# adder_mult_sequencer

File: src/rtl/mips_pkg.sv
// Shared datapath definitions: operand width, sequencer state encoding and the
// carry-out reconstruction used around the carry-less ripple adder.
package mips_pkg;

    localparam int WIDTH_W = 32;
    localparam int CNT_W   = 5;
    localparam logic [CNT_W-1:0] CNT_LAST = CNT_W'(WIDTH_W - 1);

    typedef enum logic [1:0] {
        ST_IDLE = 2'd0,
        ST_ITER = 2'd1,
        ST_DONE = 2'd2
    } state_e;

    // The adder exposes no carry-out, so recover it from the operand and sum MSBs.
    function automatic logic carry_out(input logic a_msb, input logic b_msb, input logic s_msb);
        return (a_msb & b_msb) | ((a_msb ^ b_msb) & ~s_msb);
    endfunction

endpackage

File: src/rtl/thirtyTwoBitsFullAdder.sv
// 32-bit ripple-carry adder shared with the ALU; sum only, no carry-out port.
module thirtyTwoBitsFullAdder
    import mips_pkg::*;
(
    input  logic [WIDTH_W-1:0] a,
    input  logic [WIDTH_W-1:0] b,
    input  logic               c0,
    output logic [WIDTH_W-1:0] s
);

    logic [WIDTH_W-1:0] c;

    assign c[0] = c0;

    for (genvar i = 0; i < WIDTH_W; i++) begin : g_bit
        assign s[i] = a[i] ^ b[i] ^ c[i];
        if (i < WIDTH_W - 1) begin : g_carry
            assign c[i+1] = (a[i] & b[i]) | (c[i] & (a[i] ^ b[i]));
        end
    end

endmodule

File: src/rtl/adder_mult_sequencer.sv
// Multi-cycle unsigned multiplier: runs the shared ripple adder through one
// shift-and-add step per cycle and returns a {hi,lo} product for MULTU.
//
// state   | meaning
// IDLE    | waiting for start; operands captured on accept
// ITER    | one shift-and-add step per cycle, 32 steps
// DONE    | done pulse; product register already holds the result
module adder_mult_sequencer
    import mips_pkg::*;
#(
    parameter int WIDTH      = WIDTH_W,
    parameter bit EARLY_ZERO = 1'b1
) (
    input  logic                 clk,
    input  logic                 rst,
    input  logic                 start,
    input  logic [WIDTH-1:0]     multiplicand,
    input  logic [WIDTH-1:0]     multiplier,
    output logic                 busy,
    output logic                 done,
    output logic [2*WIDTH-1:0]   product
);

    state_e             state_q, state_d;
    logic [WIDTH-1:0]   m_q, m_d;
    logic [WIDTH-1:0]   acc_q, acc_d;
    logic [WIDTH-1:0]   q_q, q_d;
    logic [CNT_W-1:0]   count_q, count_d;
    logic [2*WIDTH-1:0] product_q, product_d;

    logic [WIDTH-1:0]   addend;
    logic [WIDTH-1:0]   sum;
    logic               cout;

    assign addend = q_q[0] ? m_q : '0;

    thirtyTwoBitsFullAdder u_adder (
        .a  (acc_q),
        .b  (addend),
        .c0 (1'b0),
        .s  (sum)
    );

    assign cout = carry_out(acc_q[WIDTH-1], addend[WIDTH-1], sum[WIDTH-1]);

    always_ff @(posedge clk or posedge rst) begin
        if (rst) begin
            state_q   <= ST_IDLE;
            m_q       <= '0;
            acc_q     <= '0;
            q_q       <= '0;
            count_q   <= '0;
            product_q <= '0;
        end else begin
            state_q   <= state_d;
            m_q       <= m_d;
            acc_q     <= acc_d;
            q_q       <= q_d;
            count_q   <= count_d;
            product_q <= product_d;
        end
    end

    always_comb begin
        state_d   = state_q;
        m_d       = m_q;
        acc_d     = acc_q;
        q_d       = q_q;
        count_d   = count_q;
        product_d = product_q;

        case (state_q)
            ST_IDLE: begin
                if (start) begin
                    m_d     = multiplicand;
                    acc_d   = '0;
                    q_d     = multiplier;
                    count_d = '0;
                    if (EARLY_ZERO && ((multiplicand == '0) || (multiplier == '0))) begin
                        state_d   = ST_DONE;
                        product_d = '0;
                    end else begin
                        state_d = ST_ITER;
                    end
                end
            end
            ST_ITER: begin
                // {cout, sum, Q} shifted right by one
                acc_d = {cout, sum[WIDTH-1:1]};
                q_d   = {sum[0], q_q[WIDTH-1:1]};
                if (count_q == CNT_LAST) begin
                    state_d   = ST_DONE;
                    product_d = {cout, sum, q_q[WIDTH-1:1]};
                end else begin
                    count_d = count_q + 1'b1;
                end
            end
            ST_DONE: begin
                state_d = ST_IDLE;
            end
            default: begin
                state_d = ST_IDLE;
            end
        endcase
    end

    assign busy    = (state_q != ST_IDLE);
    assign done    = (state_q == ST_DONE);
    assign product = product_q;

endmodule

File: config.mk
export PLATFORM = sky130hd
export DESIGN_NAME = adder_mult_sequencer
export DESIGN_NICKNAME = d
export VERILOG_FILES = /design/src/rtl/mips_pkg.sv /design/src/rtl/thirtyTwoBitsFullAdder.sv /design/src/rtl/adder_mult_sequencer.sv
export SDC_FILE = /design/constraint.sdc
export NUM_CORES = 1
export LEC_CHECK = 0
export CAP_MARGIN = 20
export CORE_MARGIN = 4
export CORE_UTILIZATION = 50
export CTS_BUF_LIST = sky130_fd_sc_hd__clkbuf_16
export CTS_CLUSTER_SIZE = 24
export DETAILED_ROUTE_END_ITERATION = 6
export GPL_TIMING_DRIVEN = 0
export PLACE_DENSITY = 0.87
export SETUP_SLACK_MARGIN = 0.1
export SLEW_MARGIN = 20
export SYNTH_ARGS = -nofsm -noshare
export SYNTH_HDL_FRONTEND = slang
export SYNTH_SLANG_ARGS = --single-unit
File: constraint.sdc
create_clock -name clk -period 22.4 [get_ports clk]
set_clock_uncertainty 0.1 [all_clocks]
set_input_delay 2.24 -clock clk [delete_from_list [all_inputs] [get_ports clk]]
set_output_delay 2.24 -clock clk [all_outputs]
set_load 0.05 [all_outputs]
# geofence_driver

$ cat src/rtl/geofence_driver.sv
// Collects 6-point cases into a ping-pong buffer and replays each case to a geofence receiver.
// Defining GEOFENCE_TIMEOUT_EN adds a watchdog that ends WAIT after TIMEOUT_CYC cycles.
//   state | meaning
//   IDLE  | receiver held in reset, waiting for a complete case and a free result slot
//   SEND  | geo_reset low, points 0..5 presented on X/Y/R one per cycle
//   WAIT  | geo_reset low, outputs zeroed, waiting for the receiver strobe
module geofence_driver #(
    parameter int TIMEOUT_CYC = 2047
) (
    input  logic        clk,
    input  logic        reset,
    input  logic        in_valid,
    output logic        in_ready,
    input  logic [9:0]  in_x,
    input  logic [9:0]  in_y,
    input  logic [10:0] in_r,
    output logic        geo_reset,
    output logic [9:0]  X,
    output logic [9:0]  Y,
    output logic [10:0] R,
    input  logic        valid,
    input  logic        is_inside,
    output logic        res_valid,
    input  logic        res_ready,
    output logic        res_inside,
    output logic [7:0]  res_id,
    output logic        res_timeout
);

    if (TIMEOUT_CYC < 1) begin : g_bad_timeout
        $error("geofence_driver: TIMEOUT_CYC must be at least 1");
    end

    typedef enum logic [1:0] {IDLE, SEND, WAIT} state_t;

    state_t      state_q;
    logic [30:0] mem_q [2][6];
    logic [1:0]  full_q, full_d;
    logic        wr_bank_q, rd_bank_q;
    logic [2:0]  wr_idx_q, send_idx_q, rd_idx;
    logic [7:0]  case_cnt_q, res_id_q;
    logic        geo_reset_q, res_valid_q, res_inside_q;
    logic [9:0]  x_q, y_q;
    logic [10:0] r_q;
    logic [30:0] pt_next;
    logic        accept, set_done, start, last_pt, wait_done;

    assign in_ready = ~(full_q[0] & full_q[1]);
    assign accept   = in_valid & in_ready;
    assign set_done = accept && (wr_idx_q == 3'd5);
    assign start    = (state_q == IDLE) && full_q[rd_bank_q] && (!res_valid_q || res_ready);
    assign last_pt  = (state_q == SEND) && (send_idx_q == 3'd5);
    assign rd_idx   = (state_q == SEND && send_idx_q != 3'd5) ? send_idx_q + 3'd1 : 3'd0;
    assign pt_next  = mem_q[rd_bank_q][rd_idx];

`ifdef GEOFENCE_TIMEOUT_EN
    localparam int WD_W = $clog2(TIMEOUT_CYC + 1);
    logic [WD_W-1:0] wd_q;
    logic            res_timeout_q;
    logic            wait_to;
    assign wait_to     = !valid && (wd_q == '0);
    assign wait_done   = valid | wait_to;
    assign res_timeout = res_timeout_q;
`else
    assign wait_done   = valid;
    assign res_timeout = 1'b0;
`endif

    assign geo_reset  = geo_reset_q;
    assign X          = x_q;
    assign Y          = y_q;
    assign R          = r_q;
    assign res_valid  = res_valid_q;
    assign res_inside = res_inside_q;
    assign res_id     = res_id_q;

    // Point storage carries no reset; the full flags and write pointer decide what is live.
    always_ff @(posedge clk) begin
        if (accept) begin
            mem_q[wr_bank_q][wr_idx_q] <= {in_x, in_y, in_r};
        end
    end

    // Freeing the sent bank and completing the other bank can land in the same cycle.
    always_comb begin
        full_d = full_q;
        if (last_pt) full_d[rd_bank_q] = 1'b0;
        if (set_done) full_d[wr_bank_q] = 1'b1;
    end

    always_ff @(posedge clk) begin
        if (reset) begin
            full_q    <= 2'b00;
            wr_bank_q <= 1'b0;
            wr_idx_q  <= 3'd0;
            rd_bank_q <= 1'b0;
        end else begin
            full_q <= full_d;
            if (accept) begin
                if (wr_idx_q == 3'd5) begin
                    wr_idx_q  <= 3'd0;
                    wr_bank_q <= ~wr_bank_q;
                end else begin
                    wr_idx_q <= wr_idx_q + 3'd1;
                end
            end
            if (last_pt) rd_bank_q <= ~rd_bank_q;
        end
    end

    always_ff @(posedge clk) begin
        if (reset) begin
            state_q      <= IDLE;
            geo_reset_q  <= 1'b1;
            x_q          <= '0;
            y_q          <= '0;
            r_q          <= '0;
            send_idx_q   <= 3'd0;
            res_valid_q  <= 1'b0;
            res_inside_q <= 1'b0;
            res_id_q     <= 8'd0;
            case_cnt_q   <= 8'd0;
`ifdef GEOFENCE_TIMEOUT_EN
            wd_q          <= '0;
            res_timeout_q <= 1'b0;
`endif
        end else begin
            if (res_valid_q && res_ready) res_valid_q <= 1'b0;
            unique case (state_q)
                IDLE: begin
                    if (start) begin
                        state_q          <= SEND;
                        geo_reset_q      <= 1'b0;
                        {x_q, y_q, r_q}  <= pt_next;
                        send_idx_q       <= 3'd0;
                    end
                end
                SEND: begin
                    if (send_idx_q == 3'd5) begin
                        state_q         <= WAIT;
                        {x_q, y_q, r_q} <= '0;
`ifdef GEOFENCE_TIMEOUT_EN
                        wd_q            <= WD_W'(TIMEOUT_CYC - 1);
`endif
                    end else begin
                        {x_q, y_q, r_q} <= pt_next;
                        send_idx_q      <= send_idx_q + 3'd1;
                    end
                end
                WAIT: begin
                    if (wait_done) begin
                        state_q      <= IDLE;
                        geo_reset_q  <= 1'b1;
                        res_valid_q  <= 1'b1;
                        res_inside_q <= valid & is_inside;
                        res_id_q     <= case_cnt_q;
                        case_cnt_q   <= case_cnt_q + 8'd1;
`ifdef GEOFENCE_TIMEOUT_EN
                        res_timeout_q <= wait_to;
                    end else begin
                        wd_q <= wd_q - 1'b1;
`endif
                    end
                end
                default: state_q <= IDLE;
            endcase
        end
    end

endmodule

$ cat config.mk
export PLATFORM = sky130hd
export DESIGN_NAME = geofence_driver
export DESIGN_NICKNAME = d
export VERILOG_FILES = /design/src/rtl/geofence_driver.sv
export SDC_FILE = /design/constraint.sdc
export NUM_CORES = 1
export LEC_CHECK = 0
export CAP_MARGIN = 5
export CORE_MARGIN = 5
export CORE_UTILIZATION = 60
export DETAILED_ROUTE_END_ITERATION = 16
export GPL_TIMING_DRIVEN = 0
export PLACE_DENSITY = 0.75
export SLEW_MARGIN = 20
export SYNTH_ARGS = -nofsm -noshare
export SYNTH_HDL_FRONTEND = slang
export SYNTH_SLANG_ARGS = --single-unit
export TNS_END_PERCENT = 50
$ cat constraint.sdc
create_clock -name clk -period 4.7 [get_ports clk]
set_input_delay 0.705 -clock clk [delete_from_list [all_inputs] [get_ports clk]]
set_output_delay 0.705 -clock clk [all_outputs]
set_load 0.1 [all_outputs]

==> gallery <==
The metal 3 layer.
panel A
Scale: 4 px per um. Cells faint in the background.
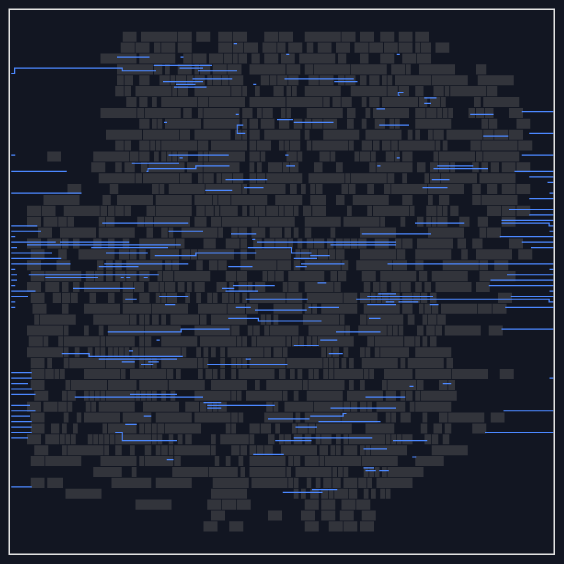
panel B
Scale: 3 px per um. Cells faint in the background.
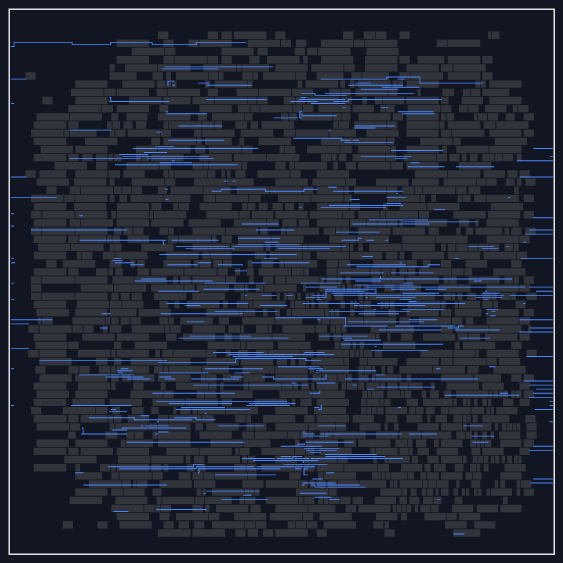
- largest die: panel B
| from | picture |
|---|---|
| geofence_driver | panel B |
| adder_mult_sequencer | panel A |

Key to panel A:
share of all routed wire: 7.4%
main direction: horizontal
nets with wire on the layer: 154

==> geofence_driver/met2.png <==
Scale: 2 px per um.
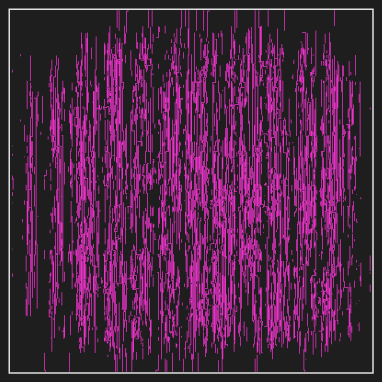
nets with wire on the layer: 1092
main direction: vertical
share of all routed wire: 48%

==> results.cfg, geofence_driver <==
; physical design summary
[power_and_ir_drop]
ir_worst_vdd_uv = 295
p_comb_uw = 192
pwr-share-clk = 0.428

[critical_path]
cp-start-kind = flop
endpoint_kind = flop

[clocking]
cts_resized = 0

[outcome]
status = completed

[yosys]
synth_top_area_share = 0.636
ys_sh_xor = 0.00349
ys_sh_mux = 0.129

[grt]
grt_pass1_wl_um = 66500

[final_layout]
lay_top_cells = edfxtp_1, mux2i_1, clkdlybuf4s50_1, dfxtp_1
final_core_util = 0.716
nMultiInputCombCells = 600

[floorplanning]
io_pins = 81
==> adder_mult_sequencer/met2.png <==
Scale: 3 px per um.
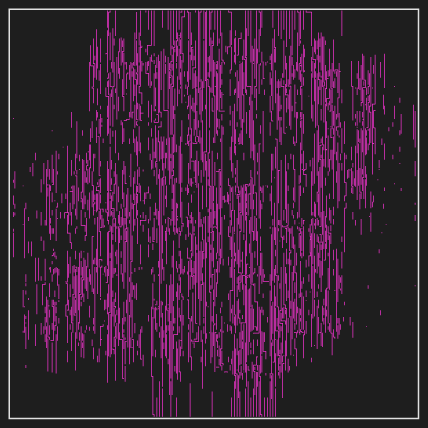
longest straight run: 52.4 um
share of all routed wire: 48%
nets with wire on the layer: 948
main direction: vertical

==> results.cfg, adder_mult_sequencer <==
; physical design summary
[yosys]
adder_share = 0.0805
area_leaders = dfrtp_1, nand2_1, fa_1
synth_top_area_share = 0.511
synth_top_cell_by_count = nand2_1

[power_and_ir_drop]
ir_worst_vdd_uv = 99.7
top_power_group = combinational cells

[floorplanning]
fp_util = 0.513
chipHeight_um = 136
coreArea_um2 = 15900

[final_layout]
n_clock_buffer = 17
final_core_util = 0.645
antenna_cells = 0
lay_top_cells = nand2_1, dfrtp_1, clkdlybuf4s50_1, o21ai_0, nand2b_1

[grt]
gr-total-overflow = 0
busiest_layer = met2

[outcome]
status = completed

[clocking]
postCtsHoldBufs = 0

# gf_div

[src/rtl/gf_div.sv]
// gf_div: sequential GF(2^8) divider, q = a * b^254 (= a / b for b != 0).
//
// The inverse b^254 is formed by square-and-multiply. b^254 is the product
// b^2 * b^4 * ... * b^128, so each of seven CALC cycles squares s and folds
// the new square into r. One MUL cycle then forms r * a. The result is held
// in DONE until the consumer accepts it.
//
// Ports:
//   clk          rising-edge clock
//   rst          asynchronous, active-high reset
//   in_valid     operand pair a/b valid (accepted only in IDLE)
//   in_ready     block can accept an operand pair
//   a, b         dividend / divisor (field elements)
//   out_valid    q / div_by_zero valid
//   out_ready    consumer accepts the result
//   q            quotient a * b^-1
//   div_by_zero  the accepted b was zero (qualified by out_valid)
module gf_div #(
    parameter logic [7:0] POLY = 8'h1D
) (
    input  logic       clk,
    input  logic       rst,
    input  logic       in_valid,
    output logic       in_ready,
    input  logic [7:0] a,
    input  logic [7:0] b,
    output logic       out_valid,
    input  logic       out_ready,
    output logic [7:0] q,
    output logic       div_by_zero
);

    typedef enum logic [1:0] {
        IDLE = 2'd0,
        CALC = 2'd1,
        MUL  = 2'd2,
        DONE = 2'd3
    } state_t;

    // Shift-and-add field multiply; a carry out of bit 7 is folded back in
    // with the low byte of the field polynomial.
    function automatic logic [7:0] gf_mul(input logic [7:0] x, input logic [7:0] y);
        logic [7:0] p;
        logic [7:0] t;
        p = 8'h00;
        t = x;
        for (int i = 0; i < 8; i++) begin
            if (y[i]) begin
                p = p ^ t;
            end else begin
                p = p;
            end
            if (t[7]) begin
                t = {t[6:0], 1'b0} ^ POLY;
            end else begin
                t = {t[6:0], 1'b0};
            end
        end
        return p;
    endfunction

    state_t     state_q, state_d;
    logic [2:0] cnt_q, cnt_d;
    logic [7:0] s_q, s_d;
    logic [7:0] r_q, r_d;
    logic [7:0] a_reg_q, a_reg_d;
    logic       dz_q, dz_d;
    logic [7:0] quo_q, quo_d;
    logic       dbz_q, dbz_d;
    logic       out_valid_q, out_valid_d;
    logic       in_ready_q, in_ready_d;
    logic [7:0] s_sq;

    assign in_ready    = in_ready_q;
    assign out_valid   = out_valid_q;
    assign q           = quo_q;
    assign div_by_zero = dbz_q;

    // Next-state and datapath for all registers; everything holds by default.
    always_comb begin
        state_d     = state_q;
        cnt_d       = cnt_q;
        s_d         = s_q;
        r_d         = r_q;
        a_reg_d     = a_reg_q;
        dz_d        = dz_q;
        quo_d       = quo_q;
        dbz_d       = dbz_q;
        out_valid_d = out_valid_q;
        in_ready_d  = in_ready_q;
        s_sq        = gf_mul(s_q, s_q);
        case (state_q)
            IDLE: begin
                if (in_valid) begin
                    a_reg_d    = a;
                    s_d        = b;
                    r_d        = 8'h01;
                    cnt_d      = 3'd0;
                    dz_d       = (b == 8'h00);
                    in_ready_d = 1'b0;
                    state_d    = CALC;
                end else begin
                    state_d = IDLE;
                end
            end
            CALC: begin
                // r accumulates b^(2+4+...+2^k) after k steps.
                s_d   = s_sq;
                r_d   = gf_mul(r_q, s_sq);
                cnt_d = cnt_q + 3'd1;
                if (cnt_q == 3'd6) begin
                    state_d = MUL;
                end else begin
                    state_d = CALC;
                end
            end
            MUL: begin
                quo_d       = gf_mul(r_q, a_reg_q);
                dbz_d       = dz_q;
                out_valid_d = 1'b1;
                state_d     = DONE;
            end
            DONE: begin
                if (out_ready) begin
                    out_valid_d = 1'b0;
                    in_ready_d  = 1'b1;
                    state_d     = IDLE;
                end else begin
                    state_d = DONE;
                end
            end
            default: begin
                out_valid_d = 1'b0;
                in_ready_d  = 1'b1;
                state_d     = IDLE;
            end
        endcase
    end

    // State register with asynchronous reset to an idle, result-cleared block.
    always_ff @(posedge clk or posedge rst) begin
        if (rst) begin
            state_q     <= IDLE;
            cnt_q       <= 3'd0;
            s_q         <= 8'h00;
            r_q         <= 8'h01;
            a_reg_q     <= 8'h00;
            dz_q        <= 1'b0;
            quo_q       <= 8'h00;
            dbz_q       <= 1'b0;
            out_valid_q <= 1'b0;
            in_ready_q  <= 1'b1;
        end else begin
            state_q     <= state_d;
            cnt_q       <= cnt_d;
            s_q         <= s_d;
            r_q         <= r_d;
            a_reg_q     <= a_reg_d;
            dz_q        <= dz_d;
            quo_q       <= quo_d;
            dbz_q       <= dbz_d;
            out_valid_q <= out_valid_d;
            in_ready_q  <= in_ready_d;
        end
    end

endmodule

[config.mk]
export PLATFORM = sky130hd
export DESIGN_NAME = gf_div
export DESIGN_NICKNAME = d
export VERILOG_FILES = /design/src/rtl/gf_div.sv
export SDC_FILE = /design/constraint.sdc
export NUM_CORES = 1
export LEC_CHECK = 0
export ABC_AREA = 1
export CAP_MARGIN = 20
export CORE_AREA = 2 2 103 105
export DETAILED_ROUTE_END_ITERATION = 8
export DIE_AREA = 0 0 105 107
export PLACE_DENSITY = 0.84
export SYNTH_ARGS = -nofsm -noshare
export SYNTH_HDL_FRONTEND = slang
export SYNTH_SLANG_ARGS = --single-unit
[constraint.sdc]
create_clock -name clk -period 2.9 [get_ports clk]
set_input_delay 0.58 -clock clk [delete_from_list [all_inputs] [get_ports clk]]
set_output_delay 0.58 -clock clk [all_outputs]
set_load 0.01 [all_outputs]
# mc_fetch_unit

## src/rtl/mc_cpu_pkg.sv

```systemverilog
// ============================================================================
// mc_cpu_pkg
// ----------------------------------------------------------------------------
// Shared definitions for the multi-cycle CPU slice. It holds the next-PC
// select codes driven by the control unit, the instruction field bit
// positions, the fetch FSM state type and the opcode constants that the
// control unit and the fetch unit agree on.
// ============================================================================
package mc_cpu_pkg;

    // Next-PC select codes carried on pc_src
    localparam logic [1:0] PC_SRC_SEQ    = 2'b00;
    localparam logic [1:0] PC_SRC_BRANCH = 2'b01;
    localparam logic [1:0] PC_SRC_REG    = 2'b10;
    localparam logic [1:0] PC_SRC_JUMP   = 2'b11;

    // Instruction field positions (MSB of each field, used with -: slices)
    localparam int OPC_MSB    = 31;
    localparam int RS_MSB     = 25;
    localparam int RT_MSB     = 20;
    localparam int RD_MSB     = 15;
    localparam int SHAMT_MSB  = 10;
    localparam int IMM_MSB    = 15;
    localparam int JTARG_MSB  = 25;
    localparam int REG_W      = 5;
    localparam int IMM_W      = 16;
    localparam int JTARG_W    = 26;

    // Fetch FSM states
    typedef enum logic {
        IDLE = 1'b0,
        WAIT = 1'b1
    } fetch_state_e;

    // Opcodes shared with the control unit
    localparam logic [5:0] OP_RTYPE = 6'h00;
    localparam logic [5:0] OP_J     = 6'h02;
    localparam logic [5:0] OP_JAL   = 6'h03;
    localparam logic [5:0] OP_BEQ   = 6'h04;
    localparam logic [5:0] OP_BNE   = 6'h05;
    localparam logic [5:0] OP_ADDI  = 6'h08;
    localparam logic [5:0] OP_ORI   = 6'h0D;
    localparam logic [5:0] OP_LW    = 6'h23;
    localparam logic [5:0] OP_SW    = 6'h2B;

endpackage

```

## src/rtl/mc_next_pc.sv

```systemverilog
// ============================================================================
// mc_next_pc
// ----------------------------------------------------------------------------
// Combinational next-PC generator. All arithmetic wraps modulo 2^32.
//
// Ports:
//   i_pc        current PC
//   i_pcSrc     select: seq / branch / register / jump
//   i_immExt    extended immediate (word offset) for branches
//   i_rsData    register value for jr
//   i_jumpTarg  26-bit jump target field from the instruction register
//   o_pcPlus4   i_pc + 4
//   o_nextPc    selected next PC
// ============================================================================
module mc_next_pc
    import mc_cpu_pkg::*;
(
    input  logic [31:0]        i_pc,
    input  logic [1:0]         i_pcSrc,
    input  logic [31:0]        i_immExt,
    input  logic [31:0]        i_rsData,
    input  logic [JTARG_W-1:0] i_jumpTarg,
    output logic [31:0]        o_pcPlus4,
    output logic [31:0]        o_nextPc
);

    logic [31:0] w_branchTarget;
    logic [31:0] w_jumpTarget;

    assign o_pcPlus4      = i_pc + 32'd4;
    assign w_branchTarget = o_pcPlus4 + {i_immExt[29:0], 2'b00};
    // Jumps stay inside the 256 MB region selected by the upper PC nibble
    assign w_jumpTarget   = {o_pcPlus4[31:28], i_jumpTarg, 2'b00};

    // Next-PC mux
    always_comb begin
        o_nextPc = o_pcPlus4;
        unique case (i_pcSrc)
            PC_SRC_SEQ:    o_nextPc = o_pcPlus4;
            PC_SRC_BRANCH: o_nextPc = w_branchTarget;
            PC_SRC_REG:    o_nextPc = i_rsData;
            PC_SRC_JUMP:   o_nextPc = w_jumpTarget;
            default:       o_nextPc = o_pcPlus4;
        endcase
    end

endmodule

```

## src/rtl/mc_fetch_unit.sv

```systemverilog
// ============================================================================
// mc_fetch_unit
// ----------------------------------------------------------------------------
// Instruction fetch unit for the multi-cycle CPU. Owns PC and IR, applies the
// control unit's pc_wre / ir_wre / pc_src strobes, runs a req/ack read to
// instruction memory and returns decoded instruction fields.
//
// Ports:
//   clk, reset            clock, synchronous active-high reset
//   pc_wre, ir_wre        PC update / fetch start strobes
//   pc_src, imm_ext,      next-PC select and its operands
//   rs_data
//   imem_req/addr/rdata/  instruction memory read handshake
//   imem_ack
//   pc, pc_plus4          current PC and PC + 4
//   ir, ir_valid          instruction register and its valid flag
//   fetch_busy            a fetch is outstanding
//   opcode, rs, rt, rd,   decoded fields of ir
//   shamt, imm16
//   fetch_overrun         one-cycle pulse when ir_wre arrives while busy
//   align_fault           sticky misaligned next-PC flag
//
// Configuration:
//   MC_FETCH_ALIGN_CHECK_EN  when defined, a misaligned next-PC is not loaded,
//                            align_fault is set (sticky) and further fetches
//                            are refused. When undefined, align_fault is 0.
// ============================================================================
module mc_fetch_unit
    import mc_cpu_pkg::*;
#(
    parameter logic [31:0] INIT_PC = 32'h0000_0000,
    parameter int          OPC_W   = 6
) (
    input  logic             clk,
    input  logic             reset,
    input  logic             pc_wre,
    input  logic             ir_wre,
    input  logic [1:0]       pc_src,
    input  logic [31:0]      imm_ext,
    input  logic [31:0]      rs_data,
    output logic             imem_req,
    output logic [31:0]      imem_addr,
    input  logic [31:0]      imem_rdata,
    input  logic             imem_ack,
    output logic [31:0]      pc,
    output logic [31:0]      pc_plus4,
    output logic [31:0]      ir,
    output logic             ir_valid,
    output logic             fetch_busy,
    output logic [OPC_W-1:0] opcode,
    output logic [4:0]       rs,
    output logic [4:0]       rt,
    output logic [4:0]       rd,
    output logic [4:0]       shamt,
    output logic [15:0]      imm16,
    output logic             fetch_overrun,
    output logic             align_fault
);

    fetch_state_e r_state;
    fetch_state_e w_stateNext;

    logic [31:0] r_pc;
    logic [31:0] r_ir;
    logic        r_irValid;
    logic [31:0] r_imemAddr;
    logic        r_overrun;

    logic [31:0] w_nextPc;
    logic [31:0] w_pcPlus4;
    logic        w_pcLoad;
    logic        w_fetchReq;
    logic        w_startFetch;
    logic        w_completeFetch;

    mc_next_pc u_nextPc (
        .i_pc       (r_pc),
        .i_pcSrc    (pc_src),
        .i_immExt   (imm_ext),
        .i_rsData   (rs_data),
        .i_jumpTarg (r_ir[JTARG_MSB -: JTARG_W]),
        .o_pcPlus4  (w_pcPlus4),
        .o_nextPc   (w_nextPc)
    );

`ifdef MC_FETCH_ALIGN_CHECK_EN
    logic r_alignFault;
    logic w_misaligned;

    assign w_misaligned = (w_nextPc[1:0] != 2'b00);
    assign w_pcLoad     = pc_wre && !w_misaligned;
    assign w_fetchReq   = ir_wre && !r_alignFault;
    assign align_fault  = r_alignFault;

    // Sticky fault: once a misaligned target is refused, the unit stays
    // halted for fetches until reset
    always_ff @(posedge clk) begin
        if (reset) begin
            r_alignFault <= 1'b0;
        end else if (pc_wre && w_misaligned) begin
            r_alignFault <= 1'b1;
        end
    end
`else
    assign w_pcLoad    = pc_wre;
    assign w_fetchReq  = ir_wre;
    assign align_fault = 1'b0;
`endif

    // State register
    always_ff @(posedge clk) begin
        if (reset) begin
            r_state <= IDLE;
        end else begin
            r_state <= w_stateNext;
        end
    end

    // Next-state logic; ack in IDLE and ir_wre in WAIT are both ignored
    always_comb begin
        w_stateNext     = r_state;
        w_startFetch    = 1'b0;
        w_completeFetch = 1'b0;
        unique case (r_state)
            IDLE: begin
                if (w_fetchReq) begin
                    w_startFetch = 1'b1;
                    w_stateNext  = WAIT;
                end
            end
            WAIT: begin
                if (imem_ack) begin
                    w_completeFetch = 1'b1;
                    w_stateNext     = IDLE;
                end
            end
            default: w_stateNext = IDLE;
        endcase
    end

    // PC register; updates in any fetch state. The fetch address is
    // captured from the pre-update PC in the block below.
    always_ff @(posedge clk) begin
        if (reset) begin
            r_pc <= INIT_PC;
        end else if (w_pcLoad) begin
            r_pc <= w_nextPc;
        end
    end

    // Fetch datapath: address latch, IR capture, valid flag, overrun pulse
    always_ff @(posedge clk) begin
        if (reset) begin
            r_imemAddr <= 32'h0000_0000;
            r_ir       <= 32'h0000_0000;
            r_irValid  <= 1'b0;
            r_overrun  <= 1'b0;
        end else begin
            r_overrun <= (r_state == WAIT) && ir_wre;
            if (w_startFetch) begin
                r_imemAddr <= r_pc;
                r_irValid  <= 1'b0;
            end
            if (w_completeFetch) begin
                r_ir      <= imem_rdata;
                r_irValid <= 1'b1;
            end
        end
    end

    assign imem_req      = (r_state == WAIT);
    assign fetch_busy    = (r_state == WAIT);
    assign imem_addr     = r_imemAddr;
    assign pc            = r_pc;
    assign pc_plus4      = w_pcPlus4;
    assign ir            = r_ir;
    assign ir_valid      = r_irValid;
    assign fetch_overrun = r_overrun;

    assign opcode = r_ir[OPC_MSB -: OPC_W];
    assign rs     = r_ir[RS_MSB -: REG_W];
    assign rt     = r_ir[RT_MSB -: REG_W];
    assign rd     = r_ir[RD_MSB -: REG_W];
    assign shamt  = r_ir[SHAMT_MSB -: REG_W];
    assign imm16  = r_ir[IMM_MSB -: IMM_W];

endmodule
```

## config.mk

```make
export PLATFORM = sky130hd
export DESIGN_NAME = mc_fetch_unit
export DESIGN_NICKNAME = d
export VERILOG_FILES = /design/src/rtl/mc_cpu_pkg.sv /design/src/rtl/mc_next_pc.sv /design/src/rtl/mc_fetch_unit.sv
export SDC_FILE = /design/constraint.sdc
export NUM_CORES = 1
export LEC_CHECK = 0
export ABC_AREA = 1
export CAP_MARGIN = 40
export CORE_UTILIZATION = 44
export DETAILED_ROUTE_END_ITERATION = 8
export GPL_ROUTABILITY_DRIVEN = 0
export GPL_TIMING_DRIVEN = 0
export PLACE_DENSITY = 0.83
export SLEW_MARGIN = 30
export SYNTH_ARGS = -nofsm -noshare
export SYNTH_HDL_FRONTEND = slang
export SYNTH_SLANG_ARGS = --single-unit
```

## constraint.sdc

```tcl
create_clock -name clk -period 5.9 [get_ports clk]
set_clock_uncertainty 0.15 [all_clocks]
set_input_delay 1.475 -clock clk [delete_from_list [all_inputs] [get_ports clk]]
set_output_delay 1.475 -clock clk [all_outputs]
set_load 0.005 [all_outputs]
```

# av_write_arbiter_flat

<file path="src/rtl/av_write_arbiter_if.sv">
// Write-only Avalon-MM link: one requester (master) driving one responder (slave).
interface av_write_arbiter_if #(
    parameter int ADDR_WIDTH = 16,
    parameter int DATA_WIDTH = 16
);
    logic [ADDR_WIDTH-1:0] address;
    logic [DATA_WIDTH-1:0] writedata;
    logic                  write;
    logic                  waitrequest;

    modport master (
        output address,
        output writedata,
        output write,
        input  waitrequest
    );

    modport slave (
        input  address,
        input  writedata,
        input  write,
        output waitrequest
    );
endinterface

</file>
<file path="src/rtl/av_write_arbiter.sv">
// Two-port Avalon-MM write arbiter: visor (m0) and target MCU (m1) share one
// downstream master port. Round-robin on ties, bounded back-to-back hold, and
// a watchdog that drops writes the downstream slave stalls indefinitely.
module av_write_arbiter #(
    parameter int ADDR_WIDTH = 16,
    parameter int DATA_WIDTH = 16,
    parameter int HOLD_MAX   = 4,
    parameter int TIMEOUT    = 255
) (
    input  logic                     sysclk,
    input  logic                     sysreset_n,
    av_write_arbiter_if.slave        m0,
    av_write_arbiter_if.slave        m1,
    av_write_arbiter_if.master       av,
    output logic [1:0]               grant,
    output logic [1:0]               timeout_flag,
    input  logic                     timeout_clear
);
    localparam int HOLD_W = $clog2(HOLD_MAX + 1);
    localparam int WAIT_W = (TIMEOUT == 0) ? 1 : $clog2(TIMEOUT + 1);
    localparam logic [HOLD_W-1:0] HOLD_SAT  = HOLD_W'(HOLD_MAX);
    localparam logic [HOLD_W-1:0] HOLD_LAST = HOLD_W'(HOLD_MAX - 1);
    localparam logic [WAIT_W-1:0] WAIT_LAST = WAIT_W'((TIMEOUT == 0) ? 0 : TIMEOUT - 1);

    typedef enum logic {
        IDLE,
        BUSY
    } state_t;

    state_t              state, state_n;
    logic                gnt, gnt_n;
    logic                last_gnt, last_gnt_n;
    logic [HOLD_W-1:0]   hold_cnt, hold_n;
    logic [WAIT_W-1:0]   wait_cnt, wait_n;
    logic [1:0]          flag_n;

    logic                  sel_write;
    logic                  other_write;
    logic [ADDR_WIDTH-1:0] sel_address;
    logic [DATA_WIDTH-1:0] sel_writedata;

    assign sel_write     = gnt ? m1.write     : m0.write;
    assign other_write   = gnt ? m0.write     : m1.write;
    assign sel_address   = gnt ? m1.address   : m0.address;
    assign sel_writedata = gnt ? m1.writedata : m0.writedata;

    // Arbitration state and counters; reset drops any in-flight write silently.
    always_ff @(posedge sysclk or negedge sysreset_n) begin
        if (!sysreset_n) begin
            state        <= IDLE;
            gnt          <= 1'b0;
            last_gnt     <= 1'b1;
            hold_cnt     <= '0;
            wait_cnt     <= '0;
            timeout_flag <= '0;
        end else begin
            state        <= state_n;
            gnt          <= gnt_n;
            last_gnt     <= last_gnt_n;
            hold_cnt     <= hold_n;
            wait_cnt     <= wait_n;
            timeout_flag <= flag_n;
        end
    end

    // Next-state, downstream mux, requester stalls and watchdog abort.
    always_comb begin
        state_n        = state;
        gnt_n          = gnt;
        last_gnt_n     = last_gnt;
        hold_n         = hold_cnt;
        wait_n         = wait_cnt;
        flag_n         = timeout_clear ? 2'b00 : timeout_flag;
        av.address     = '0;
        av.writedata   = '0;
        av.write       = 1'b0;
        m0.waitrequest = 1'b1;
        m1.waitrequest = 1'b1;
        grant          = 2'b00;

        case (state)
            IDLE: begin
                if (m0.write || m1.write) begin
                    state_n = BUSY;
                    gnt_n   = (m0.write && m1.write) ? ~last_gnt : m1.write;
                    hold_n  = '0;
                    wait_n  = '0;
                end
            end
            BUSY: begin
                grant        = gnt ? 2'b10 : 2'b01;
                av.address   = sel_address;
                av.writedata = sel_writedata;
                av.write     = sel_write;
                if (gnt) m1.waitrequest = av.waitrequest;
                else     m0.waitrequest = av.waitrequest;

                if (!sel_write) begin
                    state_n    = IDLE;
                    last_gnt_n = gnt;
                    wait_n     = '0;
                end else if (!av.waitrequest) begin
                    wait_n = '0;
                    if (hold_cnt != HOLD_SAT) hold_n = hold_cnt + 1'b1;
                    // hold_cnt+1 >= HOLD_MAX rewritten as hold_cnt >= HOLD_MAX-1
                    if (other_write && (hold_cnt >= HOLD_LAST)) begin
                        state_n    = IDLE;
                        last_gnt_n = gnt;
                    end
                end else if ((TIMEOUT != 0) && (wait_cnt == WAIT_LAST)) begin
                    // Abort: drop the write downstream but release the requester.
                    av.write = 1'b0;
                    if (gnt) m1.waitrequest = 1'b0;
                    else     m0.waitrequest = 1'b0;
                    flag_n[gnt] = 1'b1;
                    state_n     = IDLE;
                    last_gnt_n  = gnt;
                    wait_n      = '0;
                end else if (TIMEOUT != 0) begin
                    wait_n = wait_cnt + 1'b1;
                end
            end
            default: state_n = IDLE;
        endcase
    end
endmodule

</file>
<file path="src/flat_wrapper.sv">
// flat-port wrapper written by rule: the top's interface ports become plain ports
module av_write_arbiter_flat 
#(
    parameter int ADDR_WIDTH = 16,
    parameter int DATA_WIDTH = 16,
    parameter int HOLD_MAX   = 4,
    parameter int TIMEOUT    = 255
)
  (sysclk, sysreset_n, grant, timeout_flag, timeout_clear, m0_address, m0_writedata, m0_write, m0_waitrequest, m1_address, m1_writedata, m1_write, m1_waitrequest, av_address, av_writedata, av_write, av_waitrequest);
  av_write_arbiter_if #(.ADDR_WIDTH(ADDR_WIDTH), .DATA_WIDTH(DATA_WIDTH)) m0_i ();
  av_write_arbiter_if #(.ADDR_WIDTH(ADDR_WIDTH), .DATA_WIDTH(DATA_WIDTH)) m1_i ();
  av_write_arbiter_if #(.ADDR_WIDTH(ADDR_WIDTH), .DATA_WIDTH(DATA_WIDTH)) av_i ();
  input  logic sysclk;
  input  logic sysreset_n;
  output logic [1:0] grant;
  output logic [1:0] timeout_flag;
  input  logic timeout_clear;
  input wire logic [$bits(m0_i.address)-1:0] m0_address;
  input wire logic [$bits(m0_i.writedata)-1:0] m0_writedata;
  input wire logic [$bits(m0_i.write)-1:0] m0_write;
  output wire logic [$bits(m0_i.waitrequest)-1:0] m0_waitrequest;
  input wire logic [$bits(m1_i.address)-1:0] m1_address;
  input wire logic [$bits(m1_i.writedata)-1:0] m1_writedata;
  input wire logic [$bits(m1_i.write)-1:0] m1_write;
  output wire logic [$bits(m1_i.waitrequest)-1:0] m1_waitrequest;
  output wire logic [$bits(av_i.address)-1:0] av_address;
  output wire logic [$bits(av_i.writedata)-1:0] av_writedata;
  output wire logic [$bits(av_i.write)-1:0] av_write;
  input wire logic [$bits(av_i.waitrequest)-1:0] av_waitrequest;
  assign m0_i.address = m0_address;
  assign m0_i.writedata = m0_writedata;
  assign m0_i.write = m0_write;
  assign m0_waitrequest = m0_i.waitrequest;
  assign m1_i.address = m1_address;
  assign m1_i.writedata = m1_writedata;
  assign m1_i.write = m1_write;
  assign m1_waitrequest = m1_i.waitrequest;
  assign av_address = av_i.address;
  assign av_writedata = av_i.writedata;
  assign av_write = av_i.write;
  assign av_i.waitrequest = av_waitrequest;
  av_write_arbiter #(.ADDR_WIDTH(ADDR_WIDTH), .DATA_WIDTH(DATA_WIDTH), .HOLD_MAX(HOLD_MAX), .TIMEOUT(TIMEOUT)) u_core (.sysclk(sysclk), .sysreset_n(sysreset_n), .m0(m0_i), .m1(m1_i), .av(av_i), .grant(grant), .timeout_flag(timeout_flag), .timeout_clear(timeout_clear));
endmodule
</file>
<file path="config.mk">
export PLATFORM = sky130hd
export DESIGN_NAME = av_write_arbiter_flat
export DESIGN_NICKNAME = d
export VERILOG_FILES = /design/src/rtl/av_write_arbiter_if.sv /design/src/rtl/av_write_arbiter.sv /design/src/flat_wrapper.sv
export SDC_FILE = /design/constraint.sdc
export NUM_CORES = 1
export LEC_CHECK = 0
export ABC_CLOCK_PERIOD_IN_PS = 1600
export CAP_MARGIN = 10
export CELL_PAD_IN_SITES_DETAIL_PLACEMENT = 0
export CELL_PAD_IN_SITES_GLOBAL_PLACEMENT = 1
export CORE_MARGIN = 3
export CORE_UTILIZATION = 20
export DETAILED_ROUTE_END_ITERATION = 6
export PLACE_DENSITY_LB_ADDON = 0.1
export REMOVE_ABC_BUFFERS = 1
export SLEW_MARGIN = 5
export SYNTH_ARGS = -nofsm -noshare
export SYNTH_HDL_FRONTEND = slang
export SYNTH_SLANG_ARGS = --single-unit
</file>
<file path="constraint.sdc">
create_clock -name sysclk -period 1.6 [get_ports sysclk]
set_input_delay 0.48 -clock sysclk [delete_from_list [all_inputs] [get_ports sysclk]]
set_output_delay 0.48 -clock sysclk [all_outputs]
set_load 0.005 [all_outputs]
</file>
==> gf_div/met2.png <==
Scale: 4 px per um.
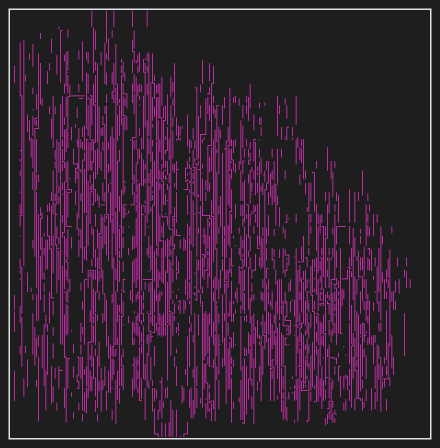
longest straight run: 59.8 um
nets with wire on the layer: 794

==> results.cfg, gf_div <==
; physical design summary
[floorplanning]
coreArea_um2 = 10100
rows = 37
die_area_um2 = 11200
fp_util = 0.532

[clocking]
root_buffer = clkbuf_8
postCtsSetupRepairBufs = 0

[yosys]
synth_top_cell_by_area = nand2_1
synth-compound-area-share = 0.0512
synth_top_cell_by_count = nand2_1
ys_cells = 916
synth_top_area_share = 0.259
synthArstFlopShare = 1.00
synth.cellmix.simpleShare = 0.470

[final_layout]
final_cell_count_no_fill = 1103
buffers_excl_clock = 70
nMultiInputCombCells = 730
area_delta_synth_final_pct = 14.9
area_dominant_class = logic gates
n_clock_buffer = 6
final_area_um2 = 6170
inv_count = 119

[critical_path]
cp_num_cells = 17
slowest_stage = dfrtp_2
path_cells = buf_6, buf_4, nand2_1, xnor2_2, xor2_1, nand2_1, nand2_1, nand2_1, nand2_1, nand2_1, nand2_4, nand2_1, xor2_1, xor2_1, nand3_1, nand3_1, nand2_1
critPathKind = flop to flop
worstReg2RegEnd = r_q[1]$_DFFE_PP0P_

[outcome]
status = completed

[detailed_routing]
dr.pass1.iters = 5

[sta]
report.final.slew_viol_count = 0
max_freq_ghz = 0.368
setup_violations = 0
finalCriticalPeriod_ps = 2720
tightest_slew_ps = 539

[place]
numPlacedInstances = 1089
place_ws_ps = 146
place_congestion = 0.989

[min_path]
min_from = in_ready$_DFFE_PP1P_
min_path_cells = 2
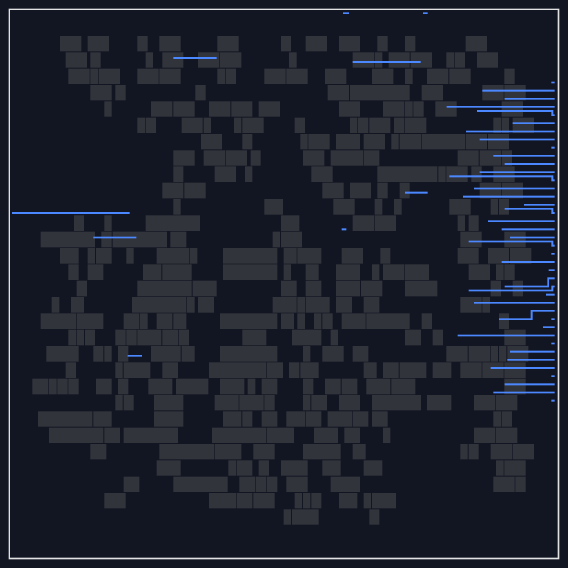
(av_write_arbiter_flat/met3.png)
Scale: 6 px per um. Cells faint in the background.
main direction: horizontal
longest straight run: 19.3 um
nets with wire on the layer: 46
share of all routed wire: 6.1%

==> results.cfg, av_write_arbiter_flat <==
; physical design summary
[outcome]
status = complete, but fails checks
violations = setup timing

[final_layout]
final_layout_size_suffix_gt1_frac = 0.356
buffers_excl_clock = 160
fill_cells = 716

[critical_path]
cp-endpoint = av_writedata[1]
critPathBufInv = 5
r2r_start = u_core.gnt$_DFFE_PN0P_
worstPathRequired_ps = 1120
cp_max_fo = 6
cp-start-kind = flop

[sta]
final.setup.tns_ps = -9380
report.final.slew_viol_count = 0
tightest_slew_ps = 229
hold_viol = 0
setup_violations = 37
fin_ws_ps = -389
finalCriticalPeriod_ps = 1990

[clocking]
cts_buffers = 3
clk_pin_slew_worst_paths_ps = 60
insertion_delay_ps = 240
postCtsHoldBufs = 0
htree_num_levels = 1

[yosys]
ys_top_cells_by_count = mux2i_1, nor2_1, nand2_1
synth_cell_types = 36
area_leaders = dfrtp_1, mux2i_1, nor2_1
topCombFamilyByArea = multiplexers
synth_top_area_share = 0.258
synth-compound-area-share = 0.124
ys_sh_mux = 0.248
postSynthSeqShare = 0.276

[floorplanning]
die_x_um = 91.3

[grt]
grt_use_met3 = 0.0331
grt_pass1_wl_um = 10000
gr-total-overflow = 0

[detailed_routing]
initialDrtViolationCount = 26
post-route-drc-count = 0

[job]
maxCapViolCount = 0
tool_warnings = 29
==> mc_fetch_unit/met4.png <==
Scale: 3 px per um. Supply wires on this layer in gray. Cells faint in the background.
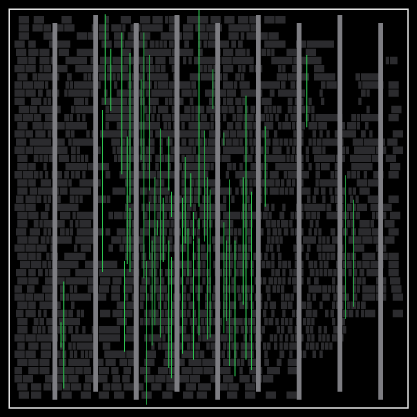
nets with wire on the layer: 44
main direction: vertical
wire length on this layer: 1750 um

==> results.cfg, mc_fetch_unit <==
; physical design summary
[outcome]
status = completed

[final_layout]
area_delta_synth_final_pct = 44.5
lay_top_count = nand2_1
inv_count = 142
lay_top_cells = nand2_1, clkdlybuf4s50_1, nor2_1, inv_1, dfxtp_1
buffers_excl_clock = 358

[floorplanning]
die_area_um2 = 17500
nWellTaps = 220
die_x_um = 132

[clocking]
postCtsHoldBufs = 0
root_buffer = clkbuf_16
tritoncts = yes
cts_buffers = 9

[yosys]
synthArstFlopShare = 0
ys_sh_xor = 0.0291
syn-cell-area_um2 = 7490
ys_cells = 1222

[grt]
use_met1 = 0.381
busiest_layer = met2
gr-total-overflow = 0

[critical_path]
endpoint_kind = output port
startpoint = pc[3]$_SDFFE_PP0P_
slowest_stage = clkdlybuf4s50_1
worstReg2RegEnd = pc[21]$_SDFFE_PP0P_

[place]
dp_hpwl_um = 24100

[detailed_routing]
route.met3.wl_um = 2850

[job]
tool_warnings = 32
maxCapViolCount = 0

[sta]
report.final.slew_viol_count = 0
setup_violations = 0

[min_path]
min_from = pc[0]$_SDFFE_PP0P_
hold_path_end = imem_addr[0]$_SDFFE_PP0P_

==> layout pictures side by side <==
Met1 routing.
Scale: 4 px per um. Supply wires on this layer in gray. Cells faint in the background.
shot_01.png
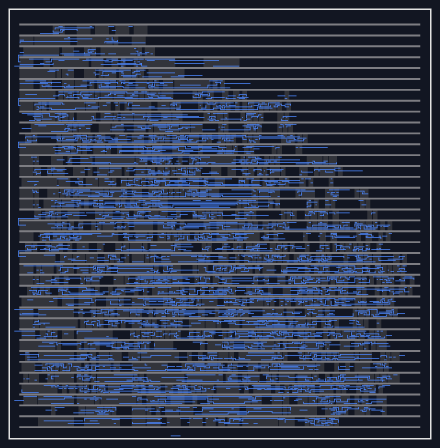
shot_02.png
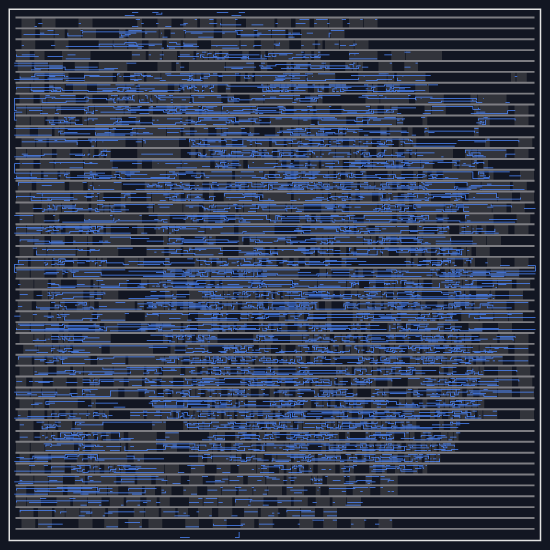
shot_03.png
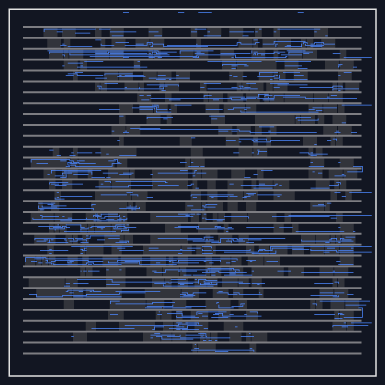
gf_div -> shot_01.png
av_write_arbiter_flat -> shot_03.png
mc_fetch_unit -> shot_02.png
The one with the smallest die is shot_03.png.

Key to shot_02.png:
wire length on this layer: 11200 um
nets with wire on the layer: 1460
main direction: horizontal
longest straight run: 51.1 um
share of all routed wire: 38%


# aging_table_responder

--- src/rtl/aging_table_responder.sv ---
// Connection aging table: one {tag, timestamp} entry per connection.
// Arbitrates table writes between delete, refresh and inspector writes
// (one commit per cycle) and answers inspector reads with 2-cycle latency.
module aging_table_responder #(
   parameter int w_agingTb          = 9,
   parameter int d_agingTb          = 9,
   parameter int w_timestamp        = 8,
   parameter int b_agingTag_agingTb = 9
) (
   input  logic                   clk,
   input  logic                   reset,
   input  logic [d_agingTb-1:0]   idx_agingTb,
   input  logic [w_agingTb-1:0]   data_agingTb,
   input  logic                   rdValid_agingTb,
   input  logic                   wrValid_agingTb,
   output logic [w_agingTb-1:0]   ctx_agingTb,
   input  logic                   upd_valid,
   input  logic [d_agingTb-1:0]   upd_idx,
   input  logic                   del_valid,
   input  logic [d_agingTb-1:0]   del_idx,
   input  logic [w_timestamp-1:0] cur_timestamp,
   output logic                   tb_ready,
   output logic [15:0]            drop_cnt
);

   localparam int N_ENT = 1 << d_agingTb;

   typedef enum logic {ST_INIT, ST_RUN} state_t;

   // Builds a table entry from tag and timestamp; unused bits stay zero.
   function automatic logic [w_agingTb-1:0] mk_entry(input logic tag,
                                                    input logic [w_timestamp-1:0] ts);
      logic [w_agingTb-1:0] e;
      e = '0;
      e[w_timestamp-1:0] = ts;
      e[b_agingTag_agingTb-1] = tag;
      return e;
   endfunction

   // Saturating increment for the drop counter.
   function automatic logic [15:0] sat_inc16(input logic [15:0] v);
      return (v == 16'hFFFF) ? v : v + 16'd1;
   endfunction

   localparam logic [w_agingTb-1:0] AGED_ENTRY = mk_entry(1'b1, '0);

   logic [w_agingTb-1:0] r_mem [N_ENT];

   state_t               r_state, w_state_nxt;
   logic [d_agingTb-1:0] r_init_cnt;
   logic                 r_tb_ready;
   logic [15:0]          r_drop_cnt;
   logic [w_agingTb-1:0] r_ctx;

   // Refresh hold (refresh that lost to a delete) and inspector write hold.
   logic                 r_uh_vld;
   logic [d_agingTb-1:0] r_uh_idx;
   logic [w_agingTb-1:0] r_uh_data;
   logic                 r_ih_vld;
   logic [d_agingTb-1:0] r_ih_idx;
   logic [w_agingTb-1:0] r_ih_data;

   logic                 r_rd_vld_p1, r_rd_excl_p1, r_rd_vld_p2;
   logic [d_agingTb-1:0] r_rd_idx_p1;
   logic [w_agingTb-1:0] r_rd_data_p1, r_rd_data_p2;

   logic                 w_run, w_del, w_updf, w_insf, w_rd, w_excl;
   logic                 w_upd_go, w_slot, w_hold_live, w_fresh_live;
   logic                 w_hold_hit, w_fresh_hit;
   logic [d_agingTb-1:0] w_upd_idx;
   logic [w_agingTb-1:0] w_upd_data;
   logic                 w_we, w_wsrc_ins, w_wsrc_fresh;
   logic [d_agingTb-1:0] w_widx;
   logic [w_agingTb-1:0] w_wdata;
   logic                 w_uh_vld_nxt, w_uh_load;
   logic                 w_ih_vld_nxt, w_ih_load, w_drop;
   logic [d_agingTb-1:0] w_ih_idx_nxt;
   logic [w_agingTb-1:0] w_ih_data_nxt;
   logic [w_agingTb-1:0] w_rd_fwd_p0, w_rd_fwd_p1;

   assign w_run  = (r_state == ST_RUN);
   assign w_del  = w_run && del_valid;
   assign w_updf = w_run && upd_valid;
   assign w_insf = w_run && wrValid_agingTb;
   assign w_rd   = w_run && rdValid_agingTb;
   // Read and write share the index, so both valid means same-entry access.
   assign w_excl = w_rd && w_insf;

   // Sweep state: leave INIT after the last entry has been written.
   always_comb begin
      w_state_nxt = r_state;
      if (r_state == ST_INIT && r_init_cnt == '1) w_state_nxt = ST_RUN;
   end

   // State, sweep counter and readiness flag.
   always_ff @(posedge clk or posedge reset) begin
      if (reset) begin
         r_state    <= ST_INIT;
         r_init_cnt <= '0;
         r_tb_ready <= 1'b0;
      end else begin
         r_state    <= w_state_nxt;
         if (r_state == ST_INIT) r_init_cnt <= r_init_cnt + 1'b1;
         r_tb_ready <= (w_state_nxt == ST_RUN);
      end
   end

   // A held refresh goes ahead of a fresh one; deletes pre-empt both.
   assign w_upd_go   = !w_del && (r_uh_vld || w_updf);
   assign w_upd_idx  = r_uh_vld ? r_uh_idx : upd_idx;
   assign w_upd_data = r_uh_vld ? r_uh_data : mk_entry(1'b0, cur_timestamp);
   assign w_slot     = !w_del && !w_upd_go;

   // Inspector writes colliding with any delete/refresh activity on the same
   // entry are dropped silently, so a refresh is never overwritten as aged.
   assign w_hold_hit  = (w_del && r_ih_idx == del_idx) ||
                        (w_updf && r_ih_idx == upd_idx) ||
                        (r_uh_vld && r_ih_idx == r_uh_idx);
   assign w_fresh_hit = (w_del && idx_agingTb == del_idx) ||
                        (w_updf && idx_agingTb == upd_idx) ||
                        (r_uh_vld && idx_agingTb == r_uh_idx);
   assign w_hold_live  = r_ih_vld && !w_hold_hit;
   assign w_fresh_live = w_insf && !w_fresh_hit;

   // Write-port mux: sweep, then delete > refresh > held > fresh inspector.
   always_comb begin
      w_we         = 1'b0;
      w_widx       = '0;
      w_wdata      = '0;
      w_wsrc_ins   = 1'b0;
      w_wsrc_fresh = 1'b0;
      if (!w_run) begin
         w_we    = 1'b1;
         w_widx  = r_init_cnt;
         w_wdata = AGED_ENTRY;
      end else if (w_del) begin
         w_we    = 1'b1;
         w_widx  = del_idx;
         w_wdata = AGED_ENTRY;
      end else if (w_upd_go) begin
         w_we    = 1'b1;
         w_widx  = w_upd_idx;
         w_wdata = w_upd_data;
      end else if (w_hold_live) begin
         w_we       = 1'b1;
         w_widx     = r_ih_idx;
         w_wdata    = r_ih_data;
         w_wsrc_ins = 1'b1;
      end else if (w_fresh_live) begin
         w_we         = 1'b1;
         w_widx       = idx_agingTb;
         w_wdata      = data_agingTb;
         w_wsrc_ins   = 1'b1;
         w_wsrc_fresh = 1'b1;
      end
   end

   // Next contents of both hold registers and the drop event.
   always_comb begin
      w_uh_vld_nxt  = 1'b0;
      w_uh_load     = 1'b0;
      if (w_del) begin
         if (w_updf && upd_idx != del_idx) begin
            w_uh_vld_nxt = 1'b1;
            w_uh_load    = 1'b1;
         end else begin
            w_uh_vld_nxt = r_uh_vld && (r_uh_idx != del_idx);
         end
      end else if (r_uh_vld && w_updf) begin
         w_uh_vld_nxt = 1'b1;
         w_uh_load    = 1'b1;
      end

      w_ih_vld_nxt  = w_hold_live;
      w_ih_load     = 1'b0;
      w_drop        = 1'b0;
      if (w_slot) begin
         w_ih_vld_nxt = w_hold_live && w_fresh_live;
         w_ih_load    = w_hold_live && w_fresh_live;
      end else if (w_fresh_live) begin
         w_ih_vld_nxt = 1'b1;
         w_ih_load    = 1'b1;
         w_drop       = w_hold_live;
      end
      w_ih_idx_nxt  = w_ih_load ? idx_agingTb  : r_ih_idx;
      w_ih_data_nxt = w_ih_load ? data_agingTb : r_ih_data;
   end

   // Table write port; contents are deliberately not reset.
   always_ff @(posedge clk) begin
      if (w_we) r_mem[w_widx] <= w_wdata;
   end

   // Stage p0 -> p1: table lookup plus this cycle's commit, except the
   // inspector write issued together with the read (read sees the old value).
   always_comb begin
      w_rd_fwd_p0 = r_mem[idx_agingTb];
      if (w_we && w_widx == idx_agingTb && !(w_excl && w_wsrc_fresh))
         w_rd_fwd_p0 = w_wdata;
   end

   // Stage p1 -> p2: next cycle's commit, then any inspector write left in hold.
   always_comb begin
      w_rd_fwd_p1 = r_rd_data_p1;
      if (w_we && w_widx == r_rd_idx_p1 && !(r_rd_excl_p1 && w_wsrc_ins))
         w_rd_fwd_p1 = w_wdata;
      if (w_ih_vld_nxt && w_ih_idx_nxt == r_rd_idx_p1 && !r_rd_excl_p1)
         w_rd_fwd_p1 = w_ih_data_nxt;
   end

   // Control registers: hold valids, read pipeline valids, ctx and drop count.
   always_ff @(posedge clk or posedge reset) begin
      if (reset) begin
         r_uh_vld     <= 1'b0;
         r_ih_vld     <= 1'b0;
         r_rd_vld_p1  <= 1'b0;
         r_rd_excl_p1 <= 1'b0;
         r_rd_vld_p2  <= 1'b0;
         r_ctx        <= '0;
         r_drop_cnt   <= '0;
      end else begin
         r_uh_vld     <= w_uh_vld_nxt;
         r_ih_vld     <= w_ih_vld_nxt;
         r_rd_vld_p1  <= w_rd;
         r_rd_excl_p1 <= w_excl;
         r_rd_vld_p2  <= r_rd_vld_p1;
         // Stage p2 -> output: ctx holds until the next read response.
         if (r_rd_vld_p2) r_ctx <= r_rd_data_p2;
         if (w_drop) r_drop_cnt <= sat_inc16(r_drop_cnt);
      end
   end

   // Datapath registers: hold payloads and read pipeline data.
   always_ff @(posedge clk) begin
      if (w_uh_load) begin
         r_uh_idx  <= upd_idx;
         r_uh_data <= mk_entry(1'b0, cur_timestamp);
      end
      r_ih_idx     <= w_ih_idx_nxt;
      r_ih_data    <= w_ih_data_nxt;
      r_rd_idx_p1  <= idx_agingTb;
      r_rd_data_p1 <= w_rd_fwd_p0;
      r_rd_data_p2 <= w_rd_fwd_p1;
   end

   assign ctx_agingTb = r_ctx;
   assign tb_ready    = r_tb_ready;
   assign drop_cnt    = r_drop_cnt;

endmodule

--- config.mk ---
export PLATFORM = sky130hd
export DESIGN_NAME = aging_table_responder
export DESIGN_NICKNAME = d
export VERILOG_FILES = /design/src/rtl/aging_table_responder.sv
export SDC_FILE = /design/constraint.sdc
export NUM_CORES = 2
export LEC_CHECK = 0
export CORE_MARGIN = 3
export CORE_UTILIZATION = 60
export CTS_CLUSTER_SIZE = 28
export DETAILED_ROUTE_END_ITERATION = 8
export PLACE_DENSITY = 0.76
export SYNTH_ARGS = -nofsm -noshare
export SYNTH_HDL_FRONTEND = slang
export SYNTH_MEMORY_MAX_BITS = 65536
export SYNTH_SLANG_ARGS = --single-unit
--- constraint.sdc ---
create_clock -name clk -period 34.3 [get_ports clk]
set_clock_uncertainty 0.05 [all_clocks]
set_input_delay 8.575 -clock clk [delete_from_list [all_inputs] [get_ports clk]]
set_output_delay 8.575 -clock clk [all_outputs]
set_load 0.01 [all_outputs]
# slot_init_scheduler

## config.mk

```make
export PLATFORM = sky130hd
export DESIGN_NAME = slot_init_scheduler
export DESIGN_NICKNAME = d
export VERILOG_FILES = /design/src/rtl/slot_init_scheduler_pkg.sv /design/src/rtl/slot_init_scheduler_sync_fifo.sv /design/src/rtl/slot_init_scheduler.sv
export SDC_FILE = /design/constraint.sdc
export NUM_CORES = 1
export LEC_CHECK = 0
export CAP_MARGIN = 5
export CELL_PAD_IN_SITES_DETAIL_PLACEMENT = 0
export CELL_PAD_IN_SITES_GLOBAL_PLACEMENT = 1
export CORE_MARGIN = 4
export CORE_UTILIZATION = 50
export DETAILED_ROUTE_END_ITERATION = 7
export GPL_TIMING_DRIVEN = 0
export PLACE_DENSITY_LB_ADDON = 0.12
export RECOVER_POWER = 50
export SLEW_MARGIN = 10
export SYNTH_ARGS = -nofsm -noshare
export SYNTH_HDL_FRONTEND = slang
export SYNTH_SLANG_ARGS = --single-unit
```

## constraint.sdc

```tcl
create_clock -name clk -period 3.9 [get_ports clk]
set_input_delay 0.39 -clock clk [delete_from_list [all_inputs] [get_ports clk]]
set_output_delay 0.39 -clock clk [all_outputs]
set_load 0.05 [all_outputs]
```

## src/rtl/slot_init_scheduler_pkg.sv

```systemverilog
// Shared widths, entry payload and FSM encoding for the slot-init scheduler.
package slot_init_scheduler_pkg;

   localparam int unsigned PRN_WIDTH          = 6;
   localparam int unsigned DOPPLER_INC_WIDTH  = 16;
   localparam int unsigned CS_WIDTH           = 11;
   localparam int unsigned SEEK_CNT_WIDTH     = 16;
   localparam int unsigned SEEK_IGNORE_CYCLES = 2;

   typedef enum logic [2:0] {
      ST_IDLE   = 3'd0,
      ST_START  = 3'd1,
      ST_SEEK   = 3'd2,
      ST_SELECT = 3'd3,
      ST_GRANT  = 3'd4
   } sched_state_t;

   typedef struct packed {
      logic [PRN_WIDTH-1:0]         prn;
      logic [DOPPLER_INC_WIDTH-1:0] dphi;
      logic [CS_WIDTH-1:0]          code_shift;
   } acq_entry_t;

   localparam int unsigned ENTRY_WIDTH = $bits(acq_entry_t);

endpackage

```

## src/rtl/slot_init_scheduler_sync_fifo.sv

```systemverilog
// Synchronous show-ahead FIFO; a push while full is discarded, full/empty are registered.
module sync_fifo #(
   parameter  int unsigned WIDTH = 8,
   parameter  int unsigned DEPTH = 4,
   localparam int unsigned CNT_W = $clog2(DEPTH + 1),
   localparam int unsigned PTR_W = (DEPTH > 1) ? $clog2(DEPTH) : 1
) (
   input  logic             clk,
   input  logic             reset,
   input  logic             push,
   input  logic             pop,
   input  logic [WIDTH-1:0] din,
   output logic [WIDTH-1:0] dout,
   output logic             full,
   output logic             empty,
   output logic [CNT_W-1:0] count
);

   logic [WIDTH-1:0] mem [DEPTH];
   logic [PTR_W-1:0] wr_ptr;
   logic [PTR_W-1:0] rd_ptr;
   logic             do_push;
   logic             do_pop;
   logic [CNT_W-1:0] count_nxt;

   function automatic logic [PTR_W-1:0] ptr_inc(input logic [PTR_W-1:0] p);
      return (p == PTR_W'(DEPTH - 1)) ? '0 : p + PTR_W'(1);
   endfunction

   assign do_push = push && !full;
   assign do_pop  = pop && !empty;
   assign dout    = mem[rd_ptr];

   always_comb begin
      count_nxt = count;
      if (do_push && !do_pop)      count_nxt = count + CNT_W'(1);
      else if (!do_push && do_pop) count_nxt = count - CNT_W'(1);
   end

   always_ff @(posedge clk) begin
      if (reset) begin
         wr_ptr <= '0;
         rd_ptr <= '0;
         count  <= '0;
         full   <= 1'b0;
         empty  <= 1'b1;
      end else begin
         if (do_push) wr_ptr <= ptr_inc(wr_ptr);
         if (do_pop)  rd_ptr <= ptr_inc(rd_ptr);
         count <= count_nxt;
         full  <= (count_nxt == CNT_W'(DEPTH));
         empty <= (count_nxt == '0);
      end
   end

   // Storage carries no reset; validity is tracked by the pointers alone.
   always_ff @(posedge clk) begin
      if (do_push) mem[wr_ptr] <= din;
   end

endmodule

```

## src/rtl/slot_init_scheduler.sv

```systemverilog
// Queues acquisitions, runs the C/A seek for each, then hands the entry to the lowest free channel.
module slot_init_scheduler
   import slot_init_scheduler_pkg::*;
#(
   parameter  int unsigned               NUM_CHANNELS = 2,
   parameter  int unsigned               FIFO_DEPTH   = 4,
   parameter  logic [SEEK_CNT_WIDTH-1:0] SEEK_TIMEOUT = 16'd40000,
   localparam int unsigned               CNT_W        = $clog2(FIFO_DEPTH + 1)
) (
   input  logic                         clk,
   input  logic                         reset,
   input  logic                         acq_valid,
   input  logic [PRN_WIDTH-1:0]         acq_prn,
   input  logic [DOPPLER_INC_WIDTH-1:0] acq_carrier_dphi,
   input  logic [CS_WIDTH-1:0]          acq_code_shift,
   output logic                         ca_init_start,
   output logic [PRN_WIDTH-1:0]         init_prn,
   output logic [DOPPLER_INC_WIDTH-1:0] init_carrier_dphi,
   output logic [CS_WIDTH-1:0]          init_code_shift,
   input  logic                         seek_complete,
   input  logic [NUM_CHANNELS-1:0]      slot_free,
   output logic [NUM_CHANNELS-1:0]      init_ready,
   input  logic [NUM_CHANNELS-1:0]      slot_initializing,
   output logic                         busy,
   output logic [CNT_W-1:0]             pending_count,
   output logic                         acq_dropped,
   output logic                         seek_timeout
);

   sched_state_t              state;
   logic [SEEK_CNT_WIDTH-1:0] seek_cnt;
   acq_entry_t                push_entry;
   acq_entry_t                head;
   logic [ENTRY_WIDTH-1:0]    head_bits;
   logic                      fifo_full;
   logic                      fifo_empty;
   logic                      fifo_pop;
   logic [NUM_CHANNELS-1:0]   free_lowest;
   logic                      grant_ack;
   logic                      grant_still_free;

   assign push_entry = '{prn: acq_prn, dphi: acq_carrier_dphi, code_shift: acq_code_shift};
   assign head       = acq_entry_t'(head_bits);
   assign fifo_pop   = (state == ST_IDLE) && !fifo_empty;

   sync_fifo #(
      .WIDTH (ENTRY_WIDTH),
      .DEPTH (FIFO_DEPTH)
   ) u_fifo (
      .clk   (clk),
      .reset (reset),
      .push  (acq_valid),
      .pop   (fifo_pop),
      .din   (push_entry),
      .dout  (head_bits),
      .full  (fifo_full),
      .empty (fifo_empty),
      .count (pending_count)
   );

   // Isolate the lowest set bit: x & -x.
   assign free_lowest      = slot_free & (~slot_free + NUM_CHANNELS'(1));
   assign grant_ack        = |(slot_initializing & init_ready);
   assign grant_still_free = |(slot_free & init_ready);
   assign busy             = (state != ST_IDLE) || !fifo_empty;

   always_ff @(posedge clk) begin
      if (reset) begin
         state             <= ST_IDLE;
         seek_cnt          <= '0;
         ca_init_start     <= 1'b0;
         init_prn          <= '0;
         init_carrier_dphi <= '0;
         init_code_shift   <= '0;
         init_ready        <= '0;
         acq_dropped       <= 1'b0;
         seek_timeout      <= 1'b0;
      end else begin
         ca_init_start <= 1'b0;
         seek_timeout  <= 1'b0;
         acq_dropped   <= acq_valid && fifo_full;
         case (state)
            ST_IDLE: begin
               if (!fifo_empty) begin
                  init_prn          <= head.prn;
                  init_carrier_dphi <= head.dphi;
                  init_code_shift   <= head.code_shift;
                  ca_init_start     <= 1'b1;
                  state             <= ST_START;
               end
            end
            ST_START: begin
               seek_cnt <= '0;
               state    <= ST_SEEK;
            end
            // The initializer may still report the previous target for a couple of cycles.
            ST_SEEK: begin
               if (seek_complete && (seek_cnt >= SEEK_CNT_WIDTH'(SEEK_IGNORE_CYCLES))) begin
                  state <= ST_SELECT;
               end else if (seek_cnt == SEEK_TIMEOUT - SEEK_CNT_WIDTH'(1)) begin
                  seek_timeout <= 1'b1;
                  state        <= ST_IDLE;
               end else begin
                  seek_cnt <= seek_cnt + SEEK_CNT_WIDTH'(1);
               end
            end
            ST_SELECT: begin
               if (|slot_free) begin
                  init_ready <= free_lowest;
                  state      <= ST_GRANT;
               end
            end
            ST_GRANT: begin
               if (grant_ack) begin
                  init_ready <= '0;
                  state      <= ST_IDLE;
               end else if (!grant_still_free) begin
                  init_ready <= '0;
                  state      <= ST_SELECT;
               end
            end
            default: begin
               init_ready <= '0;
               state      <= ST_IDLE;
            end
         endcase
      end
   end

endmodule
```

# led_pattern_gen

==> src/rtl/led_pattern_gen.sv <==
// rtl/led_pattern_gen.sv - Prescaled LED pattern generator (Johnson, bounce, binary, hold)
module led_pattern_gen #(
    parameter int N_LEDS     = 12,
    parameter int PRESCALE_W = 24,
    parameter bit ACTIVE_LOW = 1'b1
) (
    input  logic                  clk,
    input  logic                  rst_n,
    input  logic [1:0]            mode,
    input  logic                  dir,
    input  logic [PRESCALE_W-1:0] period,
    input  logic                  run,
    input  logic                  clear,
    output logic                  tick,
    output logic [N_LEDS-1:0]     leds
);

    typedef enum logic [1:0] {
        MODE_JOHNSON = 2'b00,
        MODE_BOUNCE  = 2'b01,
        MODE_BINARY  = 2'b10,
        MODE_HOLD    = 2'b11
    } mode_t;

    localparam logic [N_LEDS-1:0]     PAT_ONE = N_LEDS'(1);
    localparam logic [PRESCALE_W-1:0] CNT_ONE = PRESCALE_W'(1);

    logic [PRESCALE_W-1:0] cnt;
    logic [N_LEDS-1:0]     pat;
    logic                  bdir;
    logic                  tick_q;

    logic [N_LEDS-1:0]     pat_next;
    logic                  bdir_next;
    logic                  is_onehot;
    logic                  step;

    // >= rather than == so lowering period below cnt steps immediately instead of wrapping
    assign step      = run && (cnt >= period);
    assign is_onehot = (pat != '0) && ((pat & (pat - PAT_ONE)) == '0);

    // Next pattern and bounce direction for the currently selected mode
    always_comb begin
        pat_next  = pat;
        bdir_next = bdir;
        case (mode_t'(mode))
            MODE_JOHNSON: begin
                if (dir) pat_next = {pat[N_LEDS-2:0], ~pat[N_LEDS-1]};
                else     pat_next = {~pat[0], pat[N_LEDS-1:1]};
            end
            MODE_BOUNCE: begin
                if (!is_onehot) begin
                    // Recover from whatever pattern another mode left behind
                    pat_next  = PAT_ONE;
                    bdir_next = 1'b0;
                end else if (!bdir) begin
                    pat_next = pat << 1;
                    if (pat_next[N_LEDS-1]) bdir_next = 1'b1;
                end else begin
                    pat_next = pat >> 1;
                    if (pat_next[0]) bdir_next = 1'b0;
                end
            end
            MODE_BINARY: begin
                if (dir) pat_next = pat - PAT_ONE;
                else     pat_next = pat + PAT_ONE;
            end
            default: pat_next = pat;
        endcase
    end

    // Prescaler, pattern and tick registers; clear behaves like a synchronous reset
    always_ff @(posedge clk or negedge rst_n) begin
        if (!rst_n) begin
            cnt    <= '0;
            pat    <= PAT_ONE;
            bdir   <= 1'b0;
            tick_q <= 1'b0;
        end else if (clear) begin
            cnt    <= '0;
            pat    <= PAT_ONE;
            bdir   <= 1'b0;
            tick_q <= 1'b0;
        end else begin
            tick_q <= step;
            if (step) begin
                cnt  <= '0;
                pat  <= pat_next;
                bdir <= bdir_next;
            end else if (run) begin
                cnt <= cnt + CNT_ONE;
            end
        end
    end

    assign tick = tick_q;
    assign leds = ACTIVE_LOW ? ~pat : pat;

endmodule

==> config.mk <==
export PLATFORM = sky130hd
export DESIGN_NAME = led_pattern_gen
export DESIGN_NICKNAME = d
export VERILOG_FILES = /design/src/rtl/led_pattern_gen.sv
export SDC_FILE = /design/constraint.sdc
export NUM_CORES = 1
export LEC_CHECK = 0
export ABC_CLOCK_PERIOD_IN_PS = 3200
export CAP_MARGIN = 20
export CORE_ASPECT_RATIO = 0.6
export CORE_MARGIN = 1.5
export CORE_UTILIZATION = 56
export DETAILED_ROUTE_END_ITERATION = 8
export PLACE_DENSITY = 0.83
export SYNTH_ARGS = -nofsm -noshare
export SYNTH_HDL_FRONTEND = slang
export SYNTH_SLANG_ARGS = --single-unit
==> constraint.sdc <==
create_clock -name clk -period 3.2 [get_ports clk]
set_input_delay 0.64 -clock clk [delete_from_list [all_inputs] [get_ports clk]]
set_output_delay 0.64 -clock clk [all_outputs]
set_load 0.01 [all_outputs]
# pulse_train_gen

<file path="src/rtl/pulse_train_gen.sv">
// -----------------------------------------------------------------------------
// pulse_train_gen
//
// Programmable rectangular waveform generator. Each pulse is HIGH for H cycles
// followed by LOW for L cycles. Three run modes:
//   mode 0 : free-running square wave, ends only on stop or rst
//   mode 1 : single pulse, then done
//   mode 2 : burst of N pulses, then done
//   mode 3 : reserved, behaves as single
// Configuration (mode, H, L, N) is captured on the edge that accepts start and
// is held for the whole run, so input changes while busy have no effect.
//
// Ports:
//   clk        in   rising-edge clock
//   rst        in   synchronous active-high reset
//   start      in   launch request, sampled only in IDLE
//   stop       in   abort request, sampled only in HIGH or LOW
//   mode       in   [1:0] run mode (see above)
//   high_len   in   [CNT_W-1:0] high-phase cycles, 0 treated as 1
//   low_len    in   [CNT_W-1:0] low-phase cycles, 0 treated as 1
//   burst_len  in   [BURST_W-1:0] pulses in burst mode, 0 treated as 1
//   y          out  registered waveform, 1 only in HIGH
//   busy       out  registered, 1 in HIGH and LOW
//   done       out  registered one-cycle strobe on normal completion
// -----------------------------------------------------------------------------
module pulse_train_gen #(
    parameter int CNT_W   = 8,
    parameter int BURST_W = 4
) (
    input  logic               clk,
    input  logic               rst,
    input  logic               start,
    input  logic               stop,
    input  logic [1:0]         mode,
    input  logic [CNT_W-1:0]   high_len,
    input  logic [CNT_W-1:0]   low_len,
    input  logic [BURST_W-1:0] burst_len,
    output logic               y,
    output logic               busy,
    output logic               done
);

    localparam logic [1:0] S_IDLE = 2'd0;
    localparam logic [1:0] S_HIGH = 2'd1;
    localparam logic [1:0] S_LOW  = 2'd2;

    localparam logic [1:0] MODE_FREE  = 2'd0;
    localparam logic [1:0] MODE_BURST = 2'd2;

    logic [1:0]         state, state_nxt;
    logic [CNT_W-1:0]   cnt, cnt_nxt;
    logic [BURST_W-1:0] pcnt, pcnt_nxt;
    logic [1:0]         mode_q, mode_nxt;
    logic [CNT_W-1:0]   h_q, h_nxt;
    logic [CNT_W-1:0]   l_q, l_nxt;
    logic               done_nxt;

    // Effective durations/count with zero mapped to one.
    logic [CNT_W-1:0]   h_eff, l_eff;
    logic [BURST_W-1:0] n_eff;

    assign h_eff = (high_len  == '0) ? CNT_W'(1)   : high_len;
    assign l_eff = (low_len   == '0) ? CNT_W'(1)   : low_len;
    assign n_eff = (burst_len == '0) ? BURST_W'(1) : burst_len;

    // NOTE: every signal assigned here gets a default first so no path leaves
    // it unassigned; otherwise synthesis would infer a latch to hold its value.
    always_comb begin
        state_nxt = state;
        cnt_nxt   = cnt;
        pcnt_nxt  = pcnt;
        mode_nxt  = mode_q;
        h_nxt     = h_q;
        l_nxt     = l_q;
        done_nxt  = 1'b0;

        case (state)
            S_IDLE: begin
                // start wins over stop here; stop is meaningless in IDLE.
                if (start) begin
                    state_nxt = S_HIGH;
                    cnt_nxt   = h_eff - CNT_W'(1);
                    mode_nxt  = mode;
                    h_nxt     = h_eff;
                    l_nxt     = l_eff;
                    // Single/reserved run exactly one pulse; free-run ignores pcnt.
                    pcnt_nxt  = (mode == MODE_BURST) ? n_eff - BURST_W'(1) : '0;
                end
            end

            S_HIGH: begin
                if (stop) begin
                    state_nxt = S_IDLE;
                end else if (cnt == '0) begin
                    state_nxt = S_LOW;
                    cnt_nxt   = l_q - CNT_W'(1);
                end else begin
                    cnt_nxt   = cnt - CNT_W'(1);
                end
            end

            S_LOW: begin
                if (stop) begin
                    state_nxt = S_IDLE;
                end else if (cnt == '0) begin
                    if (mode_q == MODE_FREE) begin
                        state_nxt = S_HIGH;
                        cnt_nxt   = h_q - CNT_W'(1);
                    end else if (pcnt != '0) begin
                        state_nxt = S_HIGH;
                        cnt_nxt   = h_q - CNT_W'(1);
                        pcnt_nxt  = pcnt - BURST_W'(1);
                    end else begin
                        state_nxt = S_IDLE;
                        done_nxt  = 1'b1;
                    end
                end else begin
                    cnt_nxt   = cnt - CNT_W'(1);
                end
            end

            default: begin
                state_nxt = S_IDLE;
            end
        endcase
    end

    // NOTE: non-blocking assignments make every register update from the
    // pre-edge values, so the order of statements in this block is irrelevant.
    always_ff @(posedge clk) begin
        if (rst) begin
            state  <= S_IDLE;
            cnt    <= '0;
            pcnt   <= '0;
            mode_q <= '0;
            h_q    <= '0;
            l_q    <= '0;
            y      <= 1'b0;
            busy   <= 1'b0;
            done   <= 1'b0;
        end else begin
            state  <= state_nxt;
            cnt    <= cnt_nxt;
            pcnt   <= pcnt_nxt;
            mode_q <= mode_nxt;
            h_q    <= h_nxt;
            l_q    <= l_nxt;
            // Outputs are decoded from the next state so they line up with it.
            y      <= (state_nxt == S_HIGH);
            busy   <= (state_nxt != S_IDLE);
            done   <= done_nxt;
        end
    end

endmodule

</file>
<file path="config.mk">
export PLATFORM = sky130hd
export DESIGN_NAME = pulse_train_gen
export DESIGN_NICKNAME = d
export VERILOG_FILES = /design/src/rtl/pulse_train_gen.sv
export SDC_FILE = /design/constraint.sdc
export NUM_CORES = 1
export LEC_CHECK = 0
export ABC_AREA = 1
export CAP_MARGIN = 30
export CORE_ASPECT_RATIO = 0.7
export CORE_UTILIZATION = 30
export CTS_CLUSTER_SIZE = 25
export DETAILED_ROUTE_END_ITERATION = 16
export PLACE_DENSITY_LB_ADDON = 0.08
export RECOVER_POWER = 50
export SLEW_MARGIN = 20
export SYNTH_ARGS = -nofsm -noshare
export SYNTH_HDL_FRONTEND = slang
export SYNTH_SLANG_ARGS = --single-unit
export TNS_END_PERCENT = 30
</file>
<file path="constraint.sdc">
create_clock -name clk -period 2.6 [get_ports clk]
set_input_delay 0.78 -clock clk [delete_from_list [all_inputs] [get_ports clk]]
set_output_delay 0.78 -clock clk [all_outputs]
set_load 0.01 [all_outputs]
</file>
==> slot_init_scheduler/met1.png <==
Scale: 4 px per um. Supply wires on this layer in gray. Cells faint in the background.
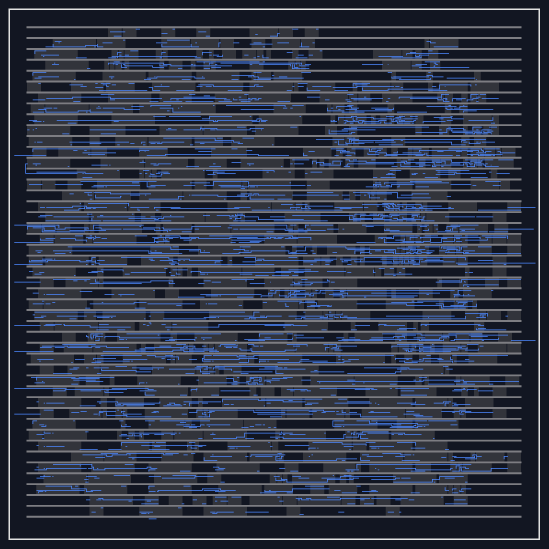
longest straight run: 52.4 um
wire length on this layer: 6890 um
nets with wire on the layer: 640
main direction: horizontal
share of all routed wire: 44%

==> results.cfg, slot_init_scheduler <==
; physical design summary
[outcome]
status = completed

[final_layout]
nMultiInputCombCells = 302

[grt]
grt_pass1_wl_um = 25000

[yosys]
yosysChipArea_um2 = 7700
syn-cell-area_um2 = 7700
synth_top_area_share = 0.514
ys_sh_xor = 0.00796

[critical_path]
critPathKind = flop to output port
arrival_ps = 2530
r2r_start = u_fifo.full$_SDFF_PP0_
critPathBufInv = 3

[detailed_routing]
initialDrtViolationCount = 365
drt-met1-wl_um = 6890
wl_um = 15500

[sta]
report.final.slew_viol_count = 0

[power_and_ir_drop]
power_clock_mw = 1.74
switching_share = 0.365

[job]
tool_warnings = 31

[min_path]
min_from = init_carrier_dphi[12]$_SDFFE_PP0P_
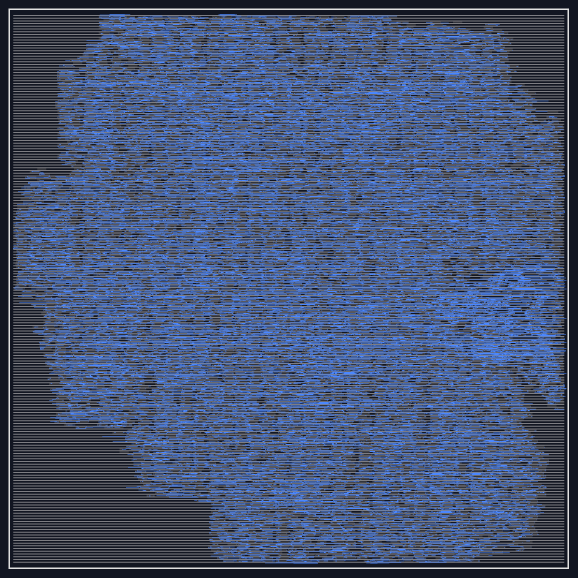
(aging_table_responder/met1.png)
Scale: 1 px per um. Supply wires on this layer in gray. Cells faint in the background.
wire length on this layer: 163 mm
nets with wire on the layer: 7867
longest straight run: 118 um

==> aging_table_responder/met3.png <==
Scale: 1 px per um. Cells faint in the background.
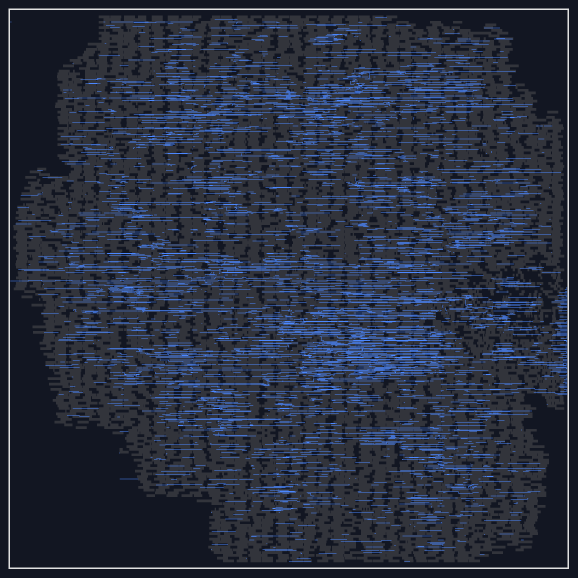
longest straight run: 185 um
main direction: horizontal
wire length on this layer: 50.4 mm
share of all routed wire: 11%
nets with wire on the layer: 1679

==> results.cfg, aging_table_responder <==
; physical design summary
[outcome]
status = complete, but fails checks
violations = slew limit

[floorplanning]
fp_util = 0.606
die_x_um = 558
io_pins = 76

[sta]
hold_viol = 0
report.final.slew_viol_count = 114

[yosys]
topCombFamilyByArea = multiplexers
yosysChipArea_um2 = 183000
syn_area_per_cell_um2 = 23.5
ys.flop_type = edfxtp_1

[power_and_ir_drop]
power_clock_mw = 4.77
combPwrFrac = 0.019
p_leak_nw = 52.0
pg_seq_mw = 6.23
p_comb_uw = 216

[final_layout]
sh_comb_area = 0.199
nonClkBufAreaFrac = 0.00977
final_area_um2 = 202000
area_dominant_class = registers
final_layout_size_suffix_gt1_frac = 0.284
nMultiInputCombCells = 2589
fill_cells = 17500

[critical_path]
critPathMaxStageDelay_ps = 980
path_cells = clkdlybuf4s50_1, and2_1, nand4_1, and3_1, nor3_2, a221oi_1, nor3_2, buf_4, buf_4, buf_4, buf_4, buf_4
worstPathRequired_ps = 34810
cp-start-kind = primary input

[min_path]
hold_path_end = r_rd_vld_p2$_DFF_PP0_
hold_class = flop to flop

[place]
place_congestion = 0.852
place_ws_ps = 17280
numPlacedInstances = 11500

[clocking]
insertion_delay_ps = 970
root_buffer = clkbuf_16

[detailed_routing]
initialDrtViolationCount = 13500
dr.pass1.iters = 6
post-route-drc-count = 0

[grt]
grt_use_met3 = 0.0612
grt_antenna_before_repair = 17
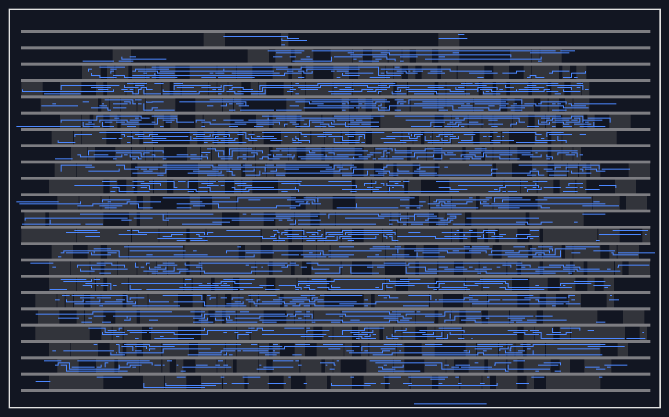
(led_pattern_gen/met1.png)
Scale: 6 px per um. Supply wires on this layer in gray. Cells faint in the background.
longest straight run: 40.5 um
wire length on this layer: 4830 um
nets with wire on the layer: 539
main direction: horizontal
share of all routed wire: 46%

==> results.cfg, led_pattern_gen <==
; physical design summary
[final_layout]
final_core_util = 0.700
final_area_um2 = 4390

[yosys]
ys_cells = 475

[critical_path]
worstReg2RegEnd = pat[10]$_DFFE_PN0P_
startpoint = pat[5]$_DFFE_PN0P_

[detailed_routing]
route.antenna.remaining_nets = 0
route.met3.wl_um = 1220

[floorplanning]
nWellTaps = 84
die_x_um = 108

[clocking]
cts_resized = 0

[power_and_ir_drop]
total_power_mw = 1.07
p_leak_nw = 1.89

[grt]
grt_use_met3 = 0.0975

[job]
tool_warnings = 30

[sta]
setup_violations = 0
grt_setup_unrepaired = false

[outcome]
status = completed
==> pulse_train_gen/met3.png <==
Scale: 4 px per um. Cells faint in the background.
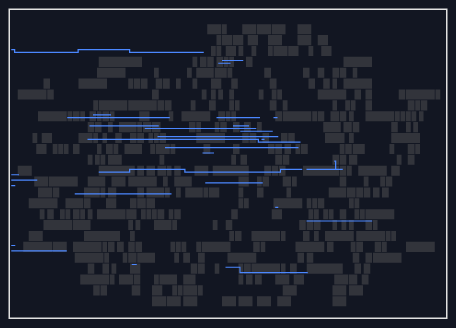
nets with wire on the layer: 22
longest straight run: 42.5 um
share of all routed wire: 6.3%
wire length on this layer: 437 um
main direction: horizontal

==> results.cfg, pulse_train_gen <==
; physical design summary
[yosys]
ys_cells = 371
postSynthSeqShare = 0.292
fp_nets = 409
area_leaders = dfxtp_1, o21ai_0, a21oi_1

[sta]
finalClockPeriodUsage = 0.891

[job]
maxCapViolCount = 0
tool_warnings = 31

[power_and_ir_drop]
ir_worst_vdd_uv = 282
combPwrFrac = 0.318
p_int_mw = 1.30
seqPwrFrac = 0.322
switchingPower_uw = 675
p_comb_uw = 629

[clocking]
cts_resized = 0
insertion_delay_ps = 290

[final_layout]
nonClkBufAreaFrac = 0.121
sh_comb_area = 0.477
final_core_util = 0.400

[floorplanning]
coreArea_um2 = 7510
die_area_um2 = 8380
fp_util = 0.320

[outcome]
status = completed

[detailed_routing]
dr_total_vias = 2463

[critical_path]
path_cells = clkdlybuf4s50_1, nor2_1, nand2_1, nor2_1, nor2_1, ha_1, nand3b_1, o21ai_0, nand2_1, nor2_1, nor2_1, nand2_1, a21oi_1
cp_max_fo = 3
endpoint_kind = flop
worstPathRequired_ps = 2780

[place]
dp_hpwl_um = 5370

==> screenshots <==
Signal wires on met2.
image #1
Scale: 4 px per um.
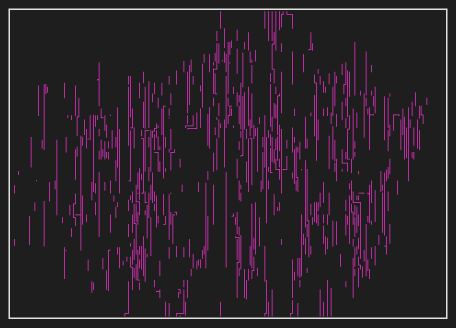
image #2
Scale: 6 px per um.
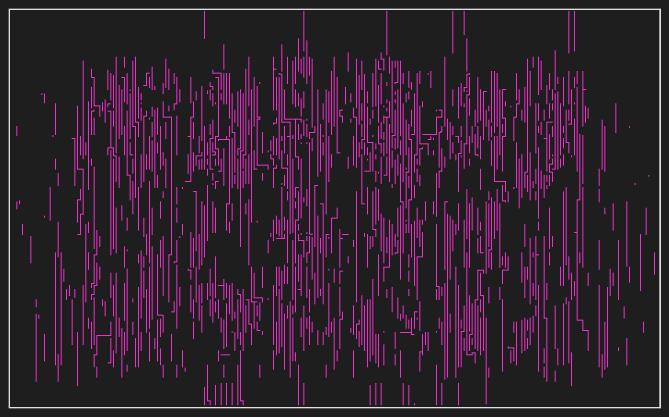
image #3
Scale: 4 px per um.
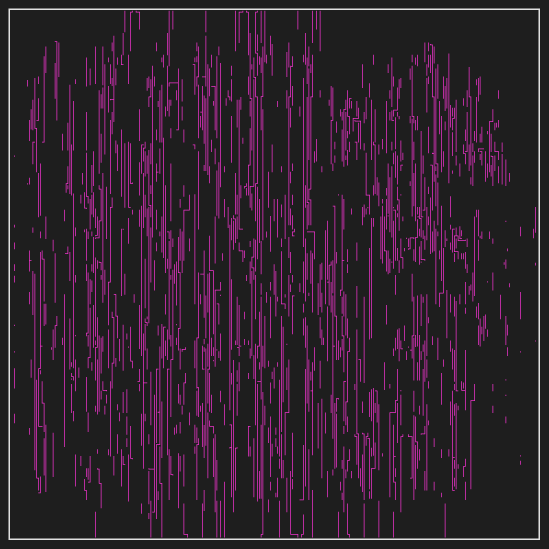
image #4
Scale: 1 px per um.
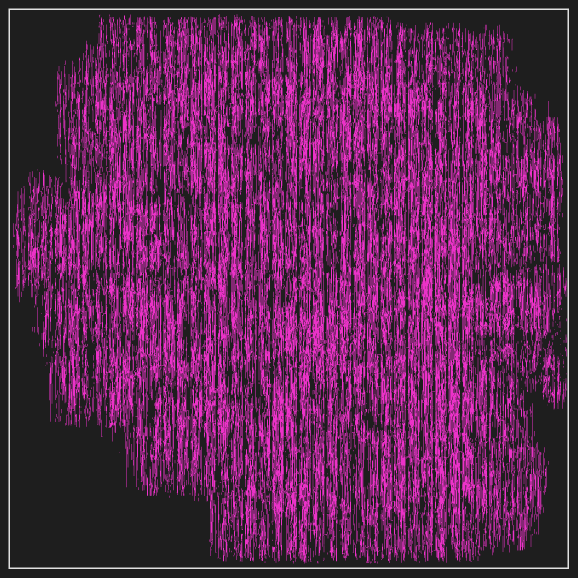
- smallest die: image #2
- largest die: image #4
aging_table_responder -> image #4
pulse_train_gen -> image #1
led_pattern_gen -> image #2
slot_init_scheduler -> image #3

Key to image #4:
nets with wire on the layer: 7716
longest straight run: 152 um
main direction: vertical
wire length on this layer: 217 mm
share of all routed wire: 48%


# instr_mem_loader

**src/rtl/riscv_loader_pkg.sv**
```systemverilog
// Shared types and constants for the boot-time instruction loader.
package riscv_loader_pkg;

  typedef enum logic [2:0] {
    LEN_LO = 3'd0,
    LEN_HI = 3'd1,
    DATA   = 3'd2,
    CSUM   = 3'd3,
    RUN    = 3'd4,
    ERROR  = 3'd5
  } loader_state_t;

  localparam logic [31:0] NOP_INSTR = 32'h0000_0013;

  localparam int unsigned LEN_W = 16;

endpackage

```
**src/rtl/instr_mem_array.sv**
```systemverilog
// Word-addressed instruction RAM: synchronous write, asynchronous read.
module instr_mem_array #(
  parameter int unsigned DEPTH = 64
) (
  input  logic                       clk,
  input  logic                       we,
  input  logic [$clog2(DEPTH)-1:0]   waddr,
  input  logic [31:0]                wdata,
  input  logic [$clog2(DEPTH)-1:0]   raddr,
  output logic [31:0]                rdata
);

  logic [31:0] mem_q [DEPTH];

  // Contents survive reset; the loader masks stale words until a frame verifies.
  always_ff @(posedge clk) begin
    if (we) begin
      mem_q[waddr] <= wdata;
    end
  end

  assign rdata = mem_q[raddr];

endmodule

```
**src/rtl/instr_mem_loader.sv**
```systemverilog
// Loads a checksummed program frame from a byte stream into instruction RAM
// and serves fetches once the frame verifies.
module instr_mem_loader
  import riscv_loader_pkg::*;
#(
  parameter int unsigned DEPTH = 64
) (
  input  logic        clk,
  input  logic        reset,
  input  logic        byte_valid,
  input  logic [7:0]  byte_data,
  output logic        byte_ready,
  input  logic [31:0] PC,
  output logic [31:0] Instruction,
  output logic        cpu_run,
  output logic        load_error,
  output logic [15:0] words_loaded
);

  localparam int unsigned ADDR_W = $clog2(DEPTH);

  loader_state_t      state_q, state_d;
  logic [7:0]         len_lo_q, len_lo_d;
  logic [LEN_W-1:0]   n_words_q, n_words_d;
  logic [1:0]         byte_cnt_q, byte_cnt_d;
  logic [23:0]        word_q, word_d;
  logic [7:0]         csum_q, csum_d;
  logic [LEN_W-1:0]   words_loaded_q, words_loaded_d;
  logic               byte_ready_q, byte_ready_d;
  logic               cpu_run_q, cpu_run_d;
  logic               load_error_q, load_error_d;

  logic               accept_c;
  logic               mem_we_c;
  logic [ADDR_W-1:0]  mem_waddr_c;
  logic [31:0]        mem_wdata_c;
  logic [31:0]        mem_rdata_c;
  logic               fetch_ok_c;

  assign accept_c = byte_valid & byte_ready_q;

  // Frame parser: next state, assembly, checksum and RAM write strobe.
  always_comb begin
    state_d        = state_q;
    len_lo_d       = len_lo_q;
    n_words_d      = n_words_q;
    byte_cnt_d     = byte_cnt_q;
    word_d         = word_q;
    csum_d         = csum_q;
    words_loaded_d = words_loaded_q;
    mem_we_c       = 1'b0;
    mem_waddr_c    = words_loaded_q[ADDR_W-1:0];
    mem_wdata_c    = {byte_data, word_q};

    if (accept_c) begin
      case (state_q)
        LEN_LO: begin
          len_lo_d = byte_data;
          csum_d   = csum_q ^ byte_data;
          state_d  = LEN_HI;
        end
        LEN_HI: begin
          n_words_d = {byte_data, len_lo_q};
          csum_d    = csum_q ^ byte_data;
          if (32'(n_words_d) > DEPTH) begin
            state_d = ERROR;
          end else if (n_words_d == '0) begin
            state_d = CSUM;
          end else begin
            state_d = DATA;
          end
        end
        DATA: begin
          csum_d     = csum_q ^ byte_data;
          byte_cnt_d = byte_cnt_q + 2'd1;
          case (byte_cnt_q)
            2'd0: word_d[7:0]   = byte_data;
            2'd1: word_d[15:8]  = byte_data;
            2'd2: word_d[23:16] = byte_data;
            default: begin
              mem_we_c       = 1'b1;
              words_loaded_d = words_loaded_q + 16'd1;
              if (words_loaded_d == n_words_q) begin
                state_d = CSUM;
              end
            end
          endcase
        end
        CSUM: begin
          state_d = (byte_data == csum_q) ? RUN : ERROR;
        end
        default: begin
          state_d = state_q;
        end
      endcase
    end

    byte_ready_d = (state_d != RUN);
    cpu_run_d    = (state_d == RUN);
    load_error_d = (state_d == ERROR);
  end

  always_ff @(posedge clk) begin
    if (reset) begin
      state_q        <= LEN_LO;
      len_lo_q       <= '0;
      n_words_q      <= '0;
      byte_cnt_q     <= '0;
      word_q         <= '0;
      csum_q         <= '0;
      words_loaded_q <= '0;
      byte_ready_q   <= 1'b1;
      cpu_run_q      <= 1'b0;
      load_error_q   <= 1'b0;
    end else begin
      state_q        <= state_d;
      len_lo_q       <= len_lo_d;
      n_words_q      <= n_words_d;
      byte_cnt_q     <= byte_cnt_d;
      word_q         <= word_d;
      csum_q         <= csum_d;
      words_loaded_q <= words_loaded_d;
      byte_ready_q   <= byte_ready_d;
      cpu_run_q      <= cpu_run_d;
      load_error_q   <= load_error_d;
    end
  end

  instr_mem_array #(
    .DEPTH (DEPTH)
  ) u_mem (
    .clk   (clk),
    .we    (mem_we_c),
    .waddr (mem_waddr_c),
    .wdata (mem_wdata_c),
    .raddr (PC[ADDR_W+1:2]),
    .rdata (mem_rdata_c)
  );

  // Only aligned, in-range fetches of a verified program see RAM; all else is a NOP.
  assign fetch_ok_c  = cpu_run_q && (PC[1:0] == 2'b00) && (PC[31:ADDR_W+2] == '0);
  assign Instruction = fetch_ok_c ? mem_rdata_c : NOP_INSTR;

  assign byte_ready   = byte_ready_q;
  assign cpu_run      = cpu_run_q;
  assign load_error   = load_error_q;
  assign words_loaded = words_loaded_q;

endmodule

```
**config.mk**
```make
export PLATFORM = sky130hd
export DESIGN_NAME = instr_mem_loader
export DESIGN_NICKNAME = d
export VERILOG_FILES = /design/src/rtl/riscv_loader_pkg.sv /design/src/rtl/instr_mem_array.sv /design/src/rtl/instr_mem_loader.sv
export SDC_FILE = /design/constraint.sdc
export NUM_CORES = 2
export LEC_CHECK = 0
export CELL_PAD_IN_SITES_DETAIL_PLACEMENT = 1
export CELL_PAD_IN_SITES_GLOBAL_PLACEMENT = 2
export CORE_MARGIN = 5
export CORE_UTILIZATION = 35
export DETAILED_ROUTE_END_ITERATION = 8
export PLACE_DENSITY = 0.62
export SLEW_MARGIN = 10
export SYNTH_ARGS = -nofsm -noshare
export SYNTH_HDL_FRONTEND = slang
export SYNTH_SLANG_ARGS = --single-unit
export TNS_END_PERCENT = 10
```
**constraint.sdc**
```tcl
create_clock -name clk -period 7.2 [get_ports clk]
set_clock_uncertainty 0.05 [all_clocks]
set_input_delay 2.16 -clock clk [delete_from_list [all_inputs] [get_ports clk]]
set_output_delay 2.16 -clock clk [all_outputs]
set_load 0.02 [all_outputs]
```
# sum_accumulator_flat

### src/rtl/sum_accumulator_if.sv
`default_nettype none
// ============================================================================
// Module   : sum_accumulator_if
// Purpose  : Handshake bundle for sum_accumulator. The upstream sample channel
//            (i_valid / o_ready / i_data) and the downstream result channel
//            (o_valid / i_ready / o_data, plus o_count / o_ovf status) share
//            one interface. Signal names are seen from the accumulator.
// Modports : slave  - the accumulator itself
//            master - the environment driving samples and taking results
// Revision : 1.0 - initial release
// ============================================================================
interface sum_accumulator_if;
  logic               i_valid;   // upstream sample valid
  logic               o_ready;   // accumulator can take a sample
  logic signed [31:0] i_data;    // signed sample
  logic               o_valid;   // group result valid
  logic               i_ready;   // downstream takes the result
  logic signed [31:0] o_data;    // running sum in ACC, group sum in OUT
  logic [7:0]         o_count;   // samples accepted in the current group
  logic               o_ovf;     // sticky signed-overflow flag for the group

  modport slave (
    input  i_valid, i_data, i_ready,
    output o_ready, o_valid, o_data, o_count, o_ovf
  );

  modport master (
    output i_valid, i_data, i_ready,
    input  o_ready, o_valid, o_data, o_count, o_ovf
  );
endinterface
`default_nettype wire

### src/rtl/sum_accumulator.sv
`default_nettype none
// ============================================================================
// Module   : sum_accumulator
// Purpose  : Sums COUNT signed 32-bit samples per group and presents the group
//            total on a valid/ready result channel. Two-state machine:
//              ACC - o_ready=1, accepting samples, o_data = running sum
//              OUT - o_valid=1, result held stable until i_ready
//            Handshake outputs decode from state only.
// Params   : COUNT - samples per result, 1..255 (default 4)
// Macros   : SUM_ACCUMULATOR_SAT_EN - when defined, an overflowing add clamps
//            to the signed 32-bit extreme; otherwise the add wraps mod 2^32.
//            o_ovf behaves identically in both builds.
// Ports    : i_clk - clock, rising edge
//            i_rst - synchronous active-high reset
//            bus   - sum_accumulator_if.slave (sample in, result out)
// Revision : 1.0 - initial release
// ============================================================================
module sum_accumulator #(
  parameter int unsigned COUNT = 4
) (
  input wire                i_clk,
  input wire                i_rst,
  sum_accumulator_if.slave  bus
);

  localparam logic [7:0] C_COUNT = 8'(COUNT);
  localparam logic signed [31:0] C_MAX_POS = 32'sh7FFF_FFFF;
  localparam logic signed [31:0] C_MAX_NEG = 32'sh8000_0000;

  typedef enum logic [0:0] {
    ST_ACC = 1'b0,
    ST_OUT = 1'b1
  } state_t;

  state_t             r_state;
  state_t             w_state_next;
  logic signed [31:0] r_acc;
  logic signed [31:0] w_acc_next;
  logic [7:0]         r_count;
  logic [7:0]         w_count_next;
  logic               r_ovf;
  logic               w_ovf_next;

  logic               w_accept;
  logic               w_consume;
  logic [7:0]         w_count_inc;
  logic signed [31:0] w_sum_raw;
  logic signed [31:0] w_sum;
  logic               w_add_ovf;

  assign w_accept    = (r_state == ST_ACC) && bus.i_valid;
  assign w_consume   = (r_state == ST_OUT) && bus.i_ready;
  assign w_count_inc = r_count + 8'd1;

  // Two's complement add; overflow when both operands share a sign and the
  // raw result's sign differs from it.
  assign w_sum_raw = r_acc + bus.i_data;
  assign w_add_ovf = (r_acc[31] == bus.i_data[31]) && (w_sum_raw[31] != r_acc[31]);

`ifdef SUM_ACCUMULATOR_SAT_EN
  // Operand sign tells the overflow direction: both negative -> clamp low.
  assign w_sum = w_add_ovf ? (r_acc[31] ? C_MAX_NEG : C_MAX_POS) : w_sum_raw;
`else
  assign w_sum = w_sum_raw;
`endif

  // Next-state and datapath update
  always_comb begin
    w_state_next = r_state;
    w_acc_next   = r_acc;
    w_count_next = r_count;
    w_ovf_next   = r_ovf;
    case (r_state)
      ST_ACC: begin
        if (w_accept) begin
          w_acc_next   = w_sum;
          w_count_next = w_count_inc;
          w_ovf_next   = r_ovf | w_add_ovf;
          if (w_count_inc == C_COUNT) begin
            w_state_next = ST_OUT;
          end
        end
      end
      ST_OUT: begin
        // Consuming returns to ACC with a fresh group; no sample is taken on
        // this edge because o_ready is still low.
        if (w_consume) begin
          w_state_next = ST_ACC;
          w_acc_next   = '0;
          w_count_next = '0;
          w_ovf_next   = 1'b0;
        end
      end
      default: begin
        w_state_next = ST_ACC;
        w_acc_next   = '0;
        w_count_next = '0;
        w_ovf_next   = 1'b0;
      end
    endcase
  end

  // State register; reset wins over any simultaneous accept or consume.
  always_ff @(posedge i_clk) begin
    if (i_rst) begin
      r_state <= ST_ACC;
      r_acc   <= '0;
      r_count <= '0;
      r_ovf   <= 1'b0;
    end else begin
      r_state <= w_state_next;
      r_acc   <= w_acc_next;
      r_count <= w_count_next;
      r_ovf   <= w_ovf_next;
    end
  end

  assign bus.o_ready = (r_state == ST_ACC);
  assign bus.o_valid = (r_state == ST_OUT);
  assign bus.o_data  = r_acc;
  assign bus.o_count = r_count;
  assign bus.o_ovf   = r_ovf;

endmodule
`default_nettype wire

### src/flat_wrapper.sv
// flat-port wrapper written by rule: the top's interface ports become plain ports
module sum_accumulator_flat 
#(
  parameter int unsigned COUNT = 4
)
  (i_clk, i_rst, bus_i_valid, bus_i_data, bus_i_ready, bus_o_ready, bus_o_valid, bus_o_data, bus_o_count, bus_o_ovf);
  sum_accumulator_if bus_i ();
  input wire i_clk;
  input wire i_rst;
  input wire logic [$bits(bus_i.i_valid)-1:0] bus_i_valid;
  input wire logic [$bits(bus_i.i_data)-1:0] bus_i_data;
  input wire logic [$bits(bus_i.i_ready)-1:0] bus_i_ready;
  output wire logic [$bits(bus_i.o_ready)-1:0] bus_o_ready;
  output wire logic [$bits(bus_i.o_valid)-1:0] bus_o_valid;
  output wire logic [$bits(bus_i.o_data)-1:0] bus_o_data;
  output wire logic [$bits(bus_i.o_count)-1:0] bus_o_count;
  output wire logic [$bits(bus_i.o_ovf)-1:0] bus_o_ovf;
  assign bus_i.i_valid = bus_i_valid;
  assign bus_i.i_data = bus_i_data;
  assign bus_i.i_ready = bus_i_ready;
  assign bus_o_ready = bus_i.o_ready;
  assign bus_o_valid = bus_i.o_valid;
  assign bus_o_data = bus_i.o_data;
  assign bus_o_count = bus_i.o_count;
  assign bus_o_ovf = bus_i.o_ovf;
  sum_accumulator #(.COUNT(COUNT)) u_core (.i_clk(i_clk), .i_rst(i_rst), .bus(bus_i));
endmodule
### config.mk
export PLATFORM = sky130hd
export DESIGN_NAME = sum_accumulator_flat
export DESIGN_NICKNAME = d
export VERILOG_FILES = /design/src/rtl/sum_accumulator_if.sv /design/src/rtl/sum_accumulator.sv /design/src/flat_wrapper.sv
export SDC_FILE = /design/constraint.sdc
export NUM_CORES = 1
export LEC_CHECK = 0
export CELL_PAD_IN_SITES_DETAIL_PLACEMENT = 1
export CELL_PAD_IN_SITES_GLOBAL_PLACEMENT = 1
export CORE_ASPECT_RATIO = 1.1
export CORE_MARGIN = 2
export CORE_UTILIZATION = 40
export CTS_CLUSTER_DIAMETER = 100
export DETAILED_ROUTE_END_ITERATION = 16
export PLACE_DENSITY_LB_ADDON = 0.1
export SLEW_MARGIN = 15
export SYNTH_ARGS = -nofsm -noshare
export SYNTH_HDL_FRONTEND = slang
export SYNTH_SLANG_ARGS = --single-unit
### constraint.sdc
create_clock -name i_clk -period 7.9 [get_ports i_clk]
set_input_delay 1.58 -clock i_clk [delete_from_list [all_inputs] [get_ports i_clk]]
set_output_delay 1.58 -clock i_clk [all_outputs]
set_load 0.01 [all_outputs]
# imem_loader

## config.mk

```make
export PLATFORM = sky130hd
export DESIGN_NAME = imem_loader
export DESIGN_NICKNAME = d
export VERILOG_FILES = /design/src/rtl/imem_loader_pkg.sv /design/src/rtl/imem_word_assembler.sv /design/src/rtl/imem_loader.sv
export SDC_FILE = /design/constraint.sdc
export NUM_CORES = 1
export LEC_CHECK = 0
export ABC_AREA = 1
export CORE_UTILIZATION = 35
export DETAILED_ROUTE_END_ITERATION = 16
export DONT_BUFFER_PORTS = 1
export PLACE_DENSITY = 0.55
export SLEW_MARGIN = 15
export SYNTH_ARGS = -nofsm -noshare
export SYNTH_HDL_FRONTEND = slang
export SYNTH_SLANG_ARGS = --single-unit
```

## constraint.sdc

```tcl
create_clock -name clk -period 2.1 [get_ports clk]
set_input_delay 0.42 -clock clk [delete_from_list [all_inputs] [get_ports clk]]
set_output_delay 0.42 -clock clk [all_outputs]
set_load 0.005 [all_outputs]
```

## src/rtl/imem_loader_pkg.sv

```systemverilog
// Shared definitions for the instruction-memory loader and the fetch side:
// FSM state encoding, instruction word width and default memory geometry.
package imem_loader_pkg;

  typedef enum logic [2:0] {
    ST_IDLE,
    ST_LEN,
    ST_DATA,
    ST_WRITE,
    ST_CHECK,
    ST_DONE,
    ST_ERR
  } state_t;

  localparam int WORD_W     = 32;
  localparam int DEF_ADDR_W = 6;
  localparam int DEF_DEPTH  = 64;

endpackage

```

## src/rtl/imem_word_assembler.sv

```systemverilog
// Packs accepted bytes little-endian into a 32-bit word and keeps a running
// XOR checksum of every byte it has taken since the last clear.
module imem_word_assembler
  import imem_loader_pkg::*;
(
  input  logic              clk,
  input  logic              rst_n,
  input  logic              clear,
  input  logic              accept,
  input  logic [7:0]        byte_data,
  output logic [WORD_W-1:0] word,
  output logic              word_ready,
  output logic [7:0]        checksum
);

  logic [1:0]        lane_reg;
  logic [WORD_W-1:0] word_reg;
  logic [7:0]        checksum_reg;

  // 'word' already includes the byte being accepted, so the loader can
  // capture the complete word on the same edge as the 4th byte.
  genvar gi;
  generate
    for (gi = 0; gi < 4; gi++) begin : g_lane
      assign word[gi*8 +: 8] = (accept && (lane_reg == 2'(gi))) ? byte_data
                                                                 : word_reg[gi*8 +: 8];
    end
  endgenerate

  assign word_ready = accept && (lane_reg == 2'd3);
  assign checksum   = checksum_reg;

  always_ff @(posedge clk or negedge rst_n) begin
    if (!rst_n) begin
      lane_reg     <= 2'd0;
      word_reg     <= '0;
      checksum_reg <= 8'd0;
    end else if (clear) begin
      lane_reg     <= 2'd0;
      word_reg     <= '0;
      checksum_reg <= 8'd0;
    end else if (accept) begin
      lane_reg     <= lane_reg + 2'd1;
      word_reg     <= word;
      checksum_reg <= checksum_reg ^ byte_data;
    end
  end

endmodule

```

## src/rtl/imem_loader.sv

```systemverilog
// Loads a length-prefixed, XOR-checksummed byte stream into instruction RAM
// from word 0 upward, holding the CPU until the image is verified.
module imem_loader
  import imem_loader_pkg::*;
#(
  parameter int ADDR_W = DEF_ADDR_W,
  parameter int DEPTH  = DEF_DEPTH
) (
  input  logic              clk,
  input  logic              rst_n,
  input  logic              load_start,
  input  logic              byte_valid,
  input  logic [7:0]        byte_data,
  output logic              byte_ready,
  output logic              ram_we,
  output logic [ADDR_W-1:0] ram_addr,
  output logic [WORD_W-1:0] ram_wdata,
  output logic              cpu_hold,
  output logic              load_done,
  output logic              load_err,
  output logic [7:0]        words_written
);

  localparam logic [7:0] DEPTH_B = 8'(DEPTH);

  state_t            state_reg, state_next;
  logic [7:0]        n_reg, n_next;
  logic [ADDR_W-1:0] addr_next;
  logic [WORD_W-1:0] wdata_next;
  logic [7:0]        ww_next;
  logic              we_next, hold_next, done_next, err_next;

  logic              accept, asm_clear, asm_accept, word_ready;
  logic [WORD_W-1:0] asm_word;
  logic [7:0]        checksum;

  assign byte_ready = (state_reg == ST_LEN) || (state_reg == ST_DATA) ||
                      (state_reg == ST_CHECK);
  assign accept     = byte_valid && byte_ready;
  assign asm_accept = accept && (state_reg == ST_DATA);

  imem_word_assembler u_asm (
    .clk        (clk),
    .rst_n      (rst_n),
    .clear      (asm_clear),
    .accept     (asm_accept),
    .byte_data  (byte_data),
    .word       (asm_word),
    .word_ready (word_ready),
    .checksum   (checksum)
  );

  always_ff @(posedge clk or negedge rst_n) begin
    if (!rst_n) state_reg <= ST_IDLE;
    else        state_reg <= state_next;
  end

  always_comb begin
    state_next = state_reg;
    n_next     = n_reg;
    addr_next  = ram_addr;
    wdata_next = ram_wdata;
    ww_next    = words_written;
    we_next    = 1'b0;
    hold_next  = cpu_hold;
    done_next  = load_done;
    err_next   = load_err;
    asm_clear  = 1'b0;
    case (state_reg)
      ST_IDLE, ST_DONE, ST_ERR: begin
        if (load_start) begin
          state_next = ST_LEN;
          hold_next  = 1'b1;
          done_next  = 1'b0;
          err_next   = 1'b0;
          ww_next    = 8'd0;
          addr_next  = '0;
          asm_clear  = 1'b1;
        end
      end
      ST_LEN: begin
        if (accept) begin
          if ((byte_data == 8'd0) || (byte_data > DEPTH_B)) begin
            state_next = ST_ERR;
            err_next   = 1'b1;
          end else begin
            n_next     = byte_data;
            state_next = ST_DATA;
          end
        end
      end
      ST_DATA: begin
        if (word_ready) begin
          wdata_next = asm_word;
          we_next    = 1'b1;
          state_next = ST_WRITE;
        end
      end
      ST_WRITE: begin
        ww_next = words_written + 8'd1;
        if ((words_written + 8'd1) == n_reg) begin
          state_next = ST_CHECK;
        end else begin
          addr_next  = ram_addr + 1'b1;
          state_next = ST_DATA;
        end
      end
      ST_CHECK: begin
        if (accept) begin
          if (byte_data == checksum) begin
            state_next = ST_DONE;
            done_next  = 1'b1;
            hold_next  = 1'b0;
          end else begin
            state_next = ST_ERR;
            err_next   = 1'b1;
          end
        end
      end
      default: state_next = ST_IDLE;
    endcase
  end

  always_ff @(posedge clk or negedge rst_n) begin
    if (!rst_n) begin
      n_reg         <= 8'd0;
      ram_addr      <= '0;
      ram_wdata     <= '0;
      words_written <= 8'd0;
      ram_we        <= 1'b0;
      cpu_hold      <= 1'b0;
      load_done     <= 1'b0;
      load_err      <= 1'b0;
    end else begin
      n_reg         <= n_next;
      ram_addr      <= addr_next;
      ram_wdata     <= wdata_next;
      words_written <= ww_next;
      ram_we        <= we_next;
      cpu_hold      <= hold_next;
      load_done     <= done_next;
      load_err      <= err_next;
    end
  end

endmodule

```

==> sum_accumulator_flat/final_congestion.png <==
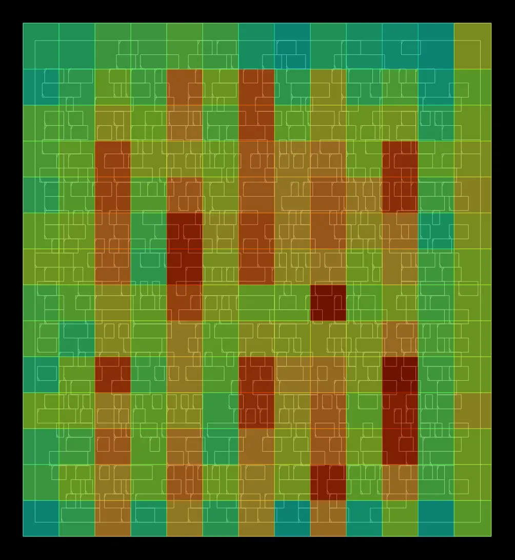
met2 Resource Use GR: 0.416
Global Route Usage Sum: 0.220
GR peak layer: met2
post-DR wirelength/cell: 16.3 um

==> sum_accumulator_flat/met4.png <==
Scale: 4 px per um. Supply wires on this layer in gray. Cells faint in the background.
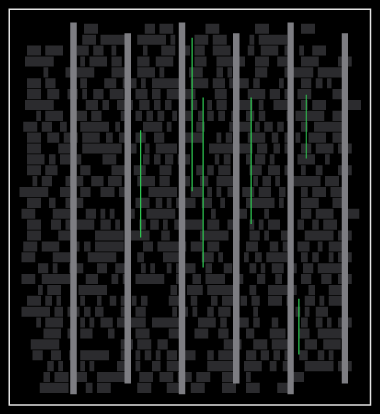
wire length on this layer: 167 um
share of all routed wire: 1.8%
longest straight run: 42.2 um
main direction: vertical

==> results.cfg, sum_accumulator_flat <==
; physical design summary
[outcome]
status = completed

[sta]
max_freq_ghz = 0.248
tightest_slew_ps = 1010
hold_viol = 0
report.final.slew_viol_count = 0

[final_layout]
antenna_cells = 0
sh_seq_area = 0.198
nonClkBufAreaFrac = 0.188
lay_top_count = clkdlybuf4s50_1
fill_cells = 991
n_clock_buffer = 5
lay_top_cells = clkdlybuf4s50_1, a21oi_1, dfxtp_1, nor2_1, nand2_1

[power_and_ir_drop]
pg_seq_uw = 262
total_power_uw = 829
switching_share = 0.379
ir_worst_vdd_uv = 76.6
pwr_density_cell_nw_per_um2 = 196
p_comb_uw = 385

[floorplanning]
io_pins = 79
rows = 34
die_area_um2 = 8860

[job]
maxCapViolCount = 0

[detailed_routing]
wl_um = 9570
drt-met1-wl_um = 4170
route.antenna.remaining_nets = 0

[grt]
grt_antenna_before_repair = 0
grt_max_degree = 27
grt_use_met3 = 0.0420

[critical_path]
worstPathRequired_ps = 8080
cp_max_fo = 4
reg2reg_slack_ps = 5180
cp_num_cells = 11
slowest_stage = fa_1

[clocking]
insertion_delay_ps = 310

[yosys]
synth_top_cell_by_count = a21oi_1
syn-cell-area_um2 = 3250
ys_cells = 403

[min_path]
hold_class = flop to flop
hold_path_end = u_core.bus.o_data[25]$_SDFFE_PP0P_
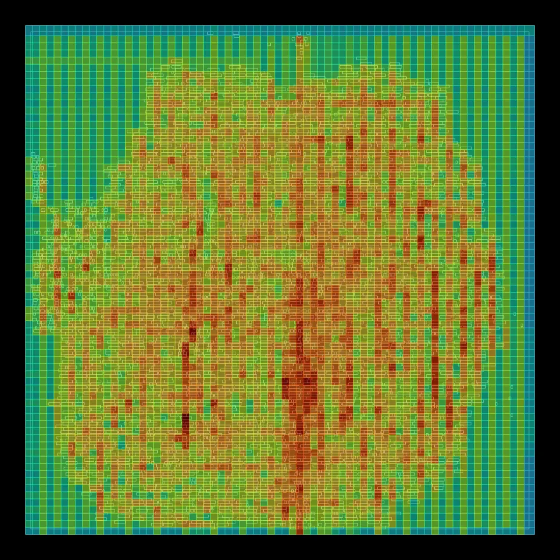
(instr_mem_loader/final_congestion.png)
met3 Usage GRT: 0.0271
post-DR wirelength/cell: 31.9 um
Global Route Usage Sum: 0.188
fin util: 0.416
met1 Track Usage GR: 0.256

==> results.cfg, instr_mem_loader <==
; physical design summary
[outcome]
status = complete, but fails checks
violations = setup timing

[sta]
fin_ws_ps = -40.5
finalClockPeriodUsage = 1.01
max_freq_ghz = 0.138
report.final.slew_viol_count = 0
setup_violations = 1

[place]
dpl_cell_area_um2 = 89400

[final_layout]
comb_area_um2 = 18100
area_delta_synth_final_pct = 18.3

[clocking]
clk_pin_slew_worst_paths_ps = 60

[yosys]
synth_cell_types = 48
ys_sh_mux = 0.177
ys.flop_type = edfxtp_1
syn-cell-area_um2 = 81600

[min_path]
hold_class = flop to flop
min_from = word_q[12]$_SDFFE_PP0P_

[critical_path]
critPathMaxStageDelay_ps = 560

[job]
maxCapViolCount = 0

[power_and_ir_drop]
power_clock_mw = 11.1
==> imem_loader/met3.png <==
Scale: 4 px per um. Cells faint in the background.
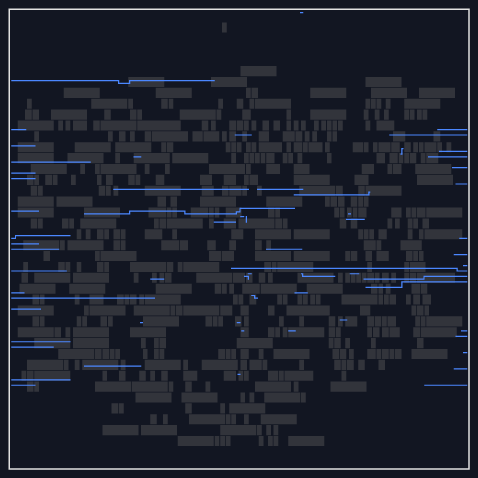
nets with wire on the layer: 46
wire length on this layer: 609 um

==> imem_loader/met2.png <==
Scale: 4 px per um.
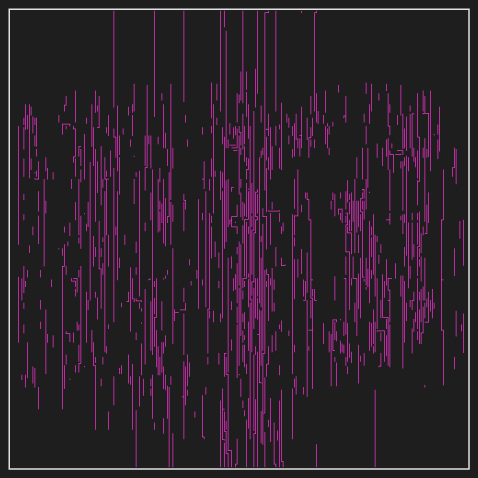
wire length on this layer: 4850 um
share of all routed wire: 47%

==> results.cfg, imem_loader <==
; physical design summary
[grt]
grt_use_met3 = 0.0577

[job]
maxCapViolCount = 0

[detailed_routing]
post-route-drc-count = 0
dr_total_vias = 3345
detail_route.wl_per_cell_um = 14.7

[yosys]
fp_nets = 542
ys.flop_type = dfrtp_1
synth-compound-area-share = 0.0959
ys_sh_mux = 0.00677

[power_and_ir_drop]
combPwrFrac = 0.275
pwr_density_cell_nw_per_um2 = 1220
ir_worst_vdd_uv = 587
switchingPower_mw = 2.13

[sta]
grt_setup_unrepaired = false
fin_skew_ps = 5.78
hold_viol = 95
whs_ps = -234

[outcome]
status = complete, but fails checks
violations = hold timing

[clocking]
tritoncts = yes
clock_sinks = 95
htree_num_levels = 3
insertion_delay_ps = 340

[final_layout]
antenna_cells = 0
buffers_excl_clock = 5
flops = 95

[critical_path]
arrival_ps = 2040
cp_top_family = simple AND/OR/NAND/NOR gates

[floorplanning]
die_area_um2 = 13100


==> notes/layouts.md <==
Pictures saved along the way, in no particular order.

M4 wires.
(a)
Scale: 4 px per um. Supply wires on this layer in gray. Cells faint in the background.
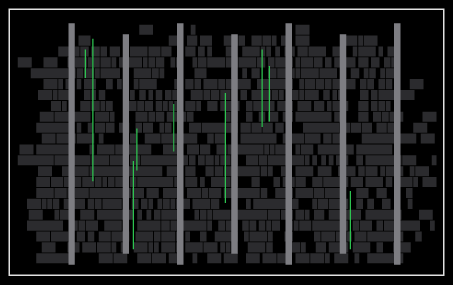
(b)
Scale: 1 px per um. Supply wires on this layer in gray. Cells faint in the background.
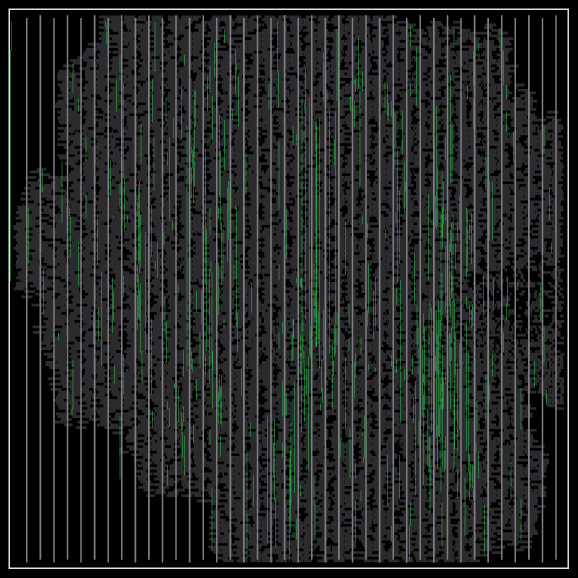
(c)
Scale: 2 px per um. Supply wires on this layer in gray. Cells faint in the background.
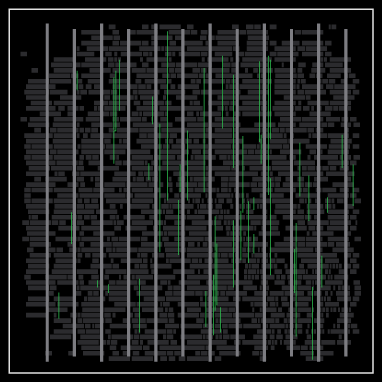
(d)
Scale: 3 px per um. Supply wires on this layer in gray. Cells faint in the background.
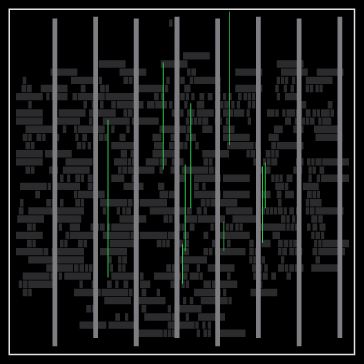
(e)
Scale: 1 px per um. Supply wires on this layer in gray. Cells faint in the background.
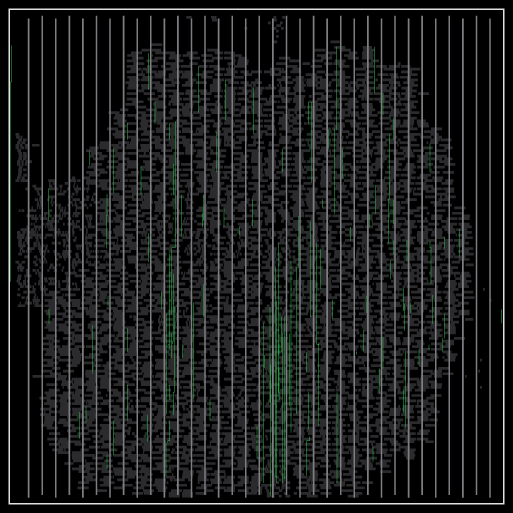
(f)
Scale: 4 px per um. Supply wires on this layer in gray. Cells faint in the background.
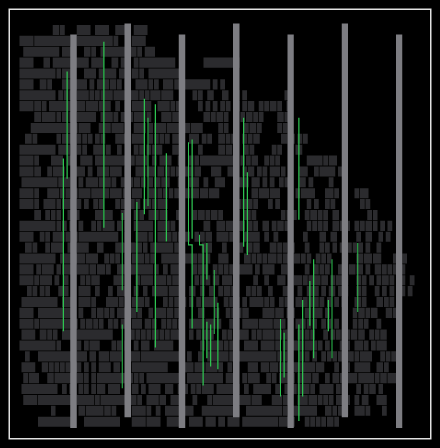
The one with the largest die is (b).
(d): imem_loader
(b): aging_table_responder
(c): geofence_driver
(a): led_pattern_gen
(e): instr_mem_loader
(f): gf_div

Key to (c):
wire length on this layer: 1270 um
main direction: vertical


==> notes/layouts.md <==
Pictures saved along the way, in no particular order.

Met1 routing.
picture 1
Scale: 4 px per um. Supply wires on this layer in gray. Cells faint in the background.
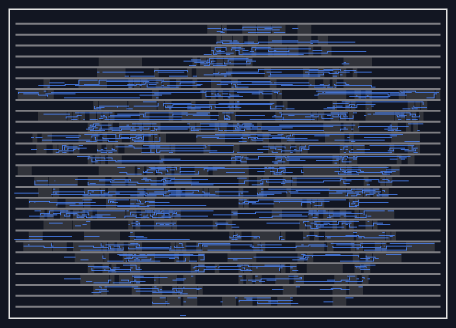
picture 2
Scale: 4 px per um. Supply wires on this layer in gray. Cells faint in the background.
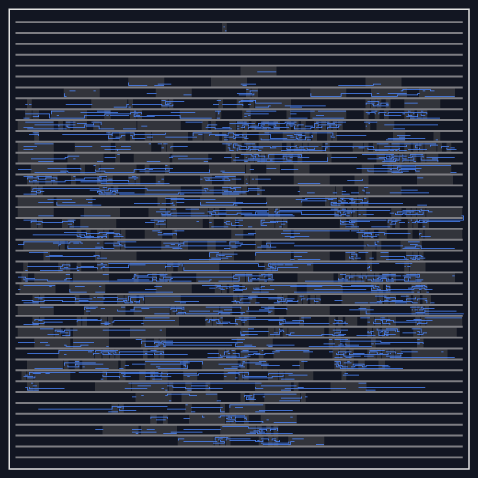
picture 3
Scale: 1 px per um. Supply wires on this layer in gray. Cells faint in the background.
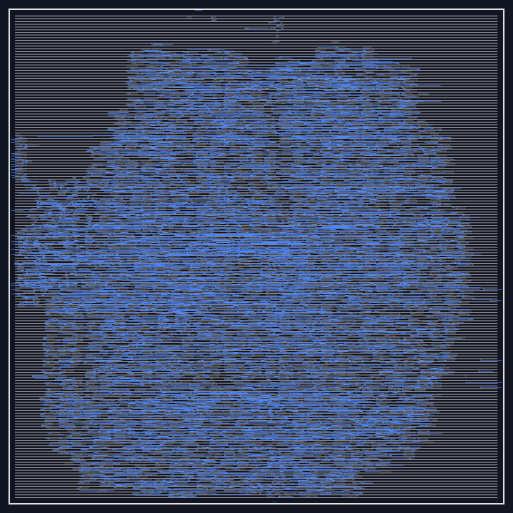
picture 4
Scale: 2 px per um. Supply wires on this layer in gray. Cells faint in the background.
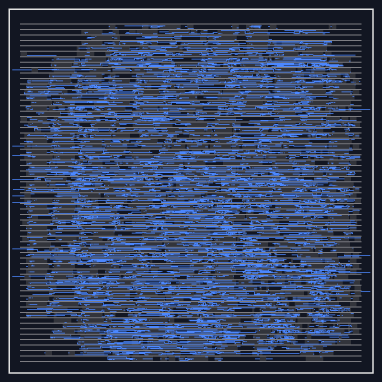
picture 5
Scale: 3 px per um. Supply wires on this layer in gray. Cells faint in the background.
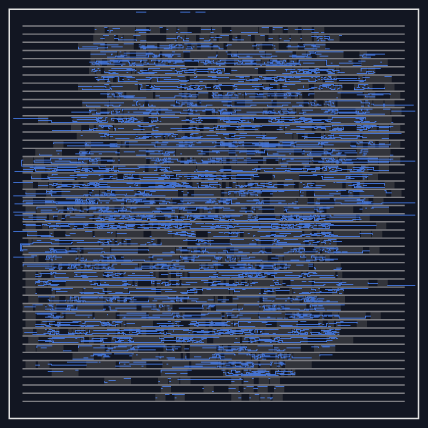
picture 6
Scale: 4 px per um. Supply wires on this layer in gray. Cells faint in the background.
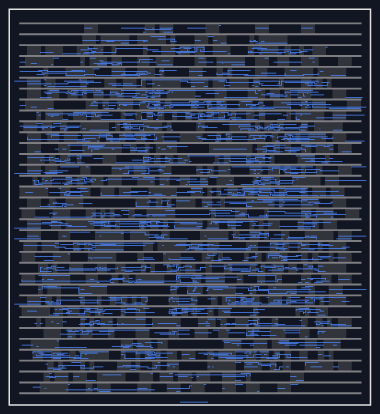
The one with the largest die is picture 3.
| picture | from |
|---|---|
| picture 5 | adder_mult_sequencer |
| picture 1 | pulse_train_gen |
| picture 3 | instr_mem_loader |
| picture 4 | geofence_driver |
| picture 6 | sum_accumulator_flat |
| picture 2 | imem_loader |

Key to picture 3:
wire length on this layer: 97.2 mm
share of all routed wire: 42%
nets with wire on the layer: 3925
main direction: horizontal
longest straight run: 155 um

Power and IR drop assume default switching activity.
